=== ecc_scalar_mult_ctrl ===
File: src/rtl/ecc_pkg.sv
// Shared definitions for the ECC scalar-multiplication controller:
// command encodings, sequencer states and default widths.
package ecc_pkg;

  localparam int KW_DEF = 4;
  localparam int W_DEF  = 4;

  localparam logic OP_DBL = 1'b0;
  localparam logic OP_ADD = 1'b1;

  typedef enum logic [2:0] {
    S_IDLE,
    S_SCAN,
    S_DBL,
    S_DBL_W,
    S_ADD,
    S_ADD_W,
    S_FIN
  } state_t;

endpackage

File: src/rtl/ecc_k_msb_find.sv
// Combinational priority encoder: index of the highest set bit of k,
// with a valid flag that is low when k is zero.
module ecc_k_msb_find #(
  parameter int KW = 4,
  parameter int BW = (KW > 1) ? $clog2(KW) : 1
) (
  input  logic [KW-1:0] k,
  output logic          valid,
  output logic [BW-1:0] msb
);

  // NOTE: both outputs get a default before the loop so no latch is inferred.
  always_comb begin
    valid = 1'b0;
    msb   = '0;
    for (int i = 0; i < KW; i++) begin
      if (k[i]) begin
        valid = 1'b1;
        msb   = BW'(i);
      end
    end
  end

endmodule

File: src/rtl/ecc_scalar_mult_ctrl.sv
// Double-and-add sequencer for kP: scans k MSB-first, issues double/add
// commands to a shared point ALU over req/ack, tracks infinity locally.
module ecc_scalar_mult_ctrl
  import ecc_pkg::*;
#(
  parameter int KW = KW_DEF,
  parameter int W  = W_DEF
) (
  input  logic          i_clk,
  input  logic          i_rst,
  input  logic          i_start,
  input  logic [KW-1:0] k,
  input  logic [W-1:0]  Px,
  input  logic [W-1:0]  Py,
  output logic          o_busy,
  output logic          o_done,
  output logic          o_inf,
  output logic [W-1:0]  kPx,
  output logic [W-1:0]  kPy,
  output logic          op_req,
  output logic          op_sel,
  output logic [W-1:0]  op_x1,
  output logic [W-1:0]  op_y1,
  output logic [W-1:0]  op_x2,
  output logic [W-1:0]  op_y2,
  input  logic          op_ack,
  input  logic [W-1:0]  op_rx,
  input  logic [W-1:0]  op_ry,
  input  logic          op_rinf
);

  localparam int BW = (KW > 1) ? $clog2(KW) : 1;

  state_t          state;
  logic [KW-1:0]   k_r;
  logic [W-1:0]    px_r, py_r;
  logic [W-1:0]    qx, qy;
  logic            qinf;
  logic [BW-1:0]   bit_idx;
  logic [BW-1:0]   msb;
  logic            msb_valid;
  state_t          step_state;

  ecc_k_msb_find #(.KW(KW), .BW(BW)) u_msb (
    .k     (k_r),
    .valid (msb_valid),
    .msb   (msb)
  );

  // Shared "bit step": finish after bit 0, otherwise double for the next bit.
  assign step_state = (bit_idx == '0) ? S_FIN : S_DBL;

  // The ALU's second operand is always the latched base point.
  assign op_x2 = px_r;
  assign op_y2 = py_r;

  // NOTE: sequential state uses non-blocking assignments only, and the async
  // reset drops op_req immediately when i_rst rises mid-operation.
  always_ff @(posedge i_clk or posedge i_rst) begin
    if (i_rst) begin
      state   <= S_IDLE;
      k_r     <= '0;
      px_r    <= '0;
      py_r    <= '0;
      qx      <= '0;
      qy      <= '0;
      qinf    <= 1'b0;
      bit_idx <= '0;
      o_busy  <= 1'b0;
      o_done  <= 1'b0;
      o_inf   <= 1'b0;
      kPx     <= '0;
      kPy     <= '0;
      op_req  <= 1'b0;
      op_sel  <= OP_DBL;
      op_x1   <= '0;
      op_y1   <= '0;
    end else begin
      o_done <= 1'b0;
      unique case (state)
        S_IDLE: begin
          if (i_start) begin
            k_r    <= k;
            px_r   <= Px;
            py_r   <= Py;
            o_inf  <= 1'b0;
            kPx    <= '0;
            kPy    <= '0;
            o_busy <= 1'b1;
            state  <= S_SCAN;
          end
        end
        S_SCAN: begin
          if (!msb_valid) begin
            qinf  <= 1'b1;
            qx    <= '0;
            qy    <= '0;
            state <= S_FIN;
          end else begin
            qinf    <= 1'b0;
            qx      <= px_r;
            qy      <= py_r;
            bit_idx <= msb - BW'(1);
            state   <= (msb == '0) ? S_FIN : S_DBL;
          end
        end
        S_DBL: begin
          if (qinf) begin
            bit_idx <= bit_idx - BW'(1);
            state   <= step_state;
          end else begin
            op_req <= 1'b1;
            op_sel <= OP_DBL;
            op_x1  <= qx;
            op_y1  <= qy;
            state  <= S_DBL_W;
          end
        end
        S_DBL_W: begin
          if (op_ack) begin
            qx     <= op_rx;
            qy     <= op_ry;
            qinf   <= op_rinf;
            op_req <= 1'b0;
            if (k_r[bit_idx]) begin
              state <= S_ADD;
            end else begin
              bit_idx <= bit_idx - BW'(1);
              state   <= step_state;
            end
          end
        end
        S_ADD: begin
          if (qinf) begin
            // inf + P = P: no ALU round trip needed.
            qx      <= px_r;
            qy      <= py_r;
            qinf    <= 1'b0;
            bit_idx <= bit_idx - BW'(1);
            state   <= step_state;
          end else begin
            op_req <= 1'b1;
            op_sel <= OP_ADD;
            op_x1  <= qx;
            op_y1  <= qy;
            state  <= S_ADD_W;
          end
        end
        S_ADD_W: begin
          if (op_ack) begin
            qx      <= op_rx;
            qy      <= op_ry;
            qinf    <= op_rinf;
            op_req  <= 1'b0;
            bit_idx <= bit_idx - BW'(1);
            state   <= step_state;
          end
        end
        S_FIN: begin
          kPx    <= qinf ? '0 : qx;
          kPy    <= qinf ? '0 : qy;
          o_inf  <= qinf;
          o_done <= 1'b1;
          o_busy <= 1'b0;
          state  <= S_IDLE;
        end
        default: state <= S_IDLE;
      endcase
    end
  end

endmodule

File: config.mk
export PLATFORM = sky130hd
export DESIGN_NAME = ecc_scalar_mult_ctrl
export DESIGN_NICKNAME = d
export VERILOG_FILES = /design/src/rtl/ecc_pkg.sv /design/src/rtl/ecc_k_msb_find.sv /design/src/rtl/ecc_scalar_mult_ctrl.sv
export SDC_FILE = /design/constraint.sdc
export NUM_CORES = 1
export LEC_CHECK = 0
export CAP_MARGIN = 40
export CORE_ASPECT_RATIO = 0.5
export CORE_UTILIZATION = 34
export DETAILED_ROUTE_END_ITERATION = 8
export GPL_ROUTABILITY_DRIVEN = 0
export PLACE_DENSITY = 0.58
export SLEW_MARGIN = 40
export SYNTH_ARGS = -nofsm -noshare
export SYNTH_HDL_FRONTEND = slang
export SYNTH_SLANG_ARGS = --single-unit
File: constraint.sdc
create_clock -name i_clk -period 3.1 [get_ports i_clk]
set_input_delay 0.62 -clock i_clk [delete_from_list [all_inputs] [get_ports i_clk]]
set_output_delay 0.62 -clock i_clk [all_outputs]
set_load 0.03 [all_outputs]
=== dmem_arbiter ===
**src/rtl/dmem_arb_pkg.sv**
```systemverilog
// Shared definitions for the dmem arbiter: FSM state encoding and the
// requester identifiers used for grant/owner tracking.
package dmem_arb_pkg;

  typedef enum logic [1:0] {
    IDLE  = 2'd0,
    ISSUE = 2'd1,
    WAIT  = 2'd2,
    RESP  = 2'd3
  } arb_state_e;

  localparam logic P_ID = 1'b0;
  localparam logic L_ID = 1'b1;

endpackage

```
**src/rtl/dmem_arbiter_rr_pick2.sv**
```systemverilog
// rr_pick2: combinational 2-input round-robin picker.
//   p_req, l_req : active requests
//   last_owner   : requester granted most recently (P_ID / L_ID)
//   grant_valid  : at least one request is active
//   grant_id     : chosen requester; on a tie the one that is not last_owner
module rr_pick2
  import dmem_arb_pkg::*;
(
  input  logic p_req,
  input  logic l_req,
  input  logic last_owner,
  output logic grant_valid,
  output logic grant_id
);

  always_comb begin
    grant_valid = p_req | l_req;
    grant_id    = P_ID;
    if (p_req && l_req) begin
      grant_id = ~last_owner;
    end else if (l_req) begin
      grant_id = L_ID;
    end
  end

endmodule

```
**src/rtl/dmem_arbiter.sv**
```systemverilog
// dmem_arbiter: shares one single-port synchronous dmem between the processor
// port (P) and the loader/debug port (L) with a req/ack handshake per port.
//   clock, reset        : clock, asynchronous active-low reset
//   p_* / l_*           : requester ports (req held until ack; ack is a
//                         one-cycle pulse, rdata valid with the ack)
//   mem_addr/data/wren  : to dmem;  mem_q : dmem read data (RD_LAT cycles)
//   busy                : FSM not in IDLE
//   owner               : current/last grant (0 = P, 1 = L)
module dmem_arbiter
  import dmem_arb_pkg::*;
#(
  parameter int unsigned AW     = 12,
  parameter int unsigned DW     = 32,
  parameter int unsigned RD_LAT = 1
) (
  input  logic          clock,
  input  logic          reset,
  input  logic          p_req,
  input  logic          p_wren,
  input  logic [AW-1:0] p_addr,
  input  logic [DW-1:0] p_wdata,
  output logic          p_ack,
  output logic [DW-1:0] p_rdata,
  input  logic          l_req,
  input  logic          l_wren,
  input  logic [AW-1:0] l_addr,
  input  logic [DW-1:0] l_wdata,
  output logic          l_ack,
  output logic [DW-1:0] l_rdata,
  output logic [AW-1:0] mem_addr,
  output logic [DW-1:0] mem_data,
  output logic          mem_wren,
  input  logic [DW-1:0] mem_q,
  output logic          busy,
  output logic          owner
);

  localparam logic [2:0] LAT_LOAD = 3'(RD_LAT - 1);

  arb_state_e    state, state_nxt;
  logic [2:0]    lat_cnt;
  logic          wren_q;
  logic [AW-1:0] addr_q;
  logic [DW-1:0] wdata_q;
  logic [DW-1:0] p_rdata_q, l_rdata_q;
  logic          grant_valid, grant_id;

  rr_pick2 u_pick (
    .p_req      (p_req),
    .l_req      (l_req),
    .last_owner (owner),
    .grant_valid(grant_valid),
    .grant_id   (grant_id)
  );

  always_comb begin
    state_nxt = state;
    case (state)
      IDLE:    if (grant_valid) state_nxt = ISSUE;
      ISSUE:   state_nxt = (wren_q || RD_LAT == 1) ? RESP : WAIT;
      WAIT:    if (lat_cnt == 3'd1) state_nxt = RESP;
      RESP:    state_nxt = IDLE;
      default: state_nxt = IDLE;
    endcase
  end

  always_ff @(posedge clock or negedge reset) begin
    if (!reset) begin
      state     <= IDLE;
      lat_cnt   <= '0;
      owner     <= L_ID;
      wren_q    <= 1'b0;
      addr_q    <= '0;
      wdata_q   <= '0;
      p_rdata_q <= '0;
      l_rdata_q <= '0;
    end else begin
      state <= state_nxt;
      case (state)
        IDLE: begin
          if (grant_valid) begin
            owner   <= grant_id;
            wren_q  <= (grant_id == L_ID) ? l_wren  : p_wren;
            addr_q  <= (grant_id == L_ID) ? l_addr  : p_addr;
            wdata_q <= (grant_id == L_ID) ? l_wdata : p_wdata;
          end
        end
        ISSUE: begin
          if (!wren_q) lat_cnt <= LAT_LOAD;
        end
        WAIT: begin
          lat_cnt <= lat_cnt - 3'd1;
        end
        RESP: begin
          if (!wren_q) begin
            if (owner == L_ID) l_rdata_q <= mem_q;
            else               p_rdata_q <= mem_q;
          end
        end
        default: ;
      endcase
    end
  end

  // The request registers double as the dmem address/data drivers, so they
  // naturally hold their last values outside a transaction.
  assign mem_addr = addr_q;
  assign mem_data = wdata_q;
  assign mem_wren = (state == ISSUE) && wren_q;
  assign busy     = (state != IDLE);
  assign p_ack    = (state == RESP) && (owner == P_ID);
  assign l_ack    = (state == RESP) && (owner == L_ID);

  // mem_q is forwarded during the ack cycle so rdata is valid with the ack;
  // the register keeps it afterwards.
  assign p_rdata = (p_ack && !wren_q) ? mem_q : p_rdata_q;
  assign l_rdata = (l_ack && !wren_q) ? mem_q : l_rdata_q;

endmodule

```
**config.mk**
```make
export PLATFORM = sky130hd
export DESIGN_NAME = dmem_arbiter
export DESIGN_NICKNAME = d
export VERILOG_FILES = /design/src/rtl/dmem_arb_pkg.sv /design/src/rtl/dmem_arbiter_rr_pick2.sv /design/src/rtl/dmem_arbiter.sv
export SDC_FILE = /design/constraint.sdc
export NUM_CORES = 1
export LEC_CHECK = 0
export CAP_MARGIN = 20
export CELL_PAD_IN_SITES_DETAIL_PLACEMENT = 1
export CELL_PAD_IN_SITES_GLOBAL_PLACEMENT = 2
export CORE_ASPECT_RATIO = 0.7
export CORE_MARGIN = 3
export CORE_UTILIZATION = 29
export DETAILED_ROUTE_END_ITERATION = 10
export HOLD_SLACK_MARGIN = 0.1
export PLACE_DENSITY = 0.92
export RECOVER_POWER = 25
export SYNTH_ARGS = -nofsm -noshare
export SYNTH_HDL_FRONTEND = slang
export SYNTH_HIERARCHICAL = 1
export SYNTH_SLANG_ARGS = --single-unit
```
**constraint.sdc**
```tcl
create_clock -name clock -period 1.9 [get_ports clock]
set_clock_uncertainty 0.15 [all_clocks]
set_input_delay 0.19 -clock clock [delete_from_list [all_inputs] [get_ports clock]]
set_output_delay 0.19 -clock clock [all_outputs]
set_load 0.01 [all_outputs]
```
=== tx_scheduler_flat ===
File: config.mk
export PLATFORM = sky130hd
export DESIGN_NAME = tx_scheduler_flat
export DESIGN_NICKNAME = d
export VERILOG_FILES = /design/src/rtl/tx_scheduler_if.sv /design/src/rtl/tx_scheduler.sv /design/src/flat_wrapper.sv
export SDC_FILE = /design/constraint.sdc
export NUM_CORES = 1
export LEC_CHECK = 0
export CORE_AREA = 8 8 120 67
export CTS_BUF_LIST = sky130_fd_sc_hd__clkbuf_8 sky130_fd_sc_hd__clkbuf_16
export DETAILED_ROUTE_END_ITERATION = 10
export DIE_AREA = 0 0 128 75
export GPL_TIMING_DRIVEN = 0
export PLACE_DENSITY = 0.79
export SLEW_MARGIN = 20
export SYNTH_ARGS = -nofsm -noshare
export SYNTH_HDL_FRONTEND = slang
export SYNTH_SLANG_ARGS = --single-unit
File: constraint.sdc
create_clock -name clk_2f -period 2.2 [get_ports clk_2f]
set_clock_uncertainty 0.15 [all_clocks]
set_input_delay 0.44 -clock clk_2f [delete_from_list [all_inputs] [get_ports clk_2f]]
set_output_delay 0.44 -clock clk_2f [all_outputs]
set_load 0.02 [all_outputs]
File: src/rtl/tx_scheduler_if.sv
`default_nettype none
// ============================================================================
// Module   : tx_scheduler_if
// Function : Source-FIFO heads/pops and phy-facing word bus for tx_scheduler.
// Revision : 1.0
// ============================================================================
interface tx_scheduler_if;
  logic        link_en;
  logic [31:0] fifo0_data;
  logic        fifo0_empty;
  logic        fifo0_pop;
  logic [31:0] fifo1_data;
  logic        fifo1_empty;
  logic        fifo1_pop;
  logic [31:0] data_out;
  logic        valid_out;
  logic [1:0]  grant;
  logic [1:0]  state;

  modport master (
    input  link_en,
    input  fifo0_data, fifo0_empty,
    input  fifo1_data, fifo1_empty,
    output fifo0_pop, fifo1_pop,
    output data_out, valid_out, grant, state
  );

  modport slave (
    output link_en,
    output fifo0_data, fifo0_empty,
    output fifo1_data, fifo1_empty,
    input  fifo0_pop, fifo1_pop,
    input  data_out, valid_out, grant, state
  );
endinterface
`default_nettype wire

File: src/rtl/tx_scheduler.sv
`default_nettype none
// ============================================================================
// Module   : tx_scheduler
// Function : Training sequence, then burst-limited round-robin of two FWFT
//            FIFOs into a registered 32-bit phy word stream.
// Revision : 1.0
// ============================================================================
module tx_scheduler #(
  parameter int          NUM_TRAIN  = 4,
  parameter logic [31:0] TRAIN_WORD = 32'hBCBC_BCBC,
  parameter logic [31:0] IDLE_WORD  = 32'h7C7C_7C7C,
  parameter int          BURST_MAX  = 4
) (
  input  wire logic      clk_2f,
  input  wire logic      reset,
  tx_scheduler_if.master sif
);

  localparam logic [3:0] c_train_last = 4'(NUM_TRAIN - 1);
  localparam logic [3:0] c_burst_max  = 4'(BURST_MAX);

  typedef enum logic [1:0] {
    ST_RESET  = 2'd0,
    ST_TRAIN  = 2'd1,
    ST_IDLE   = 2'd2,
    ST_ACTIVE = 2'd3
  } state_t;

  state_t      r_state;
  logic [31:0] r_data;
  logic        r_valid;
  logic [1:0]  r_grant;
  logic [3:0]  r_train_cnt;
  logic [3:0]  r_burst;
  logic        r_last;

  logic       w_slot;
  logic       w_owner_ne;
  logic       w_other_ne;
  logic       w_serve;
  logic       w_sel;
  logic [3:0] w_next_burst;

  // A zero burst count only exists straight after reset; treating it as
  // "no burst in progress" makes FIFO 0 win the first arbitration.
  always_comb begin
    w_slot       = (r_state == ST_IDLE || r_state == ST_ACTIVE) && sif.link_en;
    w_owner_ne   = r_last ? !sif.fifo1_empty : !sif.fifo0_empty;
    w_other_ne   = r_last ? !sif.fifo0_empty : !sif.fifo1_empty;
    w_serve      = 1'b0;
    w_sel        = r_last;
    w_next_burst = r_burst;
    if (w_slot) begin
      if (w_owner_ne && r_burst != 4'd0 && r_burst < c_burst_max) begin
        w_serve      = 1'b1;
        w_next_burst = r_burst + 4'd1;
      end else if (w_other_ne) begin
        w_serve      = 1'b1;
        w_sel        = ~r_last;
        w_next_burst = 4'd1;
      end else if (w_owner_ne) begin
        w_serve      = 1'b1;
        w_next_burst = 4'd1;
      end
    end
  end

  assign sif.fifo0_pop = w_serve & ~w_sel;
  assign sif.fifo1_pop = w_serve &  w_sel;

  always_ff @(posedge clk_2f or posedge reset) begin
    if (reset) begin
      r_state     <= ST_RESET;
      r_data      <= 32'h0;
      r_valid     <= 1'b0;
      r_grant     <= 2'b00;
      r_train_cnt <= 4'd0;
      r_burst     <= 4'd0;
      r_last      <= 1'b1;
    end else if (r_state != ST_RESET && !sif.link_en) begin
      r_state     <= ST_RESET;
      r_data      <= 32'h0;
      r_valid     <= 1'b0;
      r_grant     <= 2'b00;
      r_train_cnt <= 4'd0;
      r_burst     <= 4'd0;
      r_last      <= 1'b1;
    end else begin
      case (r_state)
        ST_RESET: begin
          if (sif.link_en) begin
            r_state <= ST_TRAIN;
          end
        end
        ST_TRAIN: begin
          r_data  <= TRAIN_WORD;
          r_valid <= 1'b1;
          r_grant <= 2'b00;
          if (r_train_cnt == c_train_last) begin
            r_state     <= ST_IDLE;
            r_train_cnt <= 4'd0;
          end else begin
            r_train_cnt <= r_train_cnt + 4'd1;
          end
        end
        ST_IDLE, ST_ACTIVE: begin
          if (w_serve) begin
            r_data  <= w_sel ? sif.fifo1_data : sif.fifo0_data;
            r_valid <= 1'b1;
            r_grant <= w_sel ? 2'b10 : 2'b01;
            r_state <= ST_ACTIVE;
            r_last  <= w_sel;
            r_burst <= w_next_burst;
          end else begin
            r_data  <= IDLE_WORD;
            r_valid <= 1'b0;
            r_grant <= 2'b00;
            r_state <= ST_IDLE;
          end
        end
        default: r_state <= ST_RESET;
      endcase
    end
  end

  assign sif.data_out  = r_data;
  assign sif.valid_out = r_valid;
  assign sif.grant     = r_grant;
  assign sif.state     = r_state;

endmodule
`default_nettype wire

File: src/flat_wrapper.sv
// flat-port wrapper written by rule: the top's interface ports become plain ports
module tx_scheduler_flat 
#(
  parameter int          NUM_TRAIN  = 4,
  parameter logic [31:0] TRAIN_WORD = 32'hBCBC_BCBC,
  parameter logic [31:0] IDLE_WORD  = 32'h7C7C_7C7C,
  parameter int          BURST_MAX  = 4
)
  (clk_2f, reset, sif_link_en, sif_fifo0_data, sif_fifo0_empty, sif_fifo1_data, sif_fifo1_empty, sif_fifo0_pop, sif_fifo1_pop, sif_data_out, sif_valid_out, sif_grant, sif_state);
  tx_scheduler_if sif_i ();
  input  wire logic clk_2f;
  input  wire logic reset;
  input wire logic [$bits(sif_i.link_en)-1:0] sif_link_en;
  input wire logic [$bits(sif_i.fifo0_data)-1:0] sif_fifo0_data;
  input wire logic [$bits(sif_i.fifo0_empty)-1:0] sif_fifo0_empty;
  input wire logic [$bits(sif_i.fifo1_data)-1:0] sif_fifo1_data;
  input wire logic [$bits(sif_i.fifo1_empty)-1:0] sif_fifo1_empty;
  output wire logic [$bits(sif_i.fifo0_pop)-1:0] sif_fifo0_pop;
  output wire logic [$bits(sif_i.fifo1_pop)-1:0] sif_fifo1_pop;
  output wire logic [$bits(sif_i.data_out)-1:0] sif_data_out;
  output wire logic [$bits(sif_i.valid_out)-1:0] sif_valid_out;
  output wire logic [$bits(sif_i.grant)-1:0] sif_grant;
  output wire logic [$bits(sif_i.state)-1:0] sif_state;
  assign sif_i.link_en = sif_link_en;
  assign sif_i.fifo0_data = sif_fifo0_data;
  assign sif_i.fifo0_empty = sif_fifo0_empty;
  assign sif_i.fifo1_data = sif_fifo1_data;
  assign sif_i.fifo1_empty = sif_fifo1_empty;
  assign sif_fifo0_pop = sif_i.fifo0_pop;
  assign sif_fifo1_pop = sif_i.fifo1_pop;
  assign sif_data_out = sif_i.data_out;
  assign sif_valid_out = sif_i.valid_out;
  assign sif_grant = sif_i.grant;
  assign sif_state = sif_i.state;
  tx_scheduler #(.NUM_TRAIN(NUM_TRAIN), .TRAIN_WORD(TRAIN_WORD), .IDLE_WORD(IDLE_WORD), .BURST_MAX(BURST_MAX)) u_core (.clk_2f(clk_2f), .reset(reset), .sif(sif_i));
endmodule
=== is_array_controller_flat ===
==> src/rtl/is_array_controller_if.sv <==
//------------------------------------------------------------------------------
// Module  : is_array_controller_if
// Brief   : Scheduler/array-facing signal bundle of the IS array sequencer.
// Revision: 1.0
//------------------------------------------------------------------------------
`default_nettype none

interface is_array_controller_if #(
    parameter int K_W = 16
);
    logic           start;
    logic [K_W-1:0] k_len;
    logic           stall;
    logic           busy;
    logic           done;
    logic           cfg_err;
    logic           reg_clear;
    logic           cscan_en;
    logic           cell_sc_en;
    logic           pipeline_en;
    logic           c_switch;
    logic           out_valid;

    modport master (
        output start, k_len, stall,
        input  busy, done, cfg_err, reg_clear, cscan_en, cell_sc_en,
               pipeline_en, c_switch, out_valid
    );

    modport slave (
        input  start, k_len, stall,
        output busy, done, cfg_err, reg_clear, cscan_en, cell_sc_en,
               pipeline_en, c_switch, out_valid
    );
endinterface

`default_nettype wire

==> src/rtl/is_array_controller.sv <==
//------------------------------------------------------------------------------
// Module  : is_array_controller
// Brief   : Tile sequencer for an input-stationary systolic array:
//           clear, stationary scan-in, streamed compute, result drain.
// Revision: 1.0
//------------------------------------------------------------------------------
`default_nettype none

module is_array_controller #(
    parameter int ROWS  = 4,
    parameter int COLS  = 4,
    parameter int K_W   = 16,
    parameter int STAGE = 0
) (
    input  wire logic          clk,
    input  wire logic          rst,
    is_array_controller_if.slave ctl
);
    localparam int SPAN_W = $clog2(ROWS + COLS + STAGE);
    // One guard bit above the widest operand keeps len + fill from wrapping.
    localparam int CW     = ((K_W > SPAN_W) ? K_W : SPAN_W) + 1;

    localparam logic [CW-1:0] c_load_last  = CW'(ROWS - 1);
    localparam logic [CW-1:0] c_drain_last = CW'(COLS - 1);
    localparam logic [CW-1:0] c_fill       = CW'(ROWS + COLS - 2 + STAGE);

    typedef enum logic [2:0] {
        S_IDLE    = 3'd0,
        S_CLEAR   = 3'd1,
        S_LOAD    = 3'd2,
        S_COMPUTE = 3'd3,
        S_DRAIN   = 3'd4,
        S_FIN     = 3'd5
    } state_t;

    state_t         r_state;
    logic [K_W-1:0] r_len;
    logic [CW-1:0]  r_cnt;
    logic           r_busy;
    logic           r_done;
    logic           r_cfg_err;
    logic           r_reg_clear;
    logic           r_cscan_en;
    logic           r_cell_sc_en;
    logic           r_compute;
    logic           r_drain;

    logic [CW-1:0]  w_tc;
    logic [CW-1:0]  w_cnt_inc;

    assign w_tc      = {{(CW-K_W){1'b0}}, r_len} + c_fill;
    assign w_cnt_inc = r_cnt + CW'(1);

    always_ff @(posedge clk or posedge rst) begin
        if (rst) begin
            r_state      <= S_IDLE;
            r_len        <= '0;
            r_cnt        <= '0;
            r_busy       <= 1'b0;
            r_done       <= 1'b0;
            r_cfg_err    <= 1'b0;
            r_reg_clear  <= 1'b0;
            r_cscan_en   <= 1'b0;
            r_cell_sc_en <= 1'b0;
            r_compute    <= 1'b0;
            r_drain      <= 1'b0;
        end else begin
            r_done       <= 1'b0;
            r_cfg_err    <= 1'b0;
            r_reg_clear  <= 1'b0;
            r_cscan_en   <= 1'b0;
            r_cell_sc_en <= 1'b0;
            case (r_state)
                S_IDLE: begin
                    if (ctl.start) begin
                        if (ctl.k_len != '0) begin
                            r_len       <= ctl.k_len;
                            r_state     <= S_CLEAR;
                            r_busy      <= 1'b1;
                            r_reg_clear <= 1'b1;
                        end else begin
                            r_cfg_err <= 1'b1;
                        end
                    end
                end
                S_CLEAR: begin
                    r_state      <= S_LOAD;
                    r_cnt        <= '0;
                    r_cscan_en   <= 1'b1;
                    r_cell_sc_en <= 1'b1;
                end
                S_LOAD: begin
                    if (r_cnt == c_load_last) begin
                        r_state   <= S_COMPUTE;
                        r_cnt     <= '0;
                        r_compute <= 1'b1;
                    end else begin
                        r_cnt      <= w_cnt_inc;
                        r_cscan_en <= 1'b1;
                    end
                end
                S_COMPUTE: begin
                    if (!ctl.stall) begin
                        if (w_cnt_inc == w_tc) begin
                            r_state   <= S_DRAIN;
                            r_cnt     <= '0;
                            r_compute <= 1'b0;
                            r_drain   <= 1'b1;
                        end else begin
                            r_cnt <= w_cnt_inc;
                        end
                    end
                end
                S_DRAIN: begin
                    if (!ctl.stall) begin
                        if (r_cnt == c_drain_last) begin
                            r_state <= S_FIN;
                            r_cnt   <= '0;
                            r_drain <= 1'b0;
                            r_done  <= 1'b1;
                        end else begin
                            r_cnt <= w_cnt_inc;
                        end
                    end
                end
                S_FIN: begin
                    r_state <= S_IDLE;
                    r_busy  <= 1'b0;
                end
                default: begin
                    r_state   <= S_IDLE;
                    r_busy    <= 1'b0;
                    r_compute <= 1'b0;
                    r_drain   <= 1'b0;
                end
            endcase
        end
    end

    // Stall gates the advance in the same cycle the array sees it.
    assign ctl.pipeline_en = (r_compute | r_drain) & ~ctl.stall;
    assign ctl.out_valid   = r_drain & ~ctl.stall;
    assign ctl.c_switch    = r_drain;
    assign ctl.busy        = r_busy;
    assign ctl.done        = r_done;
    assign ctl.cfg_err     = r_cfg_err;
    assign ctl.reg_clear   = r_reg_clear;
    assign ctl.cscan_en    = r_cscan_en;
    assign ctl.cell_sc_en  = r_cell_sc_en;

endmodule

`default_nettype wire
==> src/flat_wrapper.sv <==
// flat-port wrapper written by rule: the top's interface ports become plain ports
module is_array_controller_flat 
#(
    parameter int ROWS  = 4,
    parameter int COLS  = 4,
    parameter int K_W   = 16,
    parameter int STAGE = 0
)
  (clk, rst, ctl_start, ctl_k_len, ctl_stall, ctl_busy, ctl_done, ctl_cfg_err, ctl_reg_clear, ctl_cscan_en, ctl_cell_sc_en, ctl_pipeline_en, ctl_c_switch, ctl_out_valid);
  is_array_controller_if #(.K_W(K_W)) ctl_i ();
  input  wire logic clk;
  input  wire logic rst;
  input wire logic [$bits(ctl_i.start)-1:0] ctl_start;
  input wire logic [$bits(ctl_i.k_len)-1:0] ctl_k_len;
  input wire logic [$bits(ctl_i.stall)-1:0] ctl_stall;
  output wire logic [$bits(ctl_i.busy)-1:0] ctl_busy;
  output wire logic [$bits(ctl_i.done)-1:0] ctl_done;
  output wire logic [$bits(ctl_i.cfg_err)-1:0] ctl_cfg_err;
  output wire logic [$bits(ctl_i.reg_clear)-1:0] ctl_reg_clear;
  output wire logic [$bits(ctl_i.cscan_en)-1:0] ctl_cscan_en;
  output wire logic [$bits(ctl_i.cell_sc_en)-1:0] ctl_cell_sc_en;
  output wire logic [$bits(ctl_i.pipeline_en)-1:0] ctl_pipeline_en;
  output wire logic [$bits(ctl_i.c_switch)-1:0] ctl_c_switch;
  output wire logic [$bits(ctl_i.out_valid)-1:0] ctl_out_valid;
  assign ctl_i.start = ctl_start;
  assign ctl_i.k_len = ctl_k_len;
  assign ctl_i.stall = ctl_stall;
  assign ctl_busy = ctl_i.busy;
  assign ctl_done = ctl_i.done;
  assign ctl_cfg_err = ctl_i.cfg_err;
  assign ctl_reg_clear = ctl_i.reg_clear;
  assign ctl_cscan_en = ctl_i.cscan_en;
  assign ctl_cell_sc_en = ctl_i.cell_sc_en;
  assign ctl_pipeline_en = ctl_i.pipeline_en;
  assign ctl_c_switch = ctl_i.c_switch;
  assign ctl_out_valid = ctl_i.out_valid;
  is_array_controller #(.ROWS(ROWS), .COLS(COLS), .K_W(K_W), .STAGE(STAGE)) u_core (.clk(clk), .rst(rst), .ctl(ctl_i));
endmodule
==> config.mk <==
export PLATFORM = sky130hd
export DESIGN_NAME = is_array_controller_flat
export DESIGN_NICKNAME = d
export VERILOG_FILES = /design/src/rtl/is_array_controller_if.sv /design/src/rtl/is_array_controller.sv /design/src/flat_wrapper.sv
export SDC_FILE = /design/constraint.sdc
export NUM_CORES = 1
export LEC_CHECK = 0
export CAP_MARGIN = 30
export CORE_UTILIZATION = 42
export DETAILED_ROUTE_END_ITERATION = 8
export PLACE_DENSITY_LB_ADDON = 0.15
export SLEW_MARGIN = 20
export SYNTH_ARGS = -nofsm -noshare
export SYNTH_HDL_FRONTEND = slang
export SYNTH_SLANG_ARGS = --single-unit
==> constraint.sdc <==
create_clock -name clk -period 5.95 [get_ports clk]
set_clock_uncertainty 0.1 [all_clocks]
set_input_delay 0.595 -clock clk [delete_from_list [all_inputs] [get_ports clk]]
set_output_delay 0.595 -clock clk [all_outputs]
set_load 0.01 [all_outputs]

==> layout pictures side by side <==
Cell area per tile.
shot_01.png
Scale: 1.5 px per um. 18 x 13 tiles, from white (low) to dark blue (high), 0 to 100% covered.
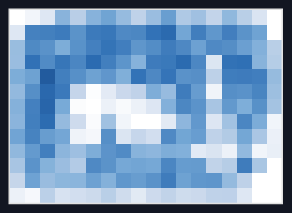
shot_02.png
Scale: 3 px per um. 12 x 6 tiles, from white (low) to dark blue (high), 0 to 100% covered.
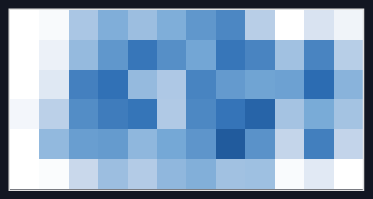
shot_03.png
Scale: 3 px per um. 9 x 9 tiles, from white (low) to dark blue (high), 0 to 100% covered.
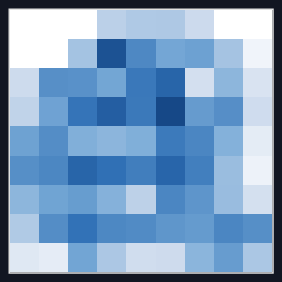
shot_04.png
Scale: 3 px per um. 13 x 8 tiles, from white (low) to dark blue (high), 0 to 100% covered.
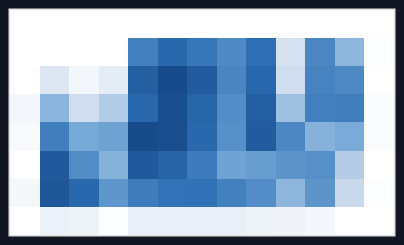
shot_04.png is tx_scheduler_flat.
shot_01.png is dmem_arbiter.
shot_02.png is ecc_scalar_mult_ctrl.
shot_03.png is is_array_controller_flat.

Key to shot_01.png:
tiles over 75% full	3.0%
fullest tile	83%
emptiest ninth of the die	south-east
nearly empty tiles	5.6%

Figure 1. Power grid (is_array_controller_flat).
Scale: 6 px per um. Pins as bars on the die edge.
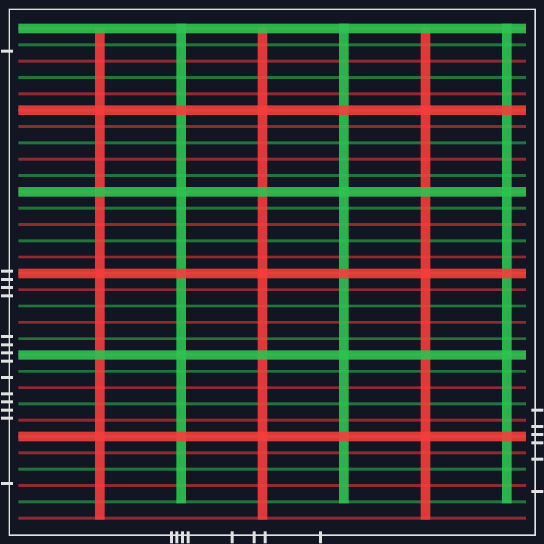
net	colour
VDD	green
VSS	red
met1 rails	31
signal pins	29
met4 straps	6
rows	30
met5 straps	6

Figure 2. Metal layers overlaid (is_array_controller_flat).
Scale: 6 px per um. Only two layers are drawn.
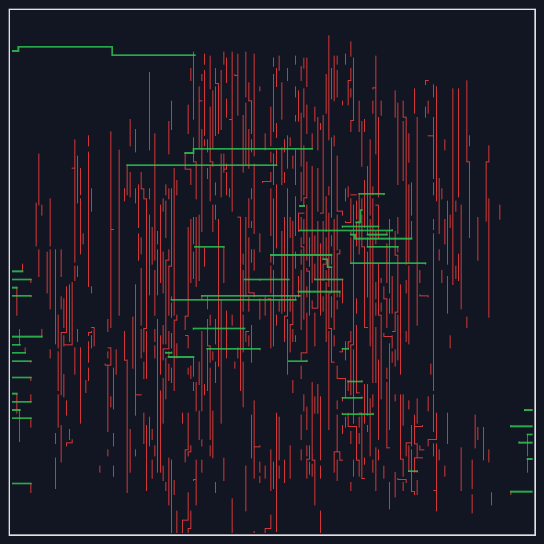
layer	colour	wire length
M3	green	296 um
M2	red	3,470 um
via count: 2,720
Routed WL: 7570 um
Wirelength per Cell: 15.7 um

==> flow_summary.toml, is_array_controller_flat <==
# implementation run metrics
[yosys]
mux_area_share_pct = 2.04
netlist.area_leader.share_pct = 35.9
yosysSeqAreaShare_pct = 35.9
edf_count = 0
synth.top_cells.by_count = "nand2_1 (64), dfrtp_1 (44), o21ai_0 (26), nor2_1 (25), xnor2_1 (23)"
ys_cells = 365
area_leaders = "dfrtp_1 (36%), nand2_1 (7.8%), xnor2_1 (6.6%)"

[power_and_ir_drop]
static-leakage-power_uw = 0.00145
p_seq_uw = 463
comb_power_share_pct = 39.8
power.group.top = "combinational cells"
cellPowerDensity_nw_per_um2 = 343
internal-power_uw = 746
switching_share_pct = 38.8

[sta]
hold_viol = 0
setup_viol = 0
whs_ns = 0.424

[floorplan]
initCoreUtil_pct = 44.4
rows = 30
die-area_um2 = 7640

[hold_path]
hold_depth = 2

[placed_design]
numPortBuffers = 28
place_congestion = 0.895
place_area_um2 = 3400
hpwlAfterDp_um = 5680

[global_routing]
grt.overflow.total = 0
grt_max_degree = 45
grt_pass1_wl_um = 12700

[layout]
regArea_um2 = 1100
top_register = "u_core.r_cnt"
layout-drive-gt1-share_pct = 8.01
logic_area_um2 = 1810
final_common_cell = "nand2_1"
post-route-util_pct = 51.4
largest_register_ffs = 17

[routing]
drtIter0Drc = 178

[cts]
path_clk_slew_ns = 0.09

[outcome]
status = "finished clean"
==> is_array_controller_flat: final cells by class <==
type                            instances  share of cell area (%)
Multi-Input combinational cell        285                    51.1
Clock inverter                          2                    1.69
Timing Repair Buffer                   30                    8.67
Sequential cell                        44                    31.0
Tap cell                               96                    3.38
Inverter                               21                    2.22
Clock buffer                            5                    1.94
==> is_array_controller_flat: logic make-up after synthesis <==
family	after synthesis
buffers and inverters	36
muxes	6
DFF	44
and+or+nand+nor	162
adders and majority gates	2
AOI/OAI and AO/OA	80
xor gates and xnor gates	35
==> is_array_controller_flat: worst max-delay path: cells and delay by family, from the launching register on <==
kind / cells / cell delay [ns]
compound gates: 3 / 0.84
flops: 1 / 0.46
mux: 1 / 0.27
fa+ha+maj: 1 / 0.30
simple gates: 4 / 1.58
==> is_array_controller_flat: layer usage <==
layer / track usage (%) / part of all wire, %
met3: 3.79 / 3.9
met1: 30.6 / 49
met4: 5.37 / 1.2
met5: 0 / 0
met2: 34.2 / 46
==> is_array_controller_flat: worst min-delay path by stage <==
stage / to
detailed placement: u_core.r_len[0]
CTS: u_core.r_len[0]
global route: u_core.r_len[0]
finish: u_core.r_len[0]
floorplan: u_core.r_len[0]
global placement: u_core.ctl.busy
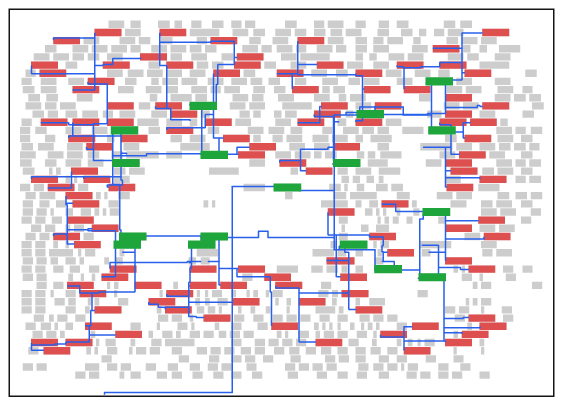
Figure 3: dmem_arbiter, routed clock nets over the placement.
Scale: 3 px per um.
[clock-net drivers] green | count: 17
[flip-flops] red | count: 115
[clock wires] blue | length: 1,880 um
flops lie	all over the die
routed clock nets	18

==> flow_summary.toml, dmem_arbiter <==
# implementation run metrics
[floorplan]
die_height_um = 129
tapCellCount = 276
dieWidth_um = 181

[routing]
route.met3.wl_um = 954
met1_length_um = 8810

[layout]
final_cell_mix = "clkdlybuf4s50_1 (168), mux2_4 (123), dfrtp_1 (114), buf_6 (89), nor2_1 (46)"
buffers = 327
area_delta_synth_final_pct = 68.6
fillers = 2106

[hold_path]
hold_path_end = "mem_addr[10]"
hp-class = "input port to flip-flop"

[setup_path]
cp-endpoint = "p_rdata[10]"
arrival_ns = 2.07
cp_cell_sequence = "ha_2 -> nor3b_4 -> buf_6 -> buf_8 -> buf_12 -> mux2_4 -> buf_6"
timing.rr.end = "p_rdata_q[1]"
cp_num_cells = 7
cp_top_family = "buffers and inverters"
r2r_setup_slack_ns = 0.01
slowest_stage = "dfrtp_1"

[sta]
tightest_slew_ns = 0.894
worst_slack_ns = -0.509
fmax_ghz = 0.415
setup_viol = 64

[placed_design]
hpwlAfterDp_um = 13800
place_area_um2 = 9010

[yosys]
ys_async_sr_fraction_pct = 100
ys_ff = 115
ff_type = "dfrtp_1"
synth.top_cells.by_count = "mux2_4 (120), dfrtp_1 (114), mux2i_1 (46), nor2_1 (46), a21oi_1 (45)"
area_leaders = "dfrtp_1 (46%), mux2_4 (29%), mux2i_1 (7.4%)"

[run]
warning_count = 32

[outcome]
violations = "setup timing"
status = "finished, violations left"

[power_and_ir_drop]
cellPowerDensity_nw_per_um2 = 1720
ir_worst_vdd_uv = 905

[global_routing]
grtUsageTotal_pct = 17.4
antenna_found_initial = 0
dmem_arbiter: metal layers:
layer | vias up | track usage (%)
met4 | 0 | 4.48
met2 | 114 | 30.4
li1 | 2205 | -
met1 | 2435 | 21.4
met5 | - | 0
met3 | 16 | 4.75
dmem_arbiter: power by group:
| part | internal, uW | switching [uW] | total (uW) |
|---|---|---|---|
| registers | 3710 | 782 | 4490 |
| logic | 6390 | 3740 | 10100 |
| clock network | 2110 | 1250 | 3360 |
dmem_arbiter: flip-flops by register name, indices dropped and copies added, names as in the netlist:
name / cells
p_rdata_q: 32
state: 2
wren_q: 1
lat_cnt: 3
l_rdata_q: 32
owner: 1
mem_data: 32
mem_addr: 12
dmem_arbiter: worst register-to-register path, cell delays in order (launching register included):
cell     delay [ns]
dfrtp_1        0.36
ha_2           0.19
nor3b_4        0.23
buf_6          0.16
buf_16         0.13
buf_8          0.13
buf_6          0.14
mux2_4         0.30
dmem_arbiter: cells by family after synthesis:
logic type | Yosys count | share of synthesized area [%]
flip-flops | 115 | 46.3
buffers and inverters | 35 | 5.91
AND/OR/NAND/NOR | 57 | 3.92
multiplexers | 176 | 38.2
adder cells (fa/ha/maj) | 6 | 1.21
AND-OR/OR-AND | 53 | 4.49
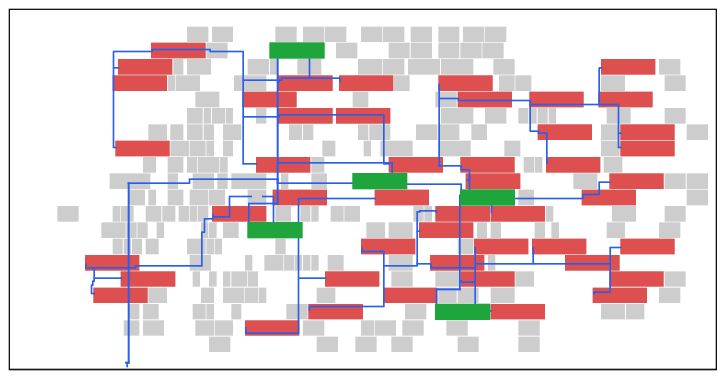
Figure 4: ecc_scalar_mult_ctrl, routed clock nets over the placement.
Scale: 6 px per um.
[flip-flops] red | count: 47
[clock wires] blue | length: 601 um
[clock-net drivers] green | count: 5
routed clock nets	6

Figure 5. Power grid (ecc_scalar_mult_ctrl).
Scale: 6 px per um. Pins as bars on the die edge.
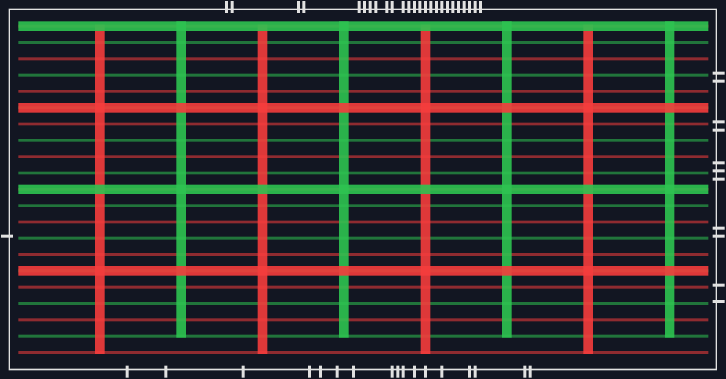
net	colour
VDD	green
VSS	red
met4 straps	8
rows	20
met5 straps	4
met1 rails	21
VDD IR max: 306 uV
die width: 118 um

==> flow_summary.toml, ecc_scalar_mult_ctrl <==
# implementation run metrics
[power_and_ir_drop]
power.share.clock_pct = 14.7
cellPowerDensity_nw_per_um2 = 1170
power.group.top = "combinational cells"
p_seq_uw = 1220
switching_share_pct = 42.3

[setup_path]
critical_path.max_stage_delay_ns = 0.61
cp.required_ns = 3.27
critPathMaxFanout = 21
arrival_ns = 2.35
timing.rr.end = "k_r[0]"
ff2ff_path_depth = 4
startpoint = "state[2]"

[cts]
ctsHoldBuffers = 0
cts_buffers = 5
post_cts_buffers = 0
cts.sink_count = 47

[layout]
fin_area_um2 = 2990
clkCellAreaFrac_pct = 4.65
layout-drive-gt1-share_pct = 13.9
bufAreaShareNonClock_pct = 18.5
nMultiInputCombCells = 137
clkbuf_count = 5
logic_area_um2 = 988

[yosys]
synth_top_cell_by_area = "dfrtp_1"
yosysWarningCount = 0
ys_ff = 47
yosysSeqAreaShare_pct = 51.8
area_leaders = "dfrtp_1 (52%), mux2_2 (6.4%), a22o_1 (4.2%)"
synth-compound-area-share_pct = 19.4
adder_share_pct = 0
synthCells = 204

[placed_design]
place_area_um2 = 2850
hpwlAfterDp_um = 3630
numPortBuffers = 53

[routing]
drc_errors = 0
routedWlPerCell_um = 14.8

[global_routing]
grt_max_degree = 48
grtUsageTotal_pct = 15.8

[sta]
worst_slack_ns = 0.920
clock_skew_ns = 0.00278
min_period_over_period_pct = 70.3
hold_viol = 0

[outcome]
status = "finished clean"

[floorplan]
initCoreUtil_pct = 36.3
## ecc_scalar_mult_ctrl: Yosys cell counts, drive strengths merged (3+ instances only)
cell / instances
nor3: 3
a211oi: 4
a21o: 3
nand2b: 3
dfrtp: 47
nor2: 13
a21oi: 4
inv: 5
buf: 9
mux2i: 4
nand2: 19
a22o: 11
clkbuf: 6
o21ai: 19
a22oi: 8
mux2: 19
## ecc_scalar_mult_ctrl: state kept, by name, indices dropped and copies added (netlist names)
name	flops
bit_idx	2
kPx	4
kPy	4
k_r	4
o_busy	1
o_done	1
o_inf	1
op_req	1
op_sel	1
op_x1	4
op_x2	4
op_y1	4
op_y2	4
qinf	1
qx	4
qy	4
state	3
## ecc_scalar_mult_ctrl: metal layers
layer	vias up	wire length, um
met2	36	2390
li1	843	-
met4	0	114
met3	11	158
met1	858	2380
met5	-	0
## ecc_scalar_mult_ctrl: through the flow
| step | util, % | power (uW) |
|---|---|---|
| CTS | 47.8 | 3530 |
| global placement | 45.5 | 2970 |
| global route | 47.8 | 3740 |
| finish | 47.8 | 3490 |
| floorplan | - | 2430 |
| detailed placement | 45.5 | 3000 |
Figure 6. Routed clock nets over the placement (tx_scheduler_flat).
Scale: 6 px per um.
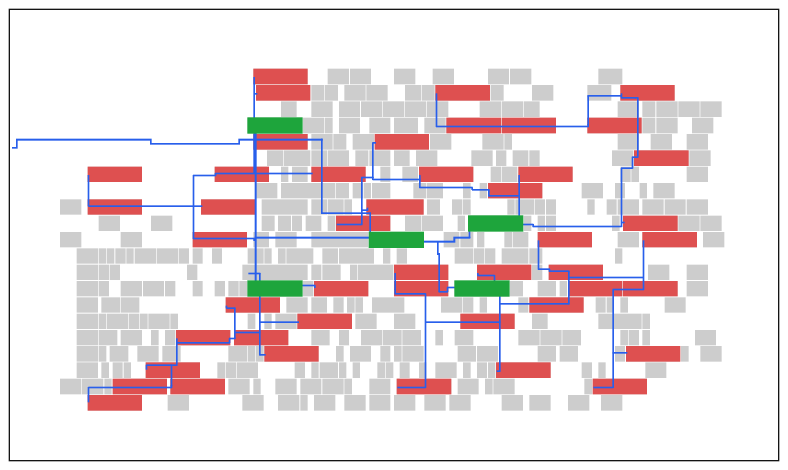
[flip-flops] red | count: 46
[clock wires] blue | length: 614 um
[clock-net drivers] green | count: 5
routed clock nets	6
clock network power: 847 uW
clock latency (worst-skew pair): 0.29 ns
Clk pwr share: 22.9%

==> flow_summary.toml, tx_scheduler_flat <==
# implementation run metrics
[outcome]
status = "finished, violations left"
violations = "setup timing"

[global_routing]
grtUsageTotal_pct = 15.9
grt_max_degree = 28
busiest_layer = "met2"
met1_usage_pct = 20.9
antenna_found_initial = 0

[layout]
layout-drive-gt1-share_pct = 11.2
comb-cell-share_pct = 27.6

[floorplan]
die-area_um2 = 9600
initCoreUtil_pct = 35.4
core-area_um2 = 6360

[routing]
drtIter0Drc = 135
ant_nets = 0
routed.top_layer = "met4"

[yosys]
avgSynthCellArea_um2 = 9.76
ys_cells = 231
fp_nets = 303
area_leaders = "dfrtp_1 (50%), o21ai_0 (6.7%), o41ai_1 (6.2%)"
ys_ff = 46

[sta]
worst_slack_ns = -0.162
setup_viol = 2

[hold_path]
hold_depth = 2
hold_path_end = "u_core.sif.data_out[12]"

[setup_path]
cp_top_family = "AND-OR/OR-AND gates"
critPathMaxFanout = 3
cp.required_ns = 1.61
cp_num_cells = 7

[run]
warning_count = 30

[placed_design]
place_congestion = 0.775
hpwlAfterDp_um = 5890
[tx_scheduler_flat: where the power goes]
part / switching [uW] / internal (uW) / total, uW
sequential: 151 / 1090 / 1240
combinational: 855 / 751 / 1610
clock: 315 / 532 / 847
total: 1320 / 2370 / 3690
[tx_scheduler_flat: metrics by stage]
step	instance area, um2	setup slack, ns	util, %	TNS (ns)
after global placement	3430	-0.768	53.9	-24.18
after global routing	3740	-0.238	58.8	-1.72
after floorplan	2260	-0.0109	-	-0.0109
final	3740	-0.162	58.8	-0.320
after CTS	3690	-0.184	58.1	-0.391
after detailed placement	3450	-0.814	54.2	-5.05
[tx_scheduler_flat: cell families (layout without fill, tap and decap cells)]
kind of cell,Yosys count,after routing,synth area share (%)
AND/OR/NAND/NOR,80,80,17.0
flip-flops,46,46,51.1
multiplexers,1,1,0.444
adder cells (fa/ha/maj),3,3,1.67
AND-OR/OR-AND,78,78,25.2
buffers and inverters,23,148,4.55
[tx_scheduler_flat: registers in the layout, indices dropped and copies added (netlist names)]
name	cells
u_core.sif.grant	2
u_core.r_train_cnt	4
u_core.sif.valid_out	1
u_core.r_burst	4
u_core.sif.state	2
u_core.r_last	1
u_core.sif.data_out	32

=== reg_dump_tx ===
Figure 7. Track usage over the die (reg_dump_tx).
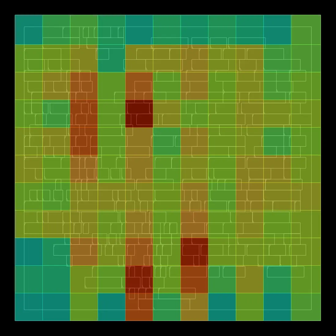

$ cat src/rtl/reg_dump_tx.sv
// rtl/reg_dump_tx.sv - serial register-file dump transmitter
// Purpose: when start is pulsed, walks register indices reg_first..reg_last,
//   wrapping from 15 to 0. It drives r_sel into the register_select mux,
//   snapshots each r_value, and shifts the snapshot out MSB-first on an
//   SPI-mode-0 style link.
// Optional feature: define REG_DUMP_PARITY_EN to append one even-parity bit
//   after each word's LSB. The parity bit is the XOR of the snapshot bits.
// Ports:
//   clk, rst         system clock, asynchronous active-high reset
//   start            1-cycle pulse that begins a dump; ignored unless idle
//   reg_first/last   inclusive 4-bit register index range
//   r_sel            register select out; bit 4 is always 0
//   r_value          selected register value, combinational from the mux
//   cs_n/sclk/sdo    serial frame select, clock (idles low), data
//   busy             high from the cycle after an accepted start until DONE exits
//   done             1-cycle pulse after the final bit period completes
module reg_dump_tx #(
  parameter int CLK_DIV = 2,
  parameter int DATA_W  = 32
) (
  input  logic              clk,
  input  logic              rst,
  input  logic              start,
  input  logic [3:0]        reg_first,
  input  logic [3:0]        reg_last,
  output logic [4:0]        r_sel,
  input  logic [DATA_W-1:0] r_value,
  output logic              cs_n,
  output logic              sclk,
  output logic              sdo,
  output logic              busy,
  output logic              done
);

`ifdef REG_DUMP_PARITY_EN
  localparam int NBITS = DATA_W + 1;
`else
  localparam int NBITS = DATA_W;
`endif
  localparam int CNT_W = $clog2(NBITS + 1);
  localparam int DIV_W = (CLK_DIV > 1) ? $clog2(CLK_DIV) : 1;
  localparam logic [DIV_W-1:0] DIV_MAX = DIV_W'(CLK_DIV - 1);

  typedef enum logic [2:0] {
    S_IDLE, S_SELECT, S_LOAD, S_SHIFT, S_NEXT, S_DONE
  } state_t;

  state_t             state_q, state_d;
  logic [3:0]         sel_q, sel_d;
  logic [3:0]         last_q, last_d;
  logic [NBITS-1:0]   shift_q, shift_d;
  logic [CNT_W-1:0]   cnt_q, cnt_d;
  logic [DIV_W-1:0]   div_q, div_d;
  logic               cs_n_q, cs_n_d;
  logic               sclk_q, sclk_d;
  logic               sdo_q, sdo_d;
  logic               busy_q, busy_d;
  logic               done_q, done_d;
  logic [NBITS-1:0]   load_word;

  // The parity bit rides at the bottom of the shift register, so the shift
  // path is identical with or without the feature.
`ifdef REG_DUMP_PARITY_EN
  assign load_word = {r_value, ^r_value};
`else
  assign load_word = r_value;
`endif

  always_comb begin
    state_d = state_q;
    sel_d   = sel_q;
    last_d  = last_q;
    shift_d = shift_q;
    cnt_d   = cnt_q;
    div_d   = div_q;
    cs_n_d  = cs_n_q;
    sclk_d  = sclk_q;
    sdo_d   = sdo_q;
    busy_d  = busy_q;
    done_d  = 1'b0;
    case (state_q)
      S_IDLE: begin
        if (start) begin
          sel_d   = reg_first;
          last_d  = reg_last;
          busy_d  = 1'b1;
          state_d = S_SELECT;
        end
      end
      S_SELECT: begin
        // r_sel has been stable for one cycle, so the mux output has settled.
        cs_n_d  = 1'b0;
        state_d = S_LOAD;
      end
      S_LOAD: begin
        shift_d = load_word;
        sdo_d   = load_word[NBITS-1];
        cnt_d   = CNT_W'(NBITS);
        div_d   = '0;
        sclk_d  = 1'b0;
        state_d = S_SHIFT;
      end
      S_SHIFT: begin
        if (div_q == DIV_MAX) begin
          div_d  = '0;
          sclk_d = ~sclk_q;
          if (sclk_q) begin
            // A high->low edge ends one bit period.
            if (cnt_q == CNT_W'(1)) begin
              cnt_d   = '0;
              state_d = S_NEXT;
            end else begin
              shift_d = shift_q << 1;
              sdo_d   = shift_q[NBITS-2];
              cnt_d   = cnt_q - CNT_W'(1);
            end
          end
        end else begin
          div_d = div_q + DIV_W'(1);
        end
      end
      S_NEXT: begin
        if (sel_q == last_q) begin
          done_d  = 1'b1;
          state_d = S_DONE;
        end else begin
          sel_d   = sel_q + 4'd1;
          state_d = S_SELECT;
        end
      end
      S_DONE: begin
        cs_n_d  = 1'b1;
        busy_d  = 1'b0;
        sdo_d   = 1'b0;
        state_d = S_IDLE;
      end
      default: state_d = S_IDLE;
    endcase
  end

  always_ff @(posedge clk or posedge rst) begin
    if (rst) begin
      state_q <= S_IDLE;
      sel_q   <= '0;
      last_q  <= '0;
      shift_q <= '0;
      cnt_q   <= '0;
      div_q   <= '0;
      cs_n_q  <= 1'b1;
      sclk_q  <= 1'b0;
      sdo_q   <= 1'b0;
      busy_q  <= 1'b0;
      done_q  <= 1'b0;
    end else begin
      state_q <= state_d;
      sel_q   <= sel_d;
      last_q  <= last_d;
      shift_q <= shift_d;
      cnt_q   <= cnt_d;
      div_q   <= div_d;
      cs_n_q  <= cs_n_d;
      sclk_q  <= sclk_d;
      sdo_q   <= sdo_d;
      busy_q  <= busy_d;
      done_q  <= done_d;
    end
  end

  assign r_sel = {1'b0, sel_q};
  assign cs_n  = cs_n_q;
  assign sclk  = sclk_q;
  assign sdo   = sdo_q;
  assign busy  = busy_q;
  assign done  = done_q;

endmodule

$ cat config.mk
export PLATFORM = sky130hd
export DESIGN_NAME = reg_dump_tx
export DESIGN_NICKNAME = d
export VERILOG_FILES = /design/src/rtl/reg_dump_tx.sv
export SDC_FILE = /design/constraint.sdc
export NUM_CORES = 1
export LEC_CHECK = 0
export CAP_MARGIN = 40
export CORE_MARGIN = 2
export CORE_UTILIZATION = 57
export CTS_CLUSTER_DIAMETER = 120
export DETAILED_ROUTE_END_ITERATION = 10
export DONT_BUFFER_PORTS = 1
export PLACE_DENSITY = 0.78
export RECOVER_POWER = 25
export SYNTH_ARGS = -nofsm -noshare
export SYNTH_HDL_FRONTEND = slang
export SYNTH_SLANG_ARGS = --single-unit
$ cat constraint.sdc
create_clock -name clk -period 1.9 [get_ports clk]
set_input_delay 0.57 -clock clk [delete_from_list [all_inputs] [get_ports clk]]
set_output_delay 0.57 -clock clk [all_outputs]
set_load 0.005 [all_outputs]
=== reorder_buffer_mp ===
<file path="config.mk">
export PLATFORM = sky130hd
export DESIGN_NAME = reorder_buffer_mp
export DESIGN_NICKNAME = d
export VERILOG_FILES = /design/src/rtl/rob_pkg.sv /design/src/rtl/rob_fwd_search.sv /design/src/rtl/reorder_buffer_mp.sv
export SDC_FILE = /design/constraint.sdc
export NUM_CORES = 2
export LEC_CHECK = 0
export CAP_MARGIN = 20
export CORE_AREA = 2 2 361 363
export DETAILED_ROUTE_END_ITERATION = 16
export DIE_AREA = 0 0 363 365
export MAX_ROUTING_LAYER = met4
export SETUP_SLACK_MARGIN = 0.4
export SLEW_MARGIN = 20
export SYNTH_ARGS = -nofsm -noshare
export SYNTH_HDL_FRONTEND = slang
export SYNTH_SLANG_ARGS = --single-unit
</file>
<file path="constraint.sdc">
create_clock -name clk -period 66.4 [get_ports clk]
set_input_delay 19.92 -clock clk [delete_from_list [all_inputs] [get_ports clk]]
set_output_delay 19.92 -clock clk [all_outputs]
set_load 0.02 [all_outputs]
</file>
<file path="src/rtl/rob_pkg.sv">
// Shared types and default sizing for the reorder buffer.
package rob_pkg;

    localparam int DEPTH    = 8;
    localparam int WB_PORTS = 2;
    localparam int DATA_W   = 32;
    localparam int REG_AW   = 5;

    // One reorder-buffer slot. dst_reg is the destination register address.
    typedef struct packed {
        logic [DATA_W-1:0] pc;
        logic [REG_AW-1:0] dst_reg;
        logic [DATA_W-1:0] val;
        logic              w;
        logic              load;
        logic              store;
        logic              jump;
        logic              busy;
        logic              done;
    } rob_entry_t;

endpackage

</file>
<file path="src/rtl/rob_fwd_search.sv">
// Youngest-match register lookup across the live reorder-buffer window.
// Only instantiated when ROB_FWD_EN is defined.
module rob_fwd_search import rob_pkg::*; #(
    parameter  int ENTRIES = DEPTH,
    localparam int IW      = $clog2(ENTRIES)
) (
    input  rob_entry_t        ent_i [ENTRIES],
    input  logic [IW-1:0]     head_i,
    input  logic [REG_AW-1:0] q_reg_i,
    output logic              q_hit_o,
    output logic              q_ready_o,
    output logic [DATA_W-1:0] q_val_o
);

    logic [IW-1:0] idx;
    logic          fwd_unused;

    // Walk from oldest (head) to youngest; a later match overrides, so the youngest wins.
    always_comb begin
        q_hit_o    = 1'b0;
        q_ready_o  = 1'b0;
        q_val_o    = '0;
        idx        = '0;
        fwd_unused = 1'b0;
        for (int k = 0; k < ENTRIES; k++) begin
            idx = head_i + IW'(k);
            // Fields the lookup never looks at.
            fwd_unused = fwd_unused ^ (^{ent_i[idx].pc, ent_i[idx].load,
                                         ent_i[idx].store, ent_i[idx].jump});
            if (ent_i[idx].busy && ent_i[idx].w && (ent_i[idx].dst_reg == q_reg_i)) begin
                q_hit_o   = 1'b1;
                q_ready_o = ent_i[idx].done;
                q_val_o   = ent_i[idx].done ? ent_i[idx].val : '0;
            end
        end
    end

endmodule

</file>
<file path="src/rtl/reorder_buffer_mp.sv">
// Multi-port reorder buffer: in-order allocate, out-of-order writeback,
// registered in-order commit, flush on a committed jump.
// Optional register forwarding lookup enabled by defining ROB_FWD_EN.
module reorder_buffer_mp #(
    parameter  int DEPTH    = rob_pkg::DEPTH,
    parameter  int WB_PORTS = rob_pkg::WB_PORTS,
    parameter  int DATA_W   = rob_pkg::DATA_W,
    parameter  int REG_AW   = rob_pkg::REG_AW,
    localparam int AW       = $clog2(DEPTH)
) (
    input  logic                   clk,
    input  logic                   reset,
    input  logic                   alloc_valid,
    output logic                   alloc_ready,
    input  logic [DATA_W-1:0]      alloc_pc,
    input  logic [REG_AW-1:0]      alloc_reg,
    input  logic                   alloc_w,
    input  logic                   alloc_load,
    input  logic                   alloc_store,
    output logic [AW-1:0]          alloc_tag,
    input  logic [WB_PORTS-1:0]    wb_valid,
    input  logic [WB_PORTS*AW-1:0] wb_tag,
    input  logic [WB_PORTS*DATA_W-1:0] wb_val,
    input  logic [WB_PORTS-1:0]    wb_jump,
    output logic                   c_valid,
    output logic [DATA_W-1:0]      c_pc,
    output logic [REG_AW-1:0]      c_reg,
    output logic [DATA_W-1:0]      c_val,
    output logic                   c_w,
    output logic                   c_load,
    output logic                   c_store,
    output logic                   flush,
`ifdef ROB_FWD_EN
    input  logic [REG_AW-1:0]      q_reg,
    output logic                   q_hit,
    output logic                   q_ready,
    output logic [DATA_W-1:0]      q_val,
`endif
    output logic [AW:0]            count,
    output logic                   empty,
    output logic                   full
);

    import rob_pkg::*;

    localparam logic [AW:0] FULL_CNT = (AW+1)'(DEPTH);

    rob_entry_t        ent_q [DEPTH];
    rob_entry_t        ent_d [DEPTH];
    logic [AW-1:0]     head_q, head_d, tail_q, tail_d, wb_idx;
    logic [AW:0]       count_q, count_d;
    logic              c_valid_q, c_valid_d, flush_q, flush_d;
    logic [DATA_W-1:0] c_pc_q, c_pc_d, c_val_q, c_val_d;
    logic [REG_AW-1:0] c_reg_q, c_reg_d;
    logic              c_w_q, c_w_d, c_load_q, c_load_d, c_store_q, c_store_d;
    logic              do_alloc, do_commit;

    assign full        = (count_q == FULL_CNT);
    assign empty       = (count_q == '0);
    assign count       = count_q;
    assign alloc_ready = !full && !flush_q;
    assign alloc_tag   = tail_q;
    assign do_alloc    = alloc_valid && alloc_ready;
    assign do_commit   = ent_q[head_q].busy && ent_q[head_q].done;

    assign c_valid = c_valid_q;
    assign c_pc    = c_pc_q;
    assign c_reg   = c_reg_q;
    assign c_val   = c_val_q;
    assign c_w     = c_w_q;
    assign c_load  = c_load_q;
    assign c_store = c_store_q;
    assign flush   = flush_q;

    // Next-state: writebacks, head commit, tail allocate, then a jump flush overrides all.
    always_comb begin
        // NOTE: every signal gets a default first so no path leaves it unassigned (no latch).
        ent_d     = ent_q;
        head_d    = head_q;
        tail_d    = tail_q;
        count_d   = count_q;
        wb_idx    = '0;
        c_valid_d = 1'b0;
        flush_d   = 1'b0;
        c_pc_d    = '0;
        c_reg_d   = '0;
        c_val_d   = '0;
        c_w_d     = 1'b0;
        c_load_d  = 1'b0;
        c_store_d = 1'b0;

        // Ascending port order lets the highest-index port win a shared tag.
        for (int p = 0; p < WB_PORTS; p++) begin
            wb_idx = wb_tag[p*AW +: AW];
            if (!flush_q && wb_valid[p] && ent_q[wb_idx].busy) begin
                ent_d[wb_idx].done = 1'b1;
                ent_d[wb_idx].val  = wb_val[p*DATA_W +: DATA_W];
                ent_d[wb_idx].jump = wb_jump[p];
            end
        end

        if (do_commit) begin
            c_valid_d = 1'b1;
            flush_d   = ent_q[head_q].jump;
            c_pc_d    = ent_q[head_q].pc;
            c_reg_d   = ent_q[head_q].dst_reg;
            c_val_d   = ent_q[head_q].val;
            c_w_d     = ent_q[head_q].w;
            c_load_d  = ent_q[head_q].load;
            c_store_d = ent_q[head_q].store;
            ent_d[head_q].busy = 1'b0;
            ent_d[head_q].done = 1'b0;
            head_d = head_q + 1'b1;
        end

        if (do_alloc) begin
            ent_d[tail_q].pc      = alloc_pc;
            ent_d[tail_q].dst_reg = alloc_reg;
            ent_d[tail_q].val     = '0;
            ent_d[tail_q].w       = alloc_w;
            ent_d[tail_q].load    = alloc_load;
            ent_d[tail_q].store   = alloc_store;
            ent_d[tail_q].jump    = 1'b0;
            ent_d[tail_q].busy    = 1'b1;
            ent_d[tail_q].done    = 1'b0;
            tail_d = tail_q + 1'b1;
        end

        case ({do_alloc, do_commit})
            2'b10:   count_d = count_q + 1'b1;
            2'b01:   count_d = count_q - 1'b1;
            default: count_d = count_q;
        endcase

        // A committing jump squashes everything younger, including this cycle's allocate.
        if (do_commit && ent_q[head_q].jump) begin
            for (int i = 0; i < DEPTH; i++) begin
                ent_d[i].busy = 1'b0;
                ent_d[i].done = 1'b0;
                ent_d[i].jump = 1'b0;
            end
            head_d  = '0;
            tail_d  = '0;
            count_d = '0;
        end
    end

    // State and commit-output registers.
    always_ff @(posedge clk or posedge reset) begin
        if (reset) begin
            // NOTE: entries are flops rather than RAM, so clearing the whole array keeps every field deterministic.
            ent_q     <= '{default: '0};
            head_q    <= '0;
            tail_q    <= '0;
            count_q   <= '0;
            c_valid_q <= 1'b0;
            flush_q   <= 1'b0;
            c_pc_q    <= '0;
            c_reg_q   <= '0;
            c_val_q   <= '0;
            c_w_q     <= 1'b0;
            c_load_q  <= 1'b0;
            c_store_q <= 1'b0;
        end else begin
            // NOTE: non-blocking assignments so all flops update from the same pre-edge values.
            ent_q     <= ent_d;
            head_q    <= head_d;
            tail_q    <= tail_d;
            count_q   <= count_d;
            c_valid_q <= c_valid_d;
            flush_q   <= flush_d;
            c_pc_q    <= c_pc_d;
            c_reg_q   <= c_reg_d;
            c_val_q   <= c_val_d;
            c_w_q     <= c_w_d;
            c_load_q  <= c_load_d;
            c_store_q <= c_store_d;
        end
    end

`ifdef ROB_FWD_EN
    rob_fwd_search #(
        .ENTRIES (DEPTH)
    ) u_fwd_search (
        .ent_i     (ent_q),
        .head_i    (head_q),
        .q_reg_i   (q_reg),
        .q_hit_o   (q_hit),
        .q_ready_o (q_ready),
        .q_val_o   (q_val)
    );
`endif

endmodule
</file>
=== imem_load_arbiter ===
<file path="src/rtl/imem_load_arbiter.sv">
// imem_load_arbiter: shares the instruction-RAM port between the CPU fetch
// stage and the UART program loader. A load session stalls fetch, drains
// the in-flight read, lets the loader write, then holds the core in reset
// so it restarts from the reset PC.
module imem_load_arbiter #(
    parameter int ADDR_W      = 14,
    parameter int DATA_W      = 32,
    parameter int RELEASE_CYC = 4
) (
    input  logic              clock,
    input  logic              reset,
    input  logic              load_req,
    input  logic              load_we,
    input  logic [ADDR_W-1:0] load_addr,
    input  logic [DATA_W-1:0] load_wdata,
    input  logic              load_done,
    input  logic [31:0]       fetch_pc,
    output logic [ADDR_W-1:0] mem_addr,
    output logic [DATA_W-1:0] mem_wdata,
    output logic              mem_we,
    output logic              load_grant,
    output logic              cpu_hold,
    output logic              cpu_rst_n,
    output logic [ADDR_W:0]   word_count,
    output logic [1:0]        state
);

    typedef enum logic [1:0] {
        ST_RUN     = 2'd0,
        ST_DRAIN   = 2'd1,
        ST_LOAD    = 2'd2,
        ST_RELEASE = 2'd3
    } state_t;

    // Word count saturates at exactly 2^ADDR_W (one full RAM image).
    localparam logic [ADDR_W:0] WC_MAX   = {1'b1, {ADDR_W{1'b0}}};
    localparam logic [3:0]      REL_INIT = 4'(RELEASE_CYC - 1);

    state_t            state_q, state_d;
    logic              load_grant_q, load_grant_d;
    logic              cpu_hold_q, cpu_hold_d;
    logic              cpu_rst_n_q, cpu_rst_n_d;
    logic [ADDR_W:0]   word_count_q, word_count_d;
    logic [3:0]        rel_cnt_q, rel_cnt_d;

    // Only the word-address slice of the PC is used; the rest is folded here
    // so the remaining bits are visibly intentional.
    logic unused_fetch_bits;
    assign unused_fetch_bits = ^fetch_pc;

    // Port mux: the loader drives the RAM only in LOAD, so a stray load_we
    // in any other state can never reach the array.
    always_comb begin
        mem_addr  = fetch_pc[ADDR_W+1:2];
        mem_wdata = '0;
        mem_we    = 1'b0;
        if (state_q == ST_LOAD) begin
            mem_addr  = load_addr;
            mem_wdata = load_wdata;
            mem_we    = load_we;
        end
    end

    // Next-state and registered-output logic for the session FSM.
    always_comb begin
        state_d      = state_q;
        load_grant_d = load_grant_q;
        cpu_hold_d   = cpu_hold_q;
        cpu_rst_n_d  = cpu_rst_n_q;
        word_count_d = word_count_q;
        rel_cnt_d    = rel_cnt_q;
        unique case (state_q)
            ST_RUN: begin
                cpu_rst_n_d = 1'b1;
                if (load_req) begin
                    state_d      = ST_DRAIN;
                    cpu_hold_d   = 1'b1;
                    word_count_d = '0;
                end
            end
            ST_DRAIN: begin
                // One cycle lets the fetch read already issued complete.
                state_d      = ST_LOAD;
                load_grant_d = 1'b1;
            end
            ST_LOAD: begin
                // A write coinciding with the end of the session still counts.
                if (load_we && (word_count_q != WC_MAX))
                    word_count_d = word_count_q + 1'b1;
                if (load_done || !load_req) begin
                    state_d      = ST_RELEASE;
                    load_grant_d = 1'b0;
                    cpu_rst_n_d  = 1'b0;
                    rel_cnt_d    = REL_INIT;
                end
            end
            ST_RELEASE: begin
                cpu_hold_d  = 1'b1;
                cpu_rst_n_d = 1'b0;
                if (rel_cnt_q == 4'd0) begin
                    state_d     = ST_RUN;
                    cpu_hold_d  = 1'b0;
                    cpu_rst_n_d = 1'b1;
                end else begin
                    rel_cnt_d = rel_cnt_q - 4'd1;
                end
            end
            default: state_d = ST_RUN;
        endcase
    end

    // State register with synchronous active-low reset; core reset is held
    // low while reset is asserted.
    always_ff @(posedge clock) begin
        if (!reset) begin
            state_q      <= ST_RUN;
            load_grant_q <= 1'b0;
            cpu_hold_q   <= 1'b0;
            cpu_rst_n_q  <= 1'b0;
            word_count_q <= '0;
            rel_cnt_q    <= '0;
        end else begin
            state_q      <= state_d;
            load_grant_q <= load_grant_d;
            cpu_hold_q   <= cpu_hold_d;
            cpu_rst_n_q  <= cpu_rst_n_d;
            word_count_q <= word_count_d;
            rel_cnt_q    <= rel_cnt_d;
        end
    end

    assign load_grant = load_grant_q;
    assign cpu_hold   = cpu_hold_q;
    assign cpu_rst_n  = cpu_rst_n_q;
    assign word_count = word_count_q;
    assign state      = state_q;

endmodule

</file>
<file path="config.mk">
export PLATFORM = sky130hd
export DESIGN_NAME = imem_load_arbiter
export DESIGN_NICKNAME = d
export VERILOG_FILES = /design/src/rtl/imem_load_arbiter.sv
export SDC_FILE = /design/constraint.sdc
export NUM_CORES = 1
export LEC_CHECK = 0
export ABC_AREA = 1
export CAP_MARGIN = 20
export CORE_MARGIN = 5
export CORE_UTILIZATION = 31
export CTS_CLUSTER_DIAMETER = 100
export DETAILED_ROUTE_END_ITERATION = 7
export GPL_ROUTABILITY_DRIVEN = 0
export PLACE_DENSITY_LB_ADDON = 0.25
export SLEW_MARGIN = 10
export SYNTH_ARGS = -nofsm -noshare
export SYNTH_HDL_FRONTEND = slang
export SYNTH_SLANG_ARGS = --single-unit
</file>
<file path="constraint.sdc">
create_clock -name clock -period 1.7 [get_ports clock]
set_input_delay 0.34 -clock clock [delete_from_list [all_inputs] [get_ports clock]]
set_output_delay 0.34 -clock clock [all_outputs]
set_load 0.01 [all_outputs]
</file>
Figure 8. Metal layers overlaid (reg_dump_tx).
Scale: 8 px per um. Only two layers are drawn.
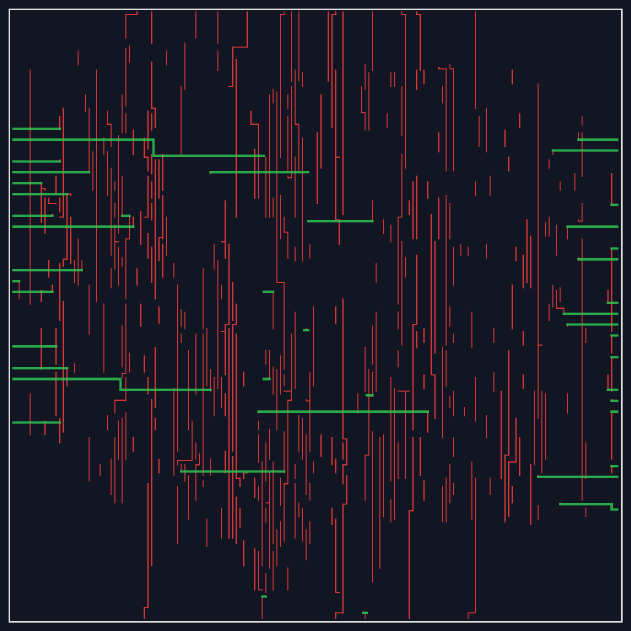
layer	colour	wire length
M3	green	262 um
M2	red	2,250 um
Wirelength per Cell: 16.1 um
Total GRT Usage: 18.6%
via count: 1,761
Routed WL: 5070 um

Figure 9. Routed clock nets over the placement (reg_dump_tx).
Scale: 8 px per um.
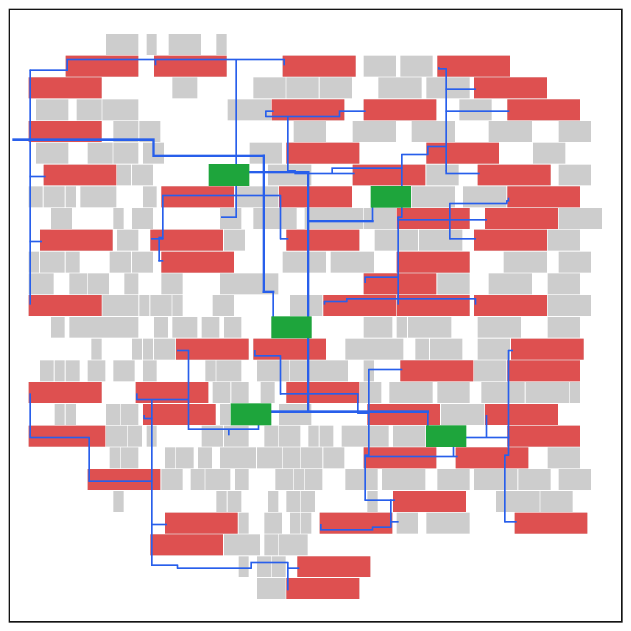
[clock-net drivers] green | count: 5
[flip-flops] red | count: 54
[clock wires] blue | length: 615 um
routed clock nets	6
clk_skew: 0.0130 ns
Clk pwr share: 15.5%
clock latency (worst-skew pair): 0.31 ns
clock network power: 659 uW

About Figure 7:
met2 Use GR: 28.2%
Final Core Density: 62.6%
gr busiest metal: met2
routing usage on met3: 4.86%
met1 Usage GRT: 26.1%

==> flow_summary.toml, reg_dump_tx <==
# implementation run metrics
[setup_path]
timing.rr.end = "shift_q[13]"
startpoint = "cnt_q[1]"

[global_routing]
grt_max_degree = 37
grt.overflow.total = 0

[layout]
num_antenna_cells = 0
clkCellAreaFrac_pct = 2.91
final_cell_mix = "dfrtp_1 (53), mux2_4 (29), mux2_1 (22), nand2_1 (19), mux2_2 (13)"
seq-cell-share_pct = 42.6
buffers = 13

[sta]
tightest_slew_ns = 0.999
fmax_ghz = 0.551
finalSetupTns_ns = 0
hold_viol = 0

[yosys]
ys_cells = 234
synthCells = 234
ys_async_sr_fraction_pct = 100
yosysSeqAreaShare_pct = 45.3

[run]
warning_count = 27

[routing]
met1_length_um = 2460

[floorplan]
rows = 26

[cts]
htreeDepth = 2
path_clk_slew_ns = 0.10

[outcome]
status = "finished clean"

[power_and_ir_drop]
static-leakage-power_uw = 0.00144
## reg_dump_tx: registers in the layout, indices dropped and copies added, names as in the netlist
register	flops
shift_q	31
cnt_q	6
last_q	4
sel_q	4
state_q	3
busy	1
cs_n	1
div_q	1
done	1
sclk	1
sdo	1
## reg_dump_tx: cells by family after synthesis
family,share of synthesized area [%]
simple gates,11.1
other cells,0.126
fa+ha+maj,1.26
mux,28.1
compound gates,7.92
flops,45.3
buf+inv,5.03
xor+xnor,1.17
## reg_dump_tx: where the power goes
group / switching (uW) / internal [uW]
registers: 271 / 1530
logic: 703 / 1090
clock network: 394 / 264
total: 1370 / 2890
## reg_dump_tx: per-stage QoR
stage	cell area [um2]	utilization, %	std cells	total power [uW]	worst slack, ns
global placement	3090	60.8	306	3540	0.163
global route	3180	62.6	314	4550	0.00231
CTS	3180	62.6	314	4300	0.0940
detailed placement	3090	60.8	306	3620	0.0976
finish	3180	62.6	314	4250	0.0855
floorplan	2990	-	234	3380	0.0171
## reg_dump_tx: worst reg2reg max path, cell delays in order (launching register included)
cell	delay, ns
dfrtp_1	0.39
inv_1	0.09
ha_1	0.18
nor2b_1	0.14
and3_4	0.21
nor2_8	0.16
buf_12	0.23
mux2_4	0.33
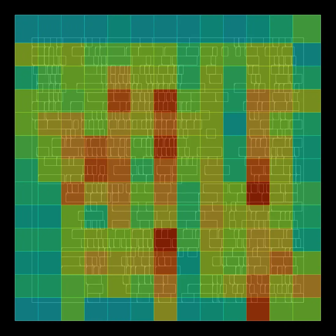
Figure 10: imem_load_arbiter, track usage over the die.
Wirelength per Cell: 13.3 um
gr busiest metal: met2
met1 Usage GRT: 21.6%
Final Core Density: 58.6%

==> flow_summary.toml, imem_load_arbiter <==
# implementation run metrics
[yosys]
top_logic_kind = "simple AND/OR/NAND/NOR gates"
edf_count = 0
avgSynthCellArea_um2 = 5.54
mux_area_share_pct = 0

[cts]
htreeDepth = 1
ctsHoldBuffers = 0
cts.path.max_buffers = 2

[power_and_ir_drop]
switching_share_pct = 43.2
total_power_uw = 4340
p_seq_share_pct = 19.1
static-leakage-power_uw = 0.00199

[outcome]
violations = "setup timing"
status = "finished, violations left"

[floorplan]
ios = 150
die_height_um = 91.1
core-area_um2 = 6390

[routing]
dr.pass1.iters = 4

[sta]
hold_viol = 0
worst_slack_ns = -0.0000853
setup_viol = 1
slew_viol_final = 0

[hold_path]
hold_path_end = "rel_cnt_q[0]"

[setup_path]
cp-endpoint = "mem_addr[5]"
timing.rr.end = "word_count[0]"
cp_top_family = "buffers and inverters"
cp_num_cells = 7
[imem_load_arbiter: cell type report]
type,instances,area (um2)
repair buffers,159,1440
fillers,606,2640
inverters,68,265
clock inverters,1,30.0
multi-input cells,264,1370
clock buffers,3,41.3
repair inverters,1,11.3
well taps,77,96.3
flip-flops and latches,24,493
[imem_load_arbiter: sequential cells by signal, summed over array words and instances, names as in the netlist]
name / cells
state: 2
cpu_rst_n: 1
load_grant: 1
cpu_hold: 1
word_count: 15
rel_cnt_q: 4
[imem_load_arbiter: cells in the final DEF, fill, tap and decap left out, types with 3 or more instances in the layout]
cell type | Yosys | layout
nand2_1 | 140 | 123
dfxtp_1 | 24 | 14
ha_1 | 8 | 6
nor2_2 | 4 | 5
inv_2 | 2 | 7
nor2_1 | 41 | 40
nand2_2 | 1 | 11
clkdlybuf4s50_1 | 0 | 84
buf_4 | 0 | 16
clkbuf_8 | 2 | 3
nand4_1 | 4 | 4
buf_6 | 1 | 12
inv_1 | 66 | 59
nand3_1 | 25 | 20
nand2_4 | 2 | 8
a21oi_1 | 16 | 14
nor3_1 | 6 | 6
o21ai_0 | 8 | 5
dfxtp_2 | 0 | 10
nand3_2 | 1 | 5
buf_12 | 0 | 3
buf_2 | 6 | 40
Figure 11. Routed clock nets over the placement (reorder_buffer_mp).
Scale: 1.5 px per um.
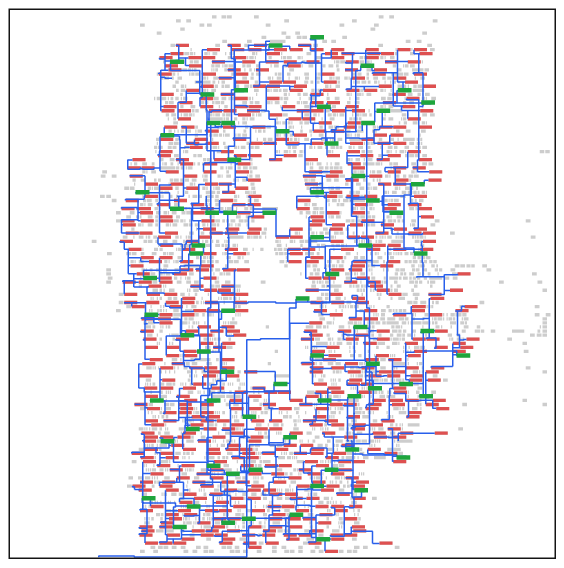
[flip-flops] red | count: 684
[clock wires] blue | length: 9,340 um
[clock-net drivers] green | count: 72
routed clock nets	73
clock network power: 438 uW
clock latency (worst-skew pair): 0.65 ns

Figure 12. Track usage over the die (reorder_buffer_mp).
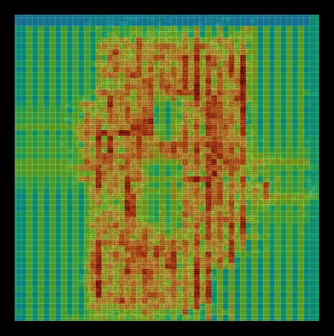
Wirelength per Cell: 23.7 um
gr busiest metal: met2
routing usage on met3: 4.79%
met1 Usage GRT: 22.6%

==> flow_summary.toml, reorder_buffer_mp <==
# implementation run metrics
[power_and_ir_drop]
ir_worst_vdd_uv = 29.7
cellPowerDensity_nw_per_um2 = 48.4
power.share.clock_pct = 23.9
p_seq_uw = 724
p_seq_share_pct = 39.5
static-leakage-power_uw = 0.0158

[routing]
drc_errors = 0

[setup_path]
cp.required_ns = 66.93
worstSetupStartpointType = "input port"
worstSetupEndpointType = "flip-flop"
critPathMaxFanout = 41

[cts]
cts_buffers = 72
cts.path.max_buffers = 3
ctsHoldBuffers = 0
cts.sink_count = 684
clock-root-buffer = "clkbuf_16"

[yosys]
ys_types = 59
mux_area_share_pct = 16.3
edf_count = 0
ys_ff = 684
yosysSeqAreaShare_pct = 53.5
top_logic_kind = "multiplexers"
ys_area_um2 = 32000
synth-compound-area-share_pct = 12.6

[global_routing]
grt_max_degree = 128
grt_pass1_wl_um = 169000
met2_usage_pct = 26.1

[layout]
seq-cell-share_pct = 45.2
final_cell_mix = "dfrtp_1 (681), nand2_1 (497), nor2_1 (320), mux2i_1 (283), a211oi_1 (263)"
ff_count = 684
area_delta_synth_final_pct = 18.5
largest_register_ffs = 600
regArea_um2 = 17100
final_common_cell = "dfrtp_1"
top_register = "ent_q"

[floorplan]
initCoreUtil_pct = 24.9
die_height_um = 365
die-area_um2 = 132000

[run]
maxCapViolCount = 0

[sta]
tightest_slew_ns = 1.16
relSlewSlack_pct = 23.0
slew_viol_final = 0
fmax_ghz = 0.0447

[outcome]
status = "finished clean"

[hold_path]
hp-class = "flip-flop to flip-flop"

[placed_design]
numPortBuffers = 200
-- reorder_buffer_mp: worst paths after layout --
check	from	end	slack [ns]	cells past startpoint
min in group asynchronous	reset	c_pc[25]	19.86	2
setup / recovery	alloc_valid	ent_q[519]	44.01	6
hold reg to reg	ent_q[280]	ent_q[280]	0.47	2
max in group asynchronous	reset	ent_q[160]	44.13	4
hold / removal	ent_q[280]	ent_q[280]	0.47	2
setup reg to reg	head_q[1]	c_pc[8]	61.89	7
-- reorder_buffer_mp: through the flow --
step,setup WS [ns],power [uW],std cells
detailed placement,43.35,1390,4650
CTS,44.05,1840,4773
global placement,43.36,1380,4649
floorplan,27.30,1160,3040
global route,43.68,1930,4809
finish,44.01,1830,4811
-- reorder_buffer_mp: critical path, stage by stage --
cell and delay (ns):
clkdlybuf4s50_1 0.47, or3b_4 0.50, nor4b_4 0.23, buf_4 0.61
buf_4 0.74, mux2_2 0.41
-- reorder_buffer_mp: layer usage --
layer / up-vias / share of wire, %
li1: 10900 / -
met4: 0 / 2.4
met5: - / 0
met1: 12500 / 43
met3: 205 / 9.4
met2: 994 / 45

==> notes/layouts.md <==
Pictures saved along the way, in no particular order.

Power grid.
(a)
Scale: 6 px per um. Pins as bars on the die edge.
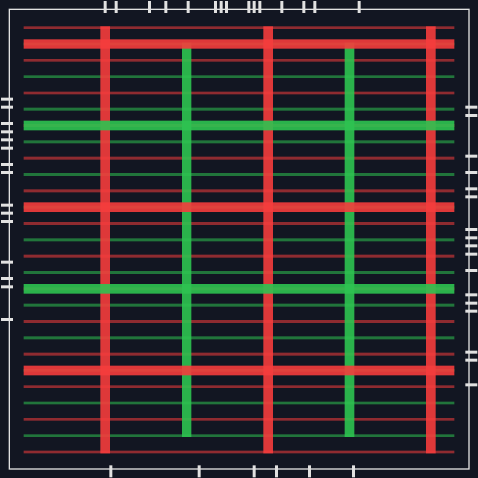
(b)
Scale: 4 px per um. Pins as bars on the die edge.
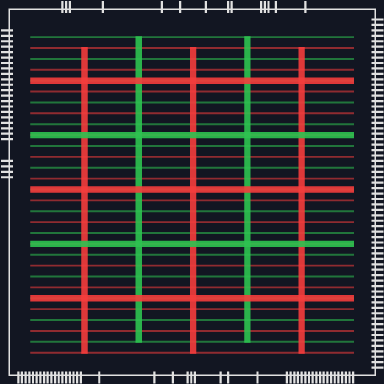
(c)
Scale: 1 px per um. Pins as bars on the die edge.
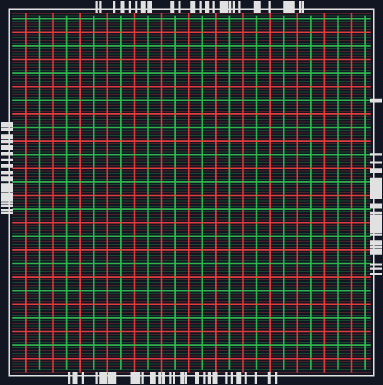
(c) comes from reorder_buffer_mp.
(a) comes from reg_dump_tx.
(b) comes from imem_load_arbiter.
The one with the smallest die is (a).
The one with the fewest pins is (a).

Key to (b):
net	colour
VDD	green
VSS	red
met5 straps	5
signal pins	150
met1 rails	30
rows	29
met4 straps	5


=== sync_fifo_8x8 ===
`src/rtl/fifo_pkg.sv`:
```
// rtl/fifo_pkg.sv - shared FIFO geometry and pointer-width helper
package fifo_pkg;

  localparam int FIFO_WIDTH = 8;
  localparam int FIFO_DEPTH = 8;

  function automatic int fifo_ptr_width(input int depth);
    return $clog2(depth);
  endfunction

endpackage

```
`src/rtl/fifo_ram.sv`:
```
// rtl/fifo_ram.sv - DEPTH x WIDTH register array, one sync write port, one comb read port
module fifo_ram
  import fifo_pkg::*;
#(
  parameter int WIDTH = FIFO_WIDTH,
  parameter int DEPTH = FIFO_DEPTH,
  parameter int AW    = fifo_ptr_width(DEPTH)
) (
  input  logic             clk,
  input  logic             we,
  input  logic [AW-1:0]    waddr,
  input  logic [WIDTH-1:0] wdata,
  input  logic [AW-1:0]    raddr,
  output logic [WIDTH-1:0] rdata
);

  logic [WIDTH-1:0] mem [DEPTH];

  // Contents are deliberately left unreset; occupancy tracking makes stale data unreachable.
  always_ff @(posedge clk) begin
    if (we) begin
      mem[waddr] <= wdata;
    end
  end

  assign rdata = mem[raddr];

endmodule

```
`src/rtl/sync_fifo_8x8.sv`:
```
// rtl/sync_fifo_8x8.sv - byte FIFO with registered read data, occupancy flags and misuse pulses
module sync_fifo_8x8
  import fifo_pkg::*;
#(
  parameter int WIDTH = FIFO_WIDTH,
  parameter int DEPTH = FIFO_DEPTH,
  parameter int AW    = fifo_ptr_width(DEPTH)
) (
  input  logic             clk,
  input  logic             rst,
  input  logic             wr_en,
  input  logic [WIDTH-1:0] din,
  input  logic             rd_en,
  output logic [WIDTH-1:0] dout,
  output logic             full,
  output logic             empty,
  output logic [AW:0]      count,
  output logic             wr_err,
  output logic             rd_err
);

  localparam logic [AW:0] DEPTH_C = (AW+1)'(DEPTH);

  logic [AW-1:0]    wr_ptr_q, wr_ptr_d;
  logic [AW-1:0]    rd_ptr_q, rd_ptr_d;
  logic [AW:0]      count_q, count_d;
  logic [WIDTH-1:0] dout_q, dout_d;
  logic             wr_err_q, wr_err_d;
  logic             rd_err_q, rd_err_d;
  logic             wr_acc, rd_acc;
  logic [WIDTH-1:0] ram_rdata;

  fifo_ram #(
    .WIDTH (WIDTH),
    .DEPTH (DEPTH),
    .AW    (AW)
  ) u_ram (
    .clk   (clk),
    .we    (wr_acc),
    .waddr (wr_ptr_q),
    .wdata (din),
    .raddr (rd_ptr_q),
    .rdata (ram_rdata)
  );

  assign full  = (count_q == DEPTH_C);
  assign empty = (count_q == '0);

  always_comb begin
    // A simultaneous read frees the slot this write needs, so full does not block it.
    wr_acc   = wr_en && (!full || rd_en);
    rd_acc   = rd_en && !empty;
    wr_ptr_d = wr_ptr_q;
    rd_ptr_d = rd_ptr_q;
    count_d  = count_q;
    dout_d   = dout_q;
    wr_err_d = wr_en && !wr_acc;
    rd_err_d = rd_en && !rd_acc;
    if (wr_acc) begin
      wr_ptr_d = wr_ptr_q + AW'(1);
    end
    if (rd_acc) begin
      rd_ptr_d = rd_ptr_q + AW'(1);
      dout_d   = ram_rdata;
    end
    case ({wr_acc, rd_acc})
      2'b10:   count_d = count_q + (AW+1)'(1);
      2'b01:   count_d = count_q - (AW+1)'(1);
      default: count_d = count_q;
    endcase
  end

  always_ff @(posedge clk or posedge rst) begin
    if (rst) begin
      wr_ptr_q <= '0;
      rd_ptr_q <= '0;
      count_q  <= '0;
      dout_q   <= '0;
      wr_err_q <= 1'b0;
      rd_err_q <= 1'b0;
    end else begin
      wr_ptr_q <= wr_ptr_d;
      rd_ptr_q <= rd_ptr_d;
      count_q  <= count_d;
      dout_q   <= dout_d;
      wr_err_q <= wr_err_d;
      rd_err_q <= rd_err_d;
    end
  end

  assign count  = count_q;
  assign dout   = dout_q;
  assign wr_err = wr_err_q;
  assign rd_err = rd_err_q;

endmodule

```
`config.mk`:
```
export PLATFORM = sky130hd
export DESIGN_NAME = sync_fifo_8x8
export DESIGN_NICKNAME = d
export VERILOG_FILES = /design/src/rtl/fifo_pkg.sv /design/src/rtl/fifo_ram.sv /design/src/rtl/sync_fifo_8x8.sv
export SDC_FILE = /design/constraint.sdc
export NUM_CORES = 1
export LEC_CHECK = 0
export CORE_ASPECT_RATIO = 0.6
export CORE_MARGIN = 8
export CORE_UTILIZATION = 61
export CTS_BUF_LIST = sky130_fd_sc_hd__clkbuf_4 sky130_fd_sc_hd__clkbuf_8 sky130_fd_sc_hd__clkbuf_16
export DETAILED_ROUTE_END_ITERATION = 8
export MAX_ROUTING_LAYER = met4
export PLACE_DENSITY = 0.89
export SYNTH_ARGS = -nofsm -noshare
export SYNTH_HDL_FRONTEND = slang
export SYNTH_SLANG_ARGS = --single-unit
```
`constraint.sdc`:
```
create_clock -name clk -period 6.56 [get_ports clk]
set_input_delay 0.984 -clock clk [delete_from_list [all_inputs] [get_ports clk]]
set_output_delay 0.984 -clock clk [all_outputs]
set_load 0.01 [all_outputs]
```
=== bkd2ibuf_ring_flat ===
**src/rtl/bkd2ibuf_ring_if.sv**
```systemverilog
// AXI-Stream ingress bundle for bkd2ibuf_ring: payload, strobes, 128-bit sideband and handshake.
interface bkd2ibuf_ring_if #(
  parameter int DW = 64
);
  logic [DW-1:0]   tdata;
  logic [DW/8-1:0] tstrb;
  logic [127:0]    tuser;
  logic            tvalid;
  logic            tlast;
  logic            tready;

  modport master (output tdata, tstrb, tuser, tvalid, tlast, input tready);
  modport slave  (input tdata, tstrb, tuser, tvalid, tlast, output tready);
endinterface

```
**src/rtl/bkd2ibuf_ring.sv**
```systemverilog
// Backend-to-ibuf ring writer: packets land as header [+ timestamp] + payload in a 2^BW-word ring.
// Optional macro BKD2IBUF_RING_TIMESTAMP_EN adds a timestamp slot after each header.
module bkd2ibuf_ring #(
  parameter int BW           = 10,
  parameter int DW           = 64,
  parameter int MAX_WORDS    = 1024,
  parameter int DROP_ON_FULL = 0
) (
  input  logic          clk,
  input  logic          rst,
  bkd2ibuf_ring_if.slave s_axis,
  output logic          wr_en,
  output logic [BW-1:0] wr_addr,
  output logic [DW-1:0] wr_data,
  input  logic          hst_rdy,
  output logic          activity,
  output logic [BW:0]   committed_prod,
  input  logic [BW:0]   committed_cons,
  output logic [31:0]   drop_cnt,
  output logic [31:0]   pkt_cnt
);

`ifdef BKD2IBUF_RING_TIMESTAMP_EN
  localparam int HL = 2;
`else
  localparam int HL = 1;
`endif
  localparam int CW = $clog2(MAX_WORDS + 1) + 1;
  localparam logic [BW:0]   HL_P  = (BW+1)'(HL);
  localparam logic [BW:0]   ONE_P = (BW+1)'(1);
  localparam logic [CW-1:0] MAX_C = CW'(MAX_WORDS);
  localparam logic [CW-1:0] ONE_C = CW'(1);

  typedef enum logic [2:0] {
    ST_INIT,
    ST_WAIT,
    ST_DATA,
    ST_DROP,
    ST_HDR,
`ifdef BKD2IBUF_RING_TIMESTAMP_EN
    ST_TS,
`endif
    ST_CHK
  } state_t;

  state_t        state_q, state_d;
  logic [BW:0]   ax_q, ax_d;
  logic [BW:0]   prod_q, prod_d;
  logic [CW-1:0] beat_q, beat_d;
  logic [15:0]   len_q, len_d;
  logic [7:0]    src_q, src_d;
  logic [7:0]    dst_q, dst_d;
  logic          wr_en_q, wr_en_d;
  logic [BW-1:0] wr_addr_q, wr_addr_d;
  logic [DW-1:0] wr_data_q, wr_data_d;
  logic [31:0]   drop_q, drop_d;
  logic [31:0]   pkt_q, pkt_d;
  logic          hst_meta_q, hst_sync_q;
  logic [BW:0]   used;
  logic          full;
  logic          tready;
  logic          drop_full;
  logic          over;
  logic          end_drop;
  logic [DW-1:0] hdr_word;
`ifdef BKD2IBUF_RING_TIMESTAMP_EN
  logic [63:0]   ts_q, ts_d;
  logic [BW:0]   ts_ptr;
  logic [DW-1:0] ts_word;
`endif

  // Right after a commit that exactly fills the ring, ax already sits past the
  // reserved header slot, so anything at or above 2^BW counts as full.
  assign used = ax_q - committed_cons;
  assign full = used[BW];

  assign drop_full = (DROP_ON_FULL != 0) && s_axis.tvalid && full;
  assign over      = (beat_q >= MAX_C);

  always_comb begin
    hdr_word       = '0;
    hdr_word[63:0] = {16'h0, len_q, 8'h0, dst_q, 8'h0, src_q};
  end

`ifdef BKD2IBUF_RING_TIMESTAMP_EN
  assign ts_ptr = prod_q + ONE_P;
  always_comb begin
    ts_word       = '0;
    ts_word[63:0] = ts_q;
  end
  logic unused_bits;
  assign unused_bits = ^{s_axis.tstrb, s_axis.tuser[127:96]};
`else
  logic unused_bits;
  assign unused_bits = ^{s_axis.tstrb, s_axis.tuser[127:32]};
`endif

  always_comb begin
    state_d   = state_q;
    ax_d      = ax_q;
    prod_d    = prod_q;
    beat_d    = beat_q;
    len_d     = len_q;
    src_d     = src_q;
    dst_d     = dst_q;
    wr_en_d   = 1'b0;
    wr_addr_d = wr_addr_q;
    wr_data_d = wr_data_q;
    drop_d    = drop_q;
    pkt_d     = pkt_q;
    tready    = 1'b0;
    end_drop  = 1'b0;
`ifdef BKD2IBUF_RING_TIMESTAMP_EN
    ts_d      = ts_q;
`endif
    case (state_q)
      ST_INIT: begin
        prod_d  = '0;
        ax_d    = HL_P;
        beat_d  = '0;
        state_d = ST_WAIT;
      end
      ST_WAIT: begin
        if (hst_sync_q) begin
          ax_d    = prod_q + HL_P;
          beat_d  = '0;
          state_d = ST_DATA;
        end
      end
      ST_DATA: begin
        tready = (DROP_ON_FULL != 0) ? 1'b1 : ~full;
        if (s_axis.tvalid && tready) begin
          if (drop_full || over) begin
            state_d  = ST_DROP;
            end_drop = s_axis.tlast;
          end else begin
            if (beat_q == '0) begin
              len_d = s_axis.tuser[15:0];
              src_d = s_axis.tuser[23:16];
              dst_d = s_axis.tuser[31:24];
`ifdef BKD2IBUF_RING_TIMESTAMP_EN
              ts_d  = s_axis.tuser[95:32];
`endif
            end
            wr_en_d   = 1'b1;
            wr_addr_d = ax_q[BW-1:0];
            wr_data_d = s_axis.tdata;
            ax_d      = ax_q + ONE_P;
            beat_d    = beat_q + ONE_C;
            if (s_axis.tlast) state_d = ST_HDR;
          end
        end
      end
      ST_DROP: begin
        tready   = 1'b1;
        end_drop = s_axis.tvalid && s_axis.tlast;
      end
      ST_HDR: begin
        wr_en_d   = 1'b1;
        wr_addr_d = prod_q[BW-1:0];
        wr_data_d = hdr_word;
`ifdef BKD2IBUF_RING_TIMESTAMP_EN
        state_d   = ST_TS;
      end
      ST_TS: begin
        wr_en_d   = 1'b1;
        wr_addr_d = ts_ptr[BW-1:0];
        wr_data_d = ts_word;
`endif
        prod_d    = ax_q;
        pkt_d     = pkt_q + 32'd1;
        state_d   = ST_CHK;
      end
      ST_CHK: begin
        if (!hst_sync_q) begin
          state_d = ST_INIT;
        end else begin
          ax_d    = prod_q + HL_P;
          beat_d  = '0;
          state_d = ST_DATA;
        end
      end
      default: state_d = ST_INIT;
    endcase

    // A dropped packet rewinds ax to the slot just past its reserved header.
    if (end_drop) begin
      ax_d    = prod_q + HL_P;
      beat_d  = '0;
      drop_d  = (drop_q == 32'hFFFF_FFFF) ? drop_q : drop_q + 32'd1;
      state_d = hst_sync_q ? ST_DATA : ST_INIT;
    end
  end

  always_ff @(posedge clk or posedge rst) begin
    if (rst) begin
      state_q    <= ST_INIT;
      ax_q       <= '0;
      prod_q     <= '0;
      beat_q     <= '0;
      len_q      <= '0;
      src_q      <= '0;
      dst_q      <= '0;
      wr_en_q    <= 1'b0;
      wr_addr_q  <= '0;
      wr_data_q  <= '0;
      drop_q     <= '0;
      pkt_q      <= '0;
      hst_meta_q <= 1'b0;
      hst_sync_q <= 1'b0;
`ifdef BKD2IBUF_RING_TIMESTAMP_EN
      ts_q       <= '0;
`endif
    end else begin
      state_q    <= state_d;
      ax_q       <= ax_d;
      prod_q     <= prod_d;
      beat_q     <= beat_d;
      len_q      <= len_d;
      src_q      <= src_d;
      dst_q      <= dst_d;
      wr_en_q    <= wr_en_d;
      wr_addr_q  <= wr_addr_d;
      wr_data_q  <= wr_data_d;
      drop_q     <= drop_d;
      pkt_q      <= pkt_d;
      hst_meta_q <= hst_rdy;
      hst_sync_q <= hst_meta_q;
`ifdef BKD2IBUF_RING_TIMESTAMP_EN
      ts_q       <= ts_d;
`endif
    end
  end

  assign s_axis.tready  = tready;
  assign wr_en          = wr_en_q;
  assign activity       = wr_en_q;
  assign wr_addr        = wr_addr_q;
  assign wr_data        = wr_data_q;
  assign committed_prod = prod_q;
  assign drop_cnt       = drop_q;
  assign pkt_cnt        = pkt_q;

endmodule

```
**src/flat_wrapper.sv**
```systemverilog
// flat-port wrapper written by rule: the top's interface ports become plain ports
module bkd2ibuf_ring_flat 
#(
  parameter int BW           = 10,
  parameter int DW           = 64,
  parameter int MAX_WORDS    = 1024,
  parameter int DROP_ON_FULL = 0
)
  (clk, rst, wr_en, wr_addr, wr_data, hst_rdy, activity, committed_prod, committed_cons, drop_cnt, pkt_cnt, s_axis_tdata, s_axis_tstrb, s_axis_tuser, s_axis_tvalid, s_axis_tlast, s_axis_tready);
  bkd2ibuf_ring_if #(.DW(DW)) s_axis_i ();
  input  logic clk;
  input  logic rst;
  output logic wr_en;
  output logic [BW-1:0] wr_addr;
  output logic [DW-1:0] wr_data;
  input  logic hst_rdy;
  output logic activity;
  output logic [BW:0] committed_prod;
  input  logic [BW:0] committed_cons;
  output logic [31:0] drop_cnt;
  output logic [31:0] pkt_cnt;
  input wire logic [$bits(s_axis_i.tdata)-1:0] s_axis_tdata;
  input wire logic [$bits(s_axis_i.tstrb)-1:0] s_axis_tstrb;
  input wire logic [$bits(s_axis_i.tuser)-1:0] s_axis_tuser;
  input wire logic [$bits(s_axis_i.tvalid)-1:0] s_axis_tvalid;
  input wire logic [$bits(s_axis_i.tlast)-1:0] s_axis_tlast;
  output wire logic [$bits(s_axis_i.tready)-1:0] s_axis_tready;
  assign s_axis_i.tdata = s_axis_tdata;
  assign s_axis_i.tstrb = s_axis_tstrb;
  assign s_axis_i.tuser = s_axis_tuser;
  assign s_axis_i.tvalid = s_axis_tvalid;
  assign s_axis_i.tlast = s_axis_tlast;
  assign s_axis_tready = s_axis_i.tready;
  bkd2ibuf_ring #(.BW(BW), .DW(DW), .MAX_WORDS(MAX_WORDS), .DROP_ON_FULL(DROP_ON_FULL)) u_core (.clk(clk), .rst(rst), .s_axis(s_axis_i), .wr_en(wr_en), .wr_addr(wr_addr), .wr_data(wr_data), .hst_rdy(hst_rdy), .activity(activity), .committed_prod(committed_prod), .committed_cons(committed_cons), .drop_cnt(drop_cnt), .pkt_cnt(pkt_cnt));
endmodule
```
**config.mk**
```make
export PLATFORM = sky130hd
export DESIGN_NAME = bkd2ibuf_ring_flat
export DESIGN_NICKNAME = d
export VERILOG_FILES = /design/src/rtl/bkd2ibuf_ring_if.sv /design/src/rtl/bkd2ibuf_ring.sv /design/src/flat_wrapper.sv
export SDC_FILE = /design/constraint.sdc
export NUM_CORES = 1
export LEC_CHECK = 0
export CAP_MARGIN = 20
export CELL_PAD_IN_SITES_DETAIL_PLACEMENT = 1
export CELL_PAD_IN_SITES_GLOBAL_PLACEMENT = 1
export CORE_ASPECT_RATIO = 1.2
export CORE_MARGIN = 8
export CORE_UTILIZATION = 37
export CTS_BUF_LIST = sky130_fd_sc_hd__clkbuf_8
export DETAILED_ROUTE_END_ITERATION = 8
export PLACE_DENSITY = 0.93
export RECOVER_POWER = 100
export SYNTH_ARGS = -nofsm -noshare
export SYNTH_HDL_FRONTEND = slang
export SYNTH_SLANG_ARGS = --single-unit
```
**constraint.sdc**
```tcl
create_clock -name clk -period 12.2 [get_ports clk]
set_input_delay 2.44 -clock clk [delete_from_list [all_inputs] [get_ports clk]]
set_output_delay 2.44 -clock clk [all_outputs]
set_load 0.005 [all_outputs]
```
=== raymarch_frame_scheduler ===
**src/rtl/raymarch_frame_scheduler.sv**
```systemverilog
// Frame driver for the raymarcher. Sweeps pixels under a credit limit, re-times the
// results through a valid delay line and buffers them in a FIFO toward the framebuffer.
module raymarch_frame_scheduler #(
  parameter int CORDW         = 10,
  parameter int SCREEN_WIDTH  = 640,
  parameter int SCREEN_HEIGHT = 480,
  parameter int PIPE_LATENCY  = 24,
  parameter int FIFO_DEPTH    = 32,
  parameter int FB_ADDR_W     = 19
) (
  input  logic                 clk,
  input  logic                 reset,
  input  logic                 start,
  output logic                 busy,
  output logic                 frame_done,
  input  logic [26:0]          cam_look_at_1_1,
  input  logic [26:0]          cam_look_at_1_2,
  input  logic [26:0]          cam_look_at_1_3,
  input  logic [26:0]          cam_look_at_2_1,
  input  logic [26:0]          cam_look_at_2_2,
  input  logic [26:0]          cam_look_at_2_3,
  input  logic [26:0]          cam_look_at_3_1,
  input  logic [26:0]          cam_look_at_3_2,
  input  logic [26:0]          cam_look_at_3_3,
  input  logic [26:0]          cam_eye_x,
  input  logic [26:0]          cam_eye_y,
  input  logic [26:0]          cam_eye_z,
  output logic [26:0]          rm_look_at_1_1,
  output logic [26:0]          rm_look_at_1_2,
  output logic [26:0]          rm_look_at_1_3,
  output logic [26:0]          rm_look_at_2_1,
  output logic [26:0]          rm_look_at_2_2,
  output logic [26:0]          rm_look_at_2_3,
  output logic [26:0]          rm_look_at_3_1,
  output logic [26:0]          rm_look_at_3_2,
  output logic [26:0]          rm_look_at_3_3,
  output logic [26:0]          rm_eye_x,
  output logic [26:0]          rm_eye_y,
  output logic [26:0]          rm_eye_z,
  output logic [CORDW-1:0]     rm_pixel_x,
  output logic [CORDW-1:0]     rm_pixel_y,
  input  logic [7:0]           rm_red,
  input  logic [7:0]           rm_green,
  input  logic [7:0]           rm_blue,
  output logic                 fb_valid,
  input  logic                 fb_ready,
  output logic [FB_ADDR_W-1:0] fb_addr,
  output logic [23:0]          fb_data
);

  // state | meaning
  // IDLE  | waiting for start, camera registers hold last frame's values
  // ISSUE | sweeping pixels into the raymarcher while credit allows
  // DRAIN | all pixels issued, waiting for the last result to hand off
  typedef enum logic [1:0] {IDLE, ISSUE, DRAIN} state_t;

  localparam int PTRW      = $clog2(FIFO_DEPTH);
  localparam int INFW      = $clog2(PIPE_LATENCY + 1);
  localparam int LAST_ADDR = SCREEN_WIDTH * SCREEN_HEIGHT - 1;

  state_t                  state;
  logic [CORDW-1:0]        cx, cy, held_x, held_y;
  logic [PIPE_LATENCY-1:0] dl;
  logic [INFW-1:0]         inflight;
  logic [23:0]             mem [FIFO_DEPTH];
  logic [PTRW-1:0]         rd_ptr, wr_ptr;
  logic [PTRW:0]           fifo_count;
  logic                    issue_ok, push, pop, last_pix;

  always_comb begin
    inflight = '0;
    for (int i = 0; i < PIPE_LATENCY; i++) inflight = inflight + INFW'(dl[i]);
  end

  // Credit covers every result that could still land in the FIFO, so a push never overflows.
  assign issue_ok   = (state == ISSUE) && (int'(fifo_count) + int'(inflight) < FIFO_DEPTH);
  assign push       = dl[PIPE_LATENCY-1];
  assign fb_valid   = (fifo_count != '0);
  assign pop        = fb_valid && fb_ready;
  assign fb_data    = fb_valid ? mem[rd_ptr] : '0;
  assign last_pix   = (cx == CORDW'(SCREEN_WIDTH - 1)) && (cy == CORDW'(SCREEN_HEIGHT - 1));
  assign frame_done = (state == DRAIN) && pop && (fb_addr == FB_ADDR_W'(LAST_ADDR));
  assign busy       = (state != IDLE);
  assign rm_pixel_x = issue_ok ? cx : held_x;
  assign rm_pixel_y = issue_ok ? cy : held_y;

  always_ff @(posedge clk) begin
    if (reset) begin
      state  <= IDLE;
      cx     <= '0;
      cy     <= '0;
      held_x <= '0;
      held_y <= '0;
      fb_addr <= '0;
      {rm_look_at_1_1, rm_look_at_1_2, rm_look_at_1_3,
       rm_look_at_2_1, rm_look_at_2_2, rm_look_at_2_3,
       rm_look_at_3_1, rm_look_at_3_2, rm_look_at_3_3,
       rm_eye_x, rm_eye_y, rm_eye_z} <= '0;
    end else begin
      if (pop) fb_addr <= fb_addr + 1'b1;
      case (state)
        IDLE: if (start) begin
          state   <= ISSUE;
          cx      <= '0;
          cy      <= '0;
          fb_addr <= '0;
          {rm_look_at_1_1, rm_look_at_1_2, rm_look_at_1_3,
           rm_look_at_2_1, rm_look_at_2_2, rm_look_at_2_3,
           rm_look_at_3_1, rm_look_at_3_2, rm_look_at_3_3,
           rm_eye_x, rm_eye_y, rm_eye_z} <=
            {cam_look_at_1_1, cam_look_at_1_2, cam_look_at_1_3,
             cam_look_at_2_1, cam_look_at_2_2, cam_look_at_2_3,
             cam_look_at_3_1, cam_look_at_3_2, cam_look_at_3_3,
             cam_eye_x, cam_eye_y, cam_eye_z};
        end
        ISSUE: if (issue_ok) begin
          held_x <= cx;
          held_y <= cy;
          if (last_pix) state <= DRAIN;
          if (cx == CORDW'(SCREEN_WIDTH - 1)) begin
            cx <= '0;
            cy <= cy + 1'b1;
          end else begin
            cx <= cx + 1'b1;
          end
        end
        DRAIN: if (frame_done) state <= IDLE;
        default: state <= IDLE;
      endcase
    end
  end

  always_ff @(posedge clk) begin
    if (reset) begin
      dl         <= '0;
      rd_ptr     <= '0;
      wr_ptr     <= '0;
      fifo_count <= '0;
    end else begin
      dl <= (dl << 1) | PIPE_LATENCY'(issue_ok);
      if (push) wr_ptr <= wr_ptr + 1'b1;
      if (pop)  rd_ptr <= rd_ptr + 1'b1;
      case ({push, pop})
        2'b10:   fifo_count <= fifo_count + 1'b1;
        2'b01:   fifo_count <= fifo_count - 1'b1;
        default: fifo_count <= fifo_count;
      endcase
    end
  end

  always_ff @(posedge clk) begin
    if (push) mem[wr_ptr] <= {rm_red, rm_green, rm_blue};
  end

endmodule
```
**config.mk**
```make
export PLATFORM = sky130hd
export DESIGN_NAME = raymarch_frame_scheduler
export DESIGN_NICKNAME = d
export VERILOG_FILES = /design/src/rtl/raymarch_frame_scheduler.sv
export SDC_FILE = /design/constraint.sdc
export NUM_CORES = 2
export LEC_CHECK = 0
export ABC_AREA = 1
export CORE_UTILIZATION = 31
export CTS_BUF_LIST = sky130_fd_sc_hd__clkbuf_8 sky130_fd_sc_hd__clkbuf_16
export DETAILED_ROUTE_END_ITERATION = 8
export PLACE_DENSITY = 0.63
export REMOVE_ABC_BUFFERS = 1
export SLEW_MARGIN = 15
export SYNTH_ARGS = -nofsm -noshare
export SYNTH_HDL_FRONTEND = slang
export SYNTH_SLANG_ARGS = --single-unit
```
**constraint.sdc**
```tcl
create_clock -name clk -period 4.65 [get_ports clk]
set_input_delay 0.465 -clock clk [delete_from_list [all_inputs] [get_ports clk]]
set_output_delay 0.465 -clock clk [all_outputs]
set_load 0.01 [all_outputs]
```

==> notes/layouts.md <==
Pictures saved along the way, in no particular order.

Track usage over the die.
picture 1
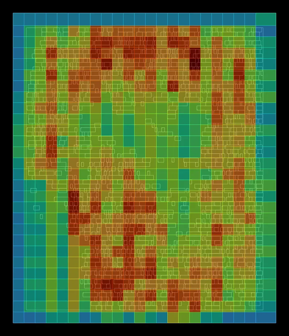
picture 2
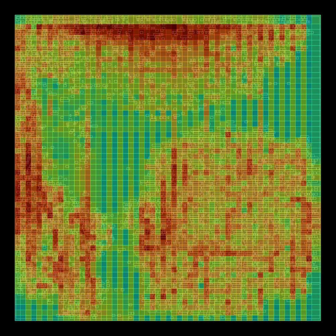
picture 3
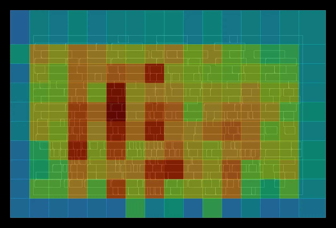
- picture 1 = bkd2ibuf_ring_flat
- picture 3 = sync_fifo_8x8
- picture 2 = raymarch_frame_scheduler
- highest track usage: picture 2
- lowest utilization: picture 2

Figure 13. Cell area per tile (bkd2ibuf_ring_flat).
Scale: 1.5 px per um. 16 x 19 tiles, from white (low) to dark blue (high), 0 to 100% covered.
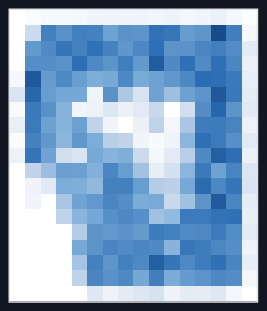
emptiest ninth of the die	south-west
fullest tile	89%
nearly empty tiles	12%

==> flow_summary.toml, bkd2ibuf_ring_flat <==
# implementation run metrics
[outcome]
status = "finished, violations left"
violations = "capacitance limit, slew limit"

[global_routing]
met1_usage_pct = 22.4

[setup_path]
cp.required_ns = 9.76
critPathMaxFanout = 7
r2r_setup_slack_ns = 6.42
cp_cell_sequence = "dlygate4sd3_1 -> inv_1 -> ha_1 -> nand2_1 -> o21ai_0 -> a21o_1 -> nor2_1 -> xnor2_1 -> nor2_1 -> nor2_1 -> dlygate4sd3_1"
cp_num_cells = 11
arrival_ns = 5.41

[cts]
cts.sink_count = 210
post_cts_buffers = 0
htreeDepth = 2

[power_and_ir_drop]
power.share.clock_pct = 25.3
p_seq_share_pct = 40.9
ir_worst_vdd_uv = 88.2
clock_power_uw = 652

[yosys]
synthMostInstantiatedCell = "dfrtp_1"
ys_async_sr_fraction_pct = 100
yosysSeqAreaShare_pct = 53.7
netlist.area_leader.share_pct = 53.7
synthCells = 964
ys_area_um2 = 9790

[routing]
route.met3.wl_um = 2340
dr.pass1.iters = 5
viasPerCell = 5.33
routedWlPerCell_um = 20.9
routed.top_layer = "met5"
drc_errors = 0

[placed_design]
hpwlAfterDp_um = 23200

[layout]
fin_area_um2 = 13300
nMultiInputCombCells = 638
final_common_cell = "dfrtp_1"
ff_count = 210

[floorplan]
die-area_um2 = 31900
core-area_um2 = 26200
dieWidth_um = 164

[sta]
relSlewSlack_pct = -322
slew_viol_final = 331
tightest_slew_ns = 6.30
hold_viol = 0

[run]
maxCapViolCount = 6
-- bkd2ibuf_ring_flat: cells by family after synthesis --
kind of cell / share of synthesized area, %
AND/OR/NAND/NOR: 17.8
flip-flops: 53.7
AND-OR/OR-AND: 10.6
buffers and inverters: 5.20
XOR/XNOR: 6.60
multiplexers: 4.21
adder cells (fa/ha/maj): 1.92
-- bkd2ibuf_ring_flat: worst min-delay path by stage --
stage	from	endpoint	slack [ns]	cells past startpoint
CTS	u_core.hst_meta_q	u_core.hst_sync_q	0.36	0
floorplan	u_core.hst_meta_q	u_core.hst_sync_q	0.33	0
finish	u_core.hst_meta_q	u_core.hst_sync_q	0.35	0
detailed placement	u_core.hst_meta_q	u_core.hst_sync_q	0.35	0
global route	u_core.hst_meta_q	u_core.hst_sync_q	0.36	0
global placement	u_core.hst_meta_q	u_core.hst_sync_q	0.34	0
-- bkd2ibuf_ring_flat: state kept, by name, summed over array words and instances (netlist names), 8 cells and up --
signal and flops:
u_core.committed_prod 11, u_core.beat_q 12, u_core.wr_addr 10, u_core.src_q 8
u_core.ax_q 11, u_core.dst_q 8, u_core.wr_data 64, u_core.drop_cnt 32
u_core.len_q 16, u_core.pkt_cnt 32
Figure 14. Metal layers overlaid (sync_fifo_8x8).
Scale: 4 px per um. Only two layers are drawn.
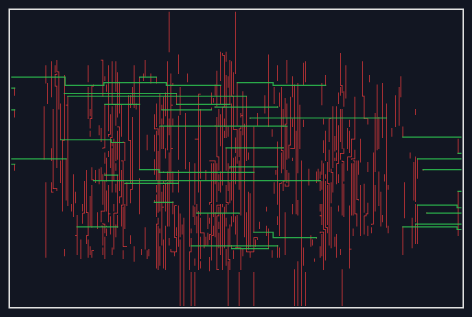
layer	colour	wire length
M2	red	3,110 um
M3	green	587 um
Total GRT Usage: 17.4%
Routed WL: 6490 um
Wirelength per Cell: 19.7 um

==> flow_summary.toml, sync_fifo_8x8 <==
# implementation run metrics
[outcome]
status = "finished clean"

[yosys]
synth.top_cells.by_count = "edfxtp_1 (64), nand2_1 (21), dfrtp_1 (20), mux2i_1 (17), mux2_2 (16)"
synthMostInstantiatedCell = "edfxtp_1"
synth_top_cell_by_area = "edfxtp_1"
ys_area_um2 = 3450
ys_ff = 84
yosysWarningCount = 0
ys_async_sr_fraction_pct = 23.8
edf_count = 64

[layout]
fin_area_um2 = 4000
fillers = 371
final_common_cell = "edfxtp_1"
layout.cells.non_filler = 329

[run]
maxCapViolCount = 0

[routing]
met2_length_um = 3110
ant_nets = 0

[setup_path]
cp.required_ns = 6.79
worstSetupStartpointType = "input port"

[cts]
clock-root-buffer = "clkbuf_8"
insertion_delay_ns = 0.35

[global_routing]
met3_usage_pct = 5.75
busiest_layer = "met2"
met1_usage_pct = 21.8

[placed_design]
hpwlAfterDp_um = 4400
place_congestion = 0.780
## sync_fifo_8x8: final cells by class
cell class | instances | area [um2] | area share [%]
multi-input cells | 120 | 930 | 23.2
repair buffers | 33 | 315 | 7.87
well taps | 69 | 86.3 | 2.16
inverters | 7 | 31.3 | 0.781
clock inverters | 6 | 87.6 | 2.19
clock buffers | 10 | 131 | 3.28
flip-flops and latches | 84 | 2420 | 60.5
## sync_fifo_8x8: power by group
group	switching (uW)	internal, uW	total (uW)	leakage (uW)
clock network	174	219	393	0.000104
logic	315	288	603	0.000549
registers	78.0	694	772	0.000824
## sync_fifo_8x8: sequential cells by signal (all words and copies together) (netlist names)
signal,count
dout,8
u_ram.mem,64
wr_err,1
rd_ptr_q,3
count,4
wr_ptr_q,3
rd_err,1
## sync_fifo_8x8: final timing paths
kind | from | end | slack [ns] | cells past startpoint
min in group asynchronous | rst | dout[5] | 1.07 | 2
worst max-delay path | rd_en | count[3] | 3.27 | 9
worst min register to register | dout[6] | dout[6] | 0.51 | 2
worst max register to register | count[0] | count[3] | 3.50 | 9
worst min-delay path | dout[6] | dout[6] | 0.51 | 2
max in group asynchronous | rst | wr_ptr_q[1] | 5.03 | 2
Figure 15. Cell area per tile (raymarch_frame_scheduler).
39 x 39 tiles, from white (low) to dark blue (high), 0 to 100% covered.
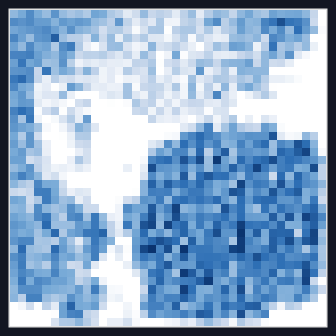
nearly empty tiles	17%
tiles over 75% full	8.1%
fullest tile	99%
Core Region: 150,000 um2
Final Core Density: 40.7%

Figure 16. Routed clock nets over the placement (raymarch_frame_scheduler).
Scale: 1.5 px per um.
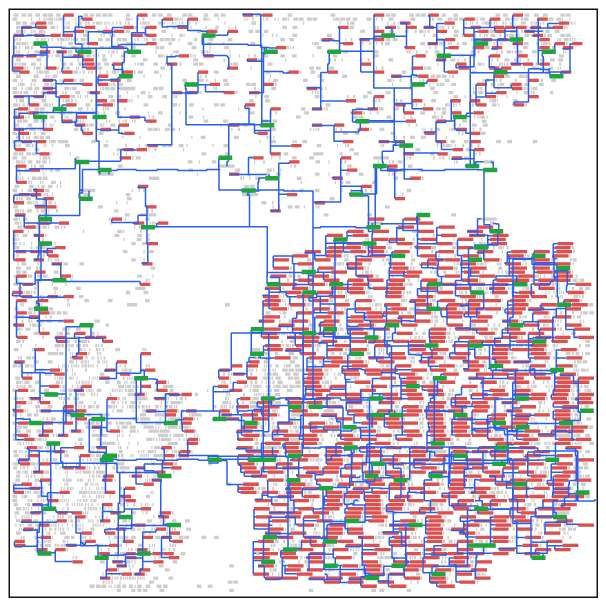
[clock wires] blue | length: 15,900 um
[flip-flops] red | count: 1,198
[clock-net drivers] green | count: 137
routed clock nets	138

==> flow_summary.toml, raymarch_frame_scheduler <==
# implementation run metrics
[setup_path]
path_buffers = 5
cp_top_family = "adder cells"
crit_path_frequent_cell = "fa_1"
cp.required_ns = 4.18

[layout]
seq-cell-share_pct = 51.9
bufAreaShareNonClock_pct = 13.6
nMultiInputCombCells = 2685
final_common_cell = "nor2_1"
final_cell_mix = "nor2_1 (1,205), edfxtp_1 (768), clkdlybuf4s50_1 (718), o21ai_0 (710), dfxtp_1 (424)"

[sta]
worst_slack_ns = -1.07
whs_ns = 0.239
hold_viol = 0
setup_viol = 20
clock_skew_ns = 0.0547

[floorplan]
die-area_um2 = 153000
dieWidth_um = 391

[yosys]
synth_area_um2 = 46900
netlist.area_leader.share_pct = 49.2
edf_count = 768

[outcome]
violations = "setup timing"
status = "finished, violations left"

[routing]
routedWlPerCell_um = 27.5

[cts]
clock-root-buffer = "clkbuf_16"
cts_buffers = 137

[power_and_ir_drop]
internal-power_uw = 21800
total_power_uw = 33500

[global_routing]
grt_pass1_wl_um = 269000
[raymarch_frame_scheduler: power by group through the flow]
stage / Combinational [uW] / Clock (uW) / Sequential (uW)
5_1_grt: 10600 / 11300 / 13000
6_report: 9790 / 10800 / 13000
2_1_floorplan: 4230 / 0 / 13300
3_5_place_dp: 9670 / 0 / 13200
3_3_place_gp: 9590 / 0 / 13200
4_1_cts: 9660 / 10900 / 13000
[raymarch_frame_scheduler: cell families (layout without fill, tap and decap cells)]
| family | Yosys count | in the layout | synth area share (%) |
|---|---|---|---|
| simple gates | 1634 | 1635 | 13.8 |
| flops | 1198 | 1198 | 67.5 |
| compound gates | 995 | 995 | 12.2 |
| buf+inv | 462 | 1255 | 4.77 |
| fa+ha+maj | 43 | 43 | 1.44 |
| xor+xnor | 12 | 12 | 0.224 |
| other cells | 0 | 23 | 0 |
[raymarch_frame_scheduler: layer usage]
metal / GRT usage [%] / part of all wire, % / up-vias
met2: 37.0 / 44 / 1829
met4: 8.43 / 3.3 / 50
met5: 1.85 / 0.36 / -
li1: - / - / 16600
met1: 33.6 / 42 / 18000
met3: 9.10 / 10 / 308


==> gallery <==
Signal wires on met4.
Plate I
Scale: 2 px per um.
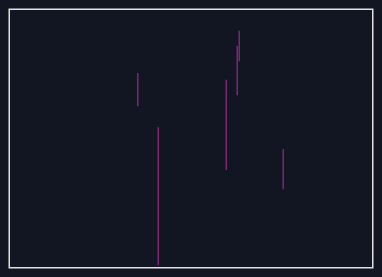
Plate II
Scale: 2 px per um.
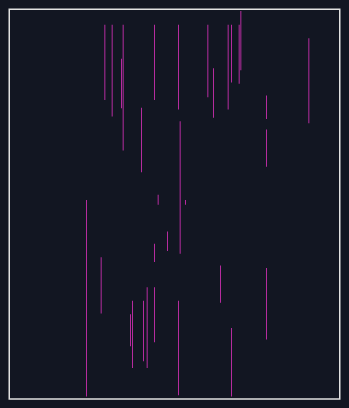
Plate III
Scale: 1 px per um.
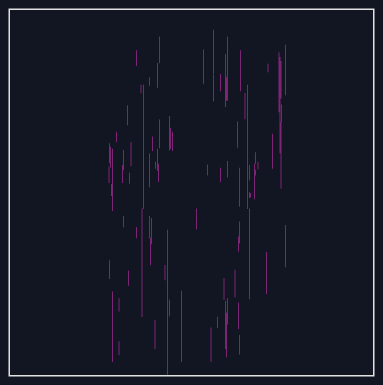
Plate IV
Scale: 1 px per um.
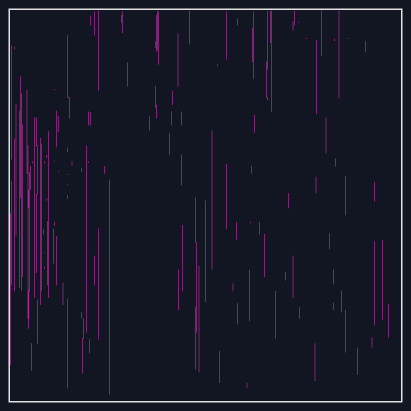
- Plate I = dmem_arbiter
- Plate III = reorder_buffer_mp
- Plate IV = raymarch_frame_scheduler
- Plate II = bkd2ibuf_ring_flat


==> screenshots <==
Routed clock nets over the placement.
image #1
Scale: 3 px per um.
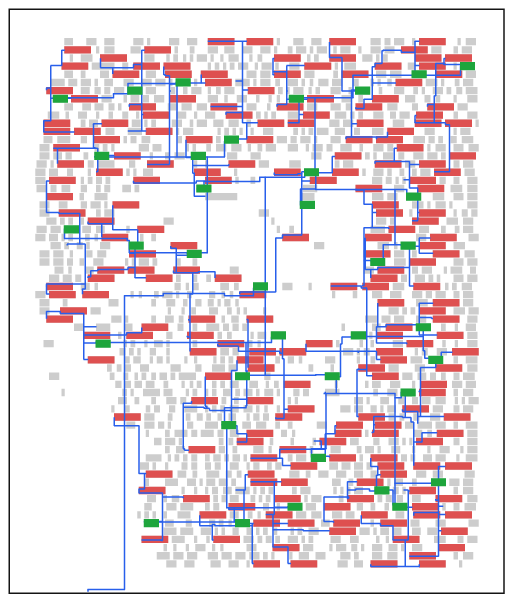
image #2
Scale: 6 px per um.
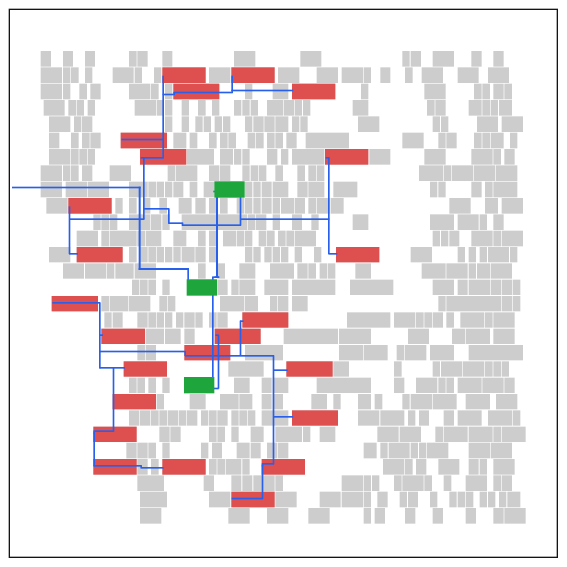
image #3
Scale: 6 px per um.
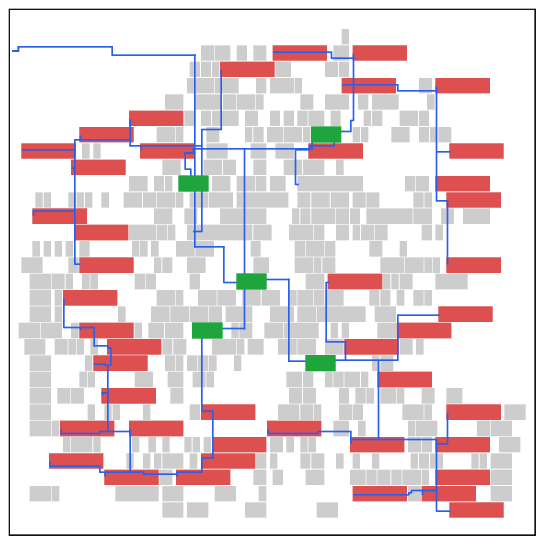
image #4
Scale: 4 px per um.
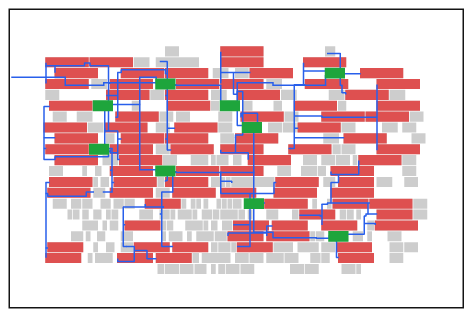
- fewest sequential cells: image #2
- largest die: image #1
Image #2 comes from imem_load_arbiter.
Image #3 comes from is_array_controller_flat.
Image #4 comes from sync_fifo_8x8.
Image #1 comes from bkd2ibuf_ring_flat.

Power and IR drop assume default switching activity.
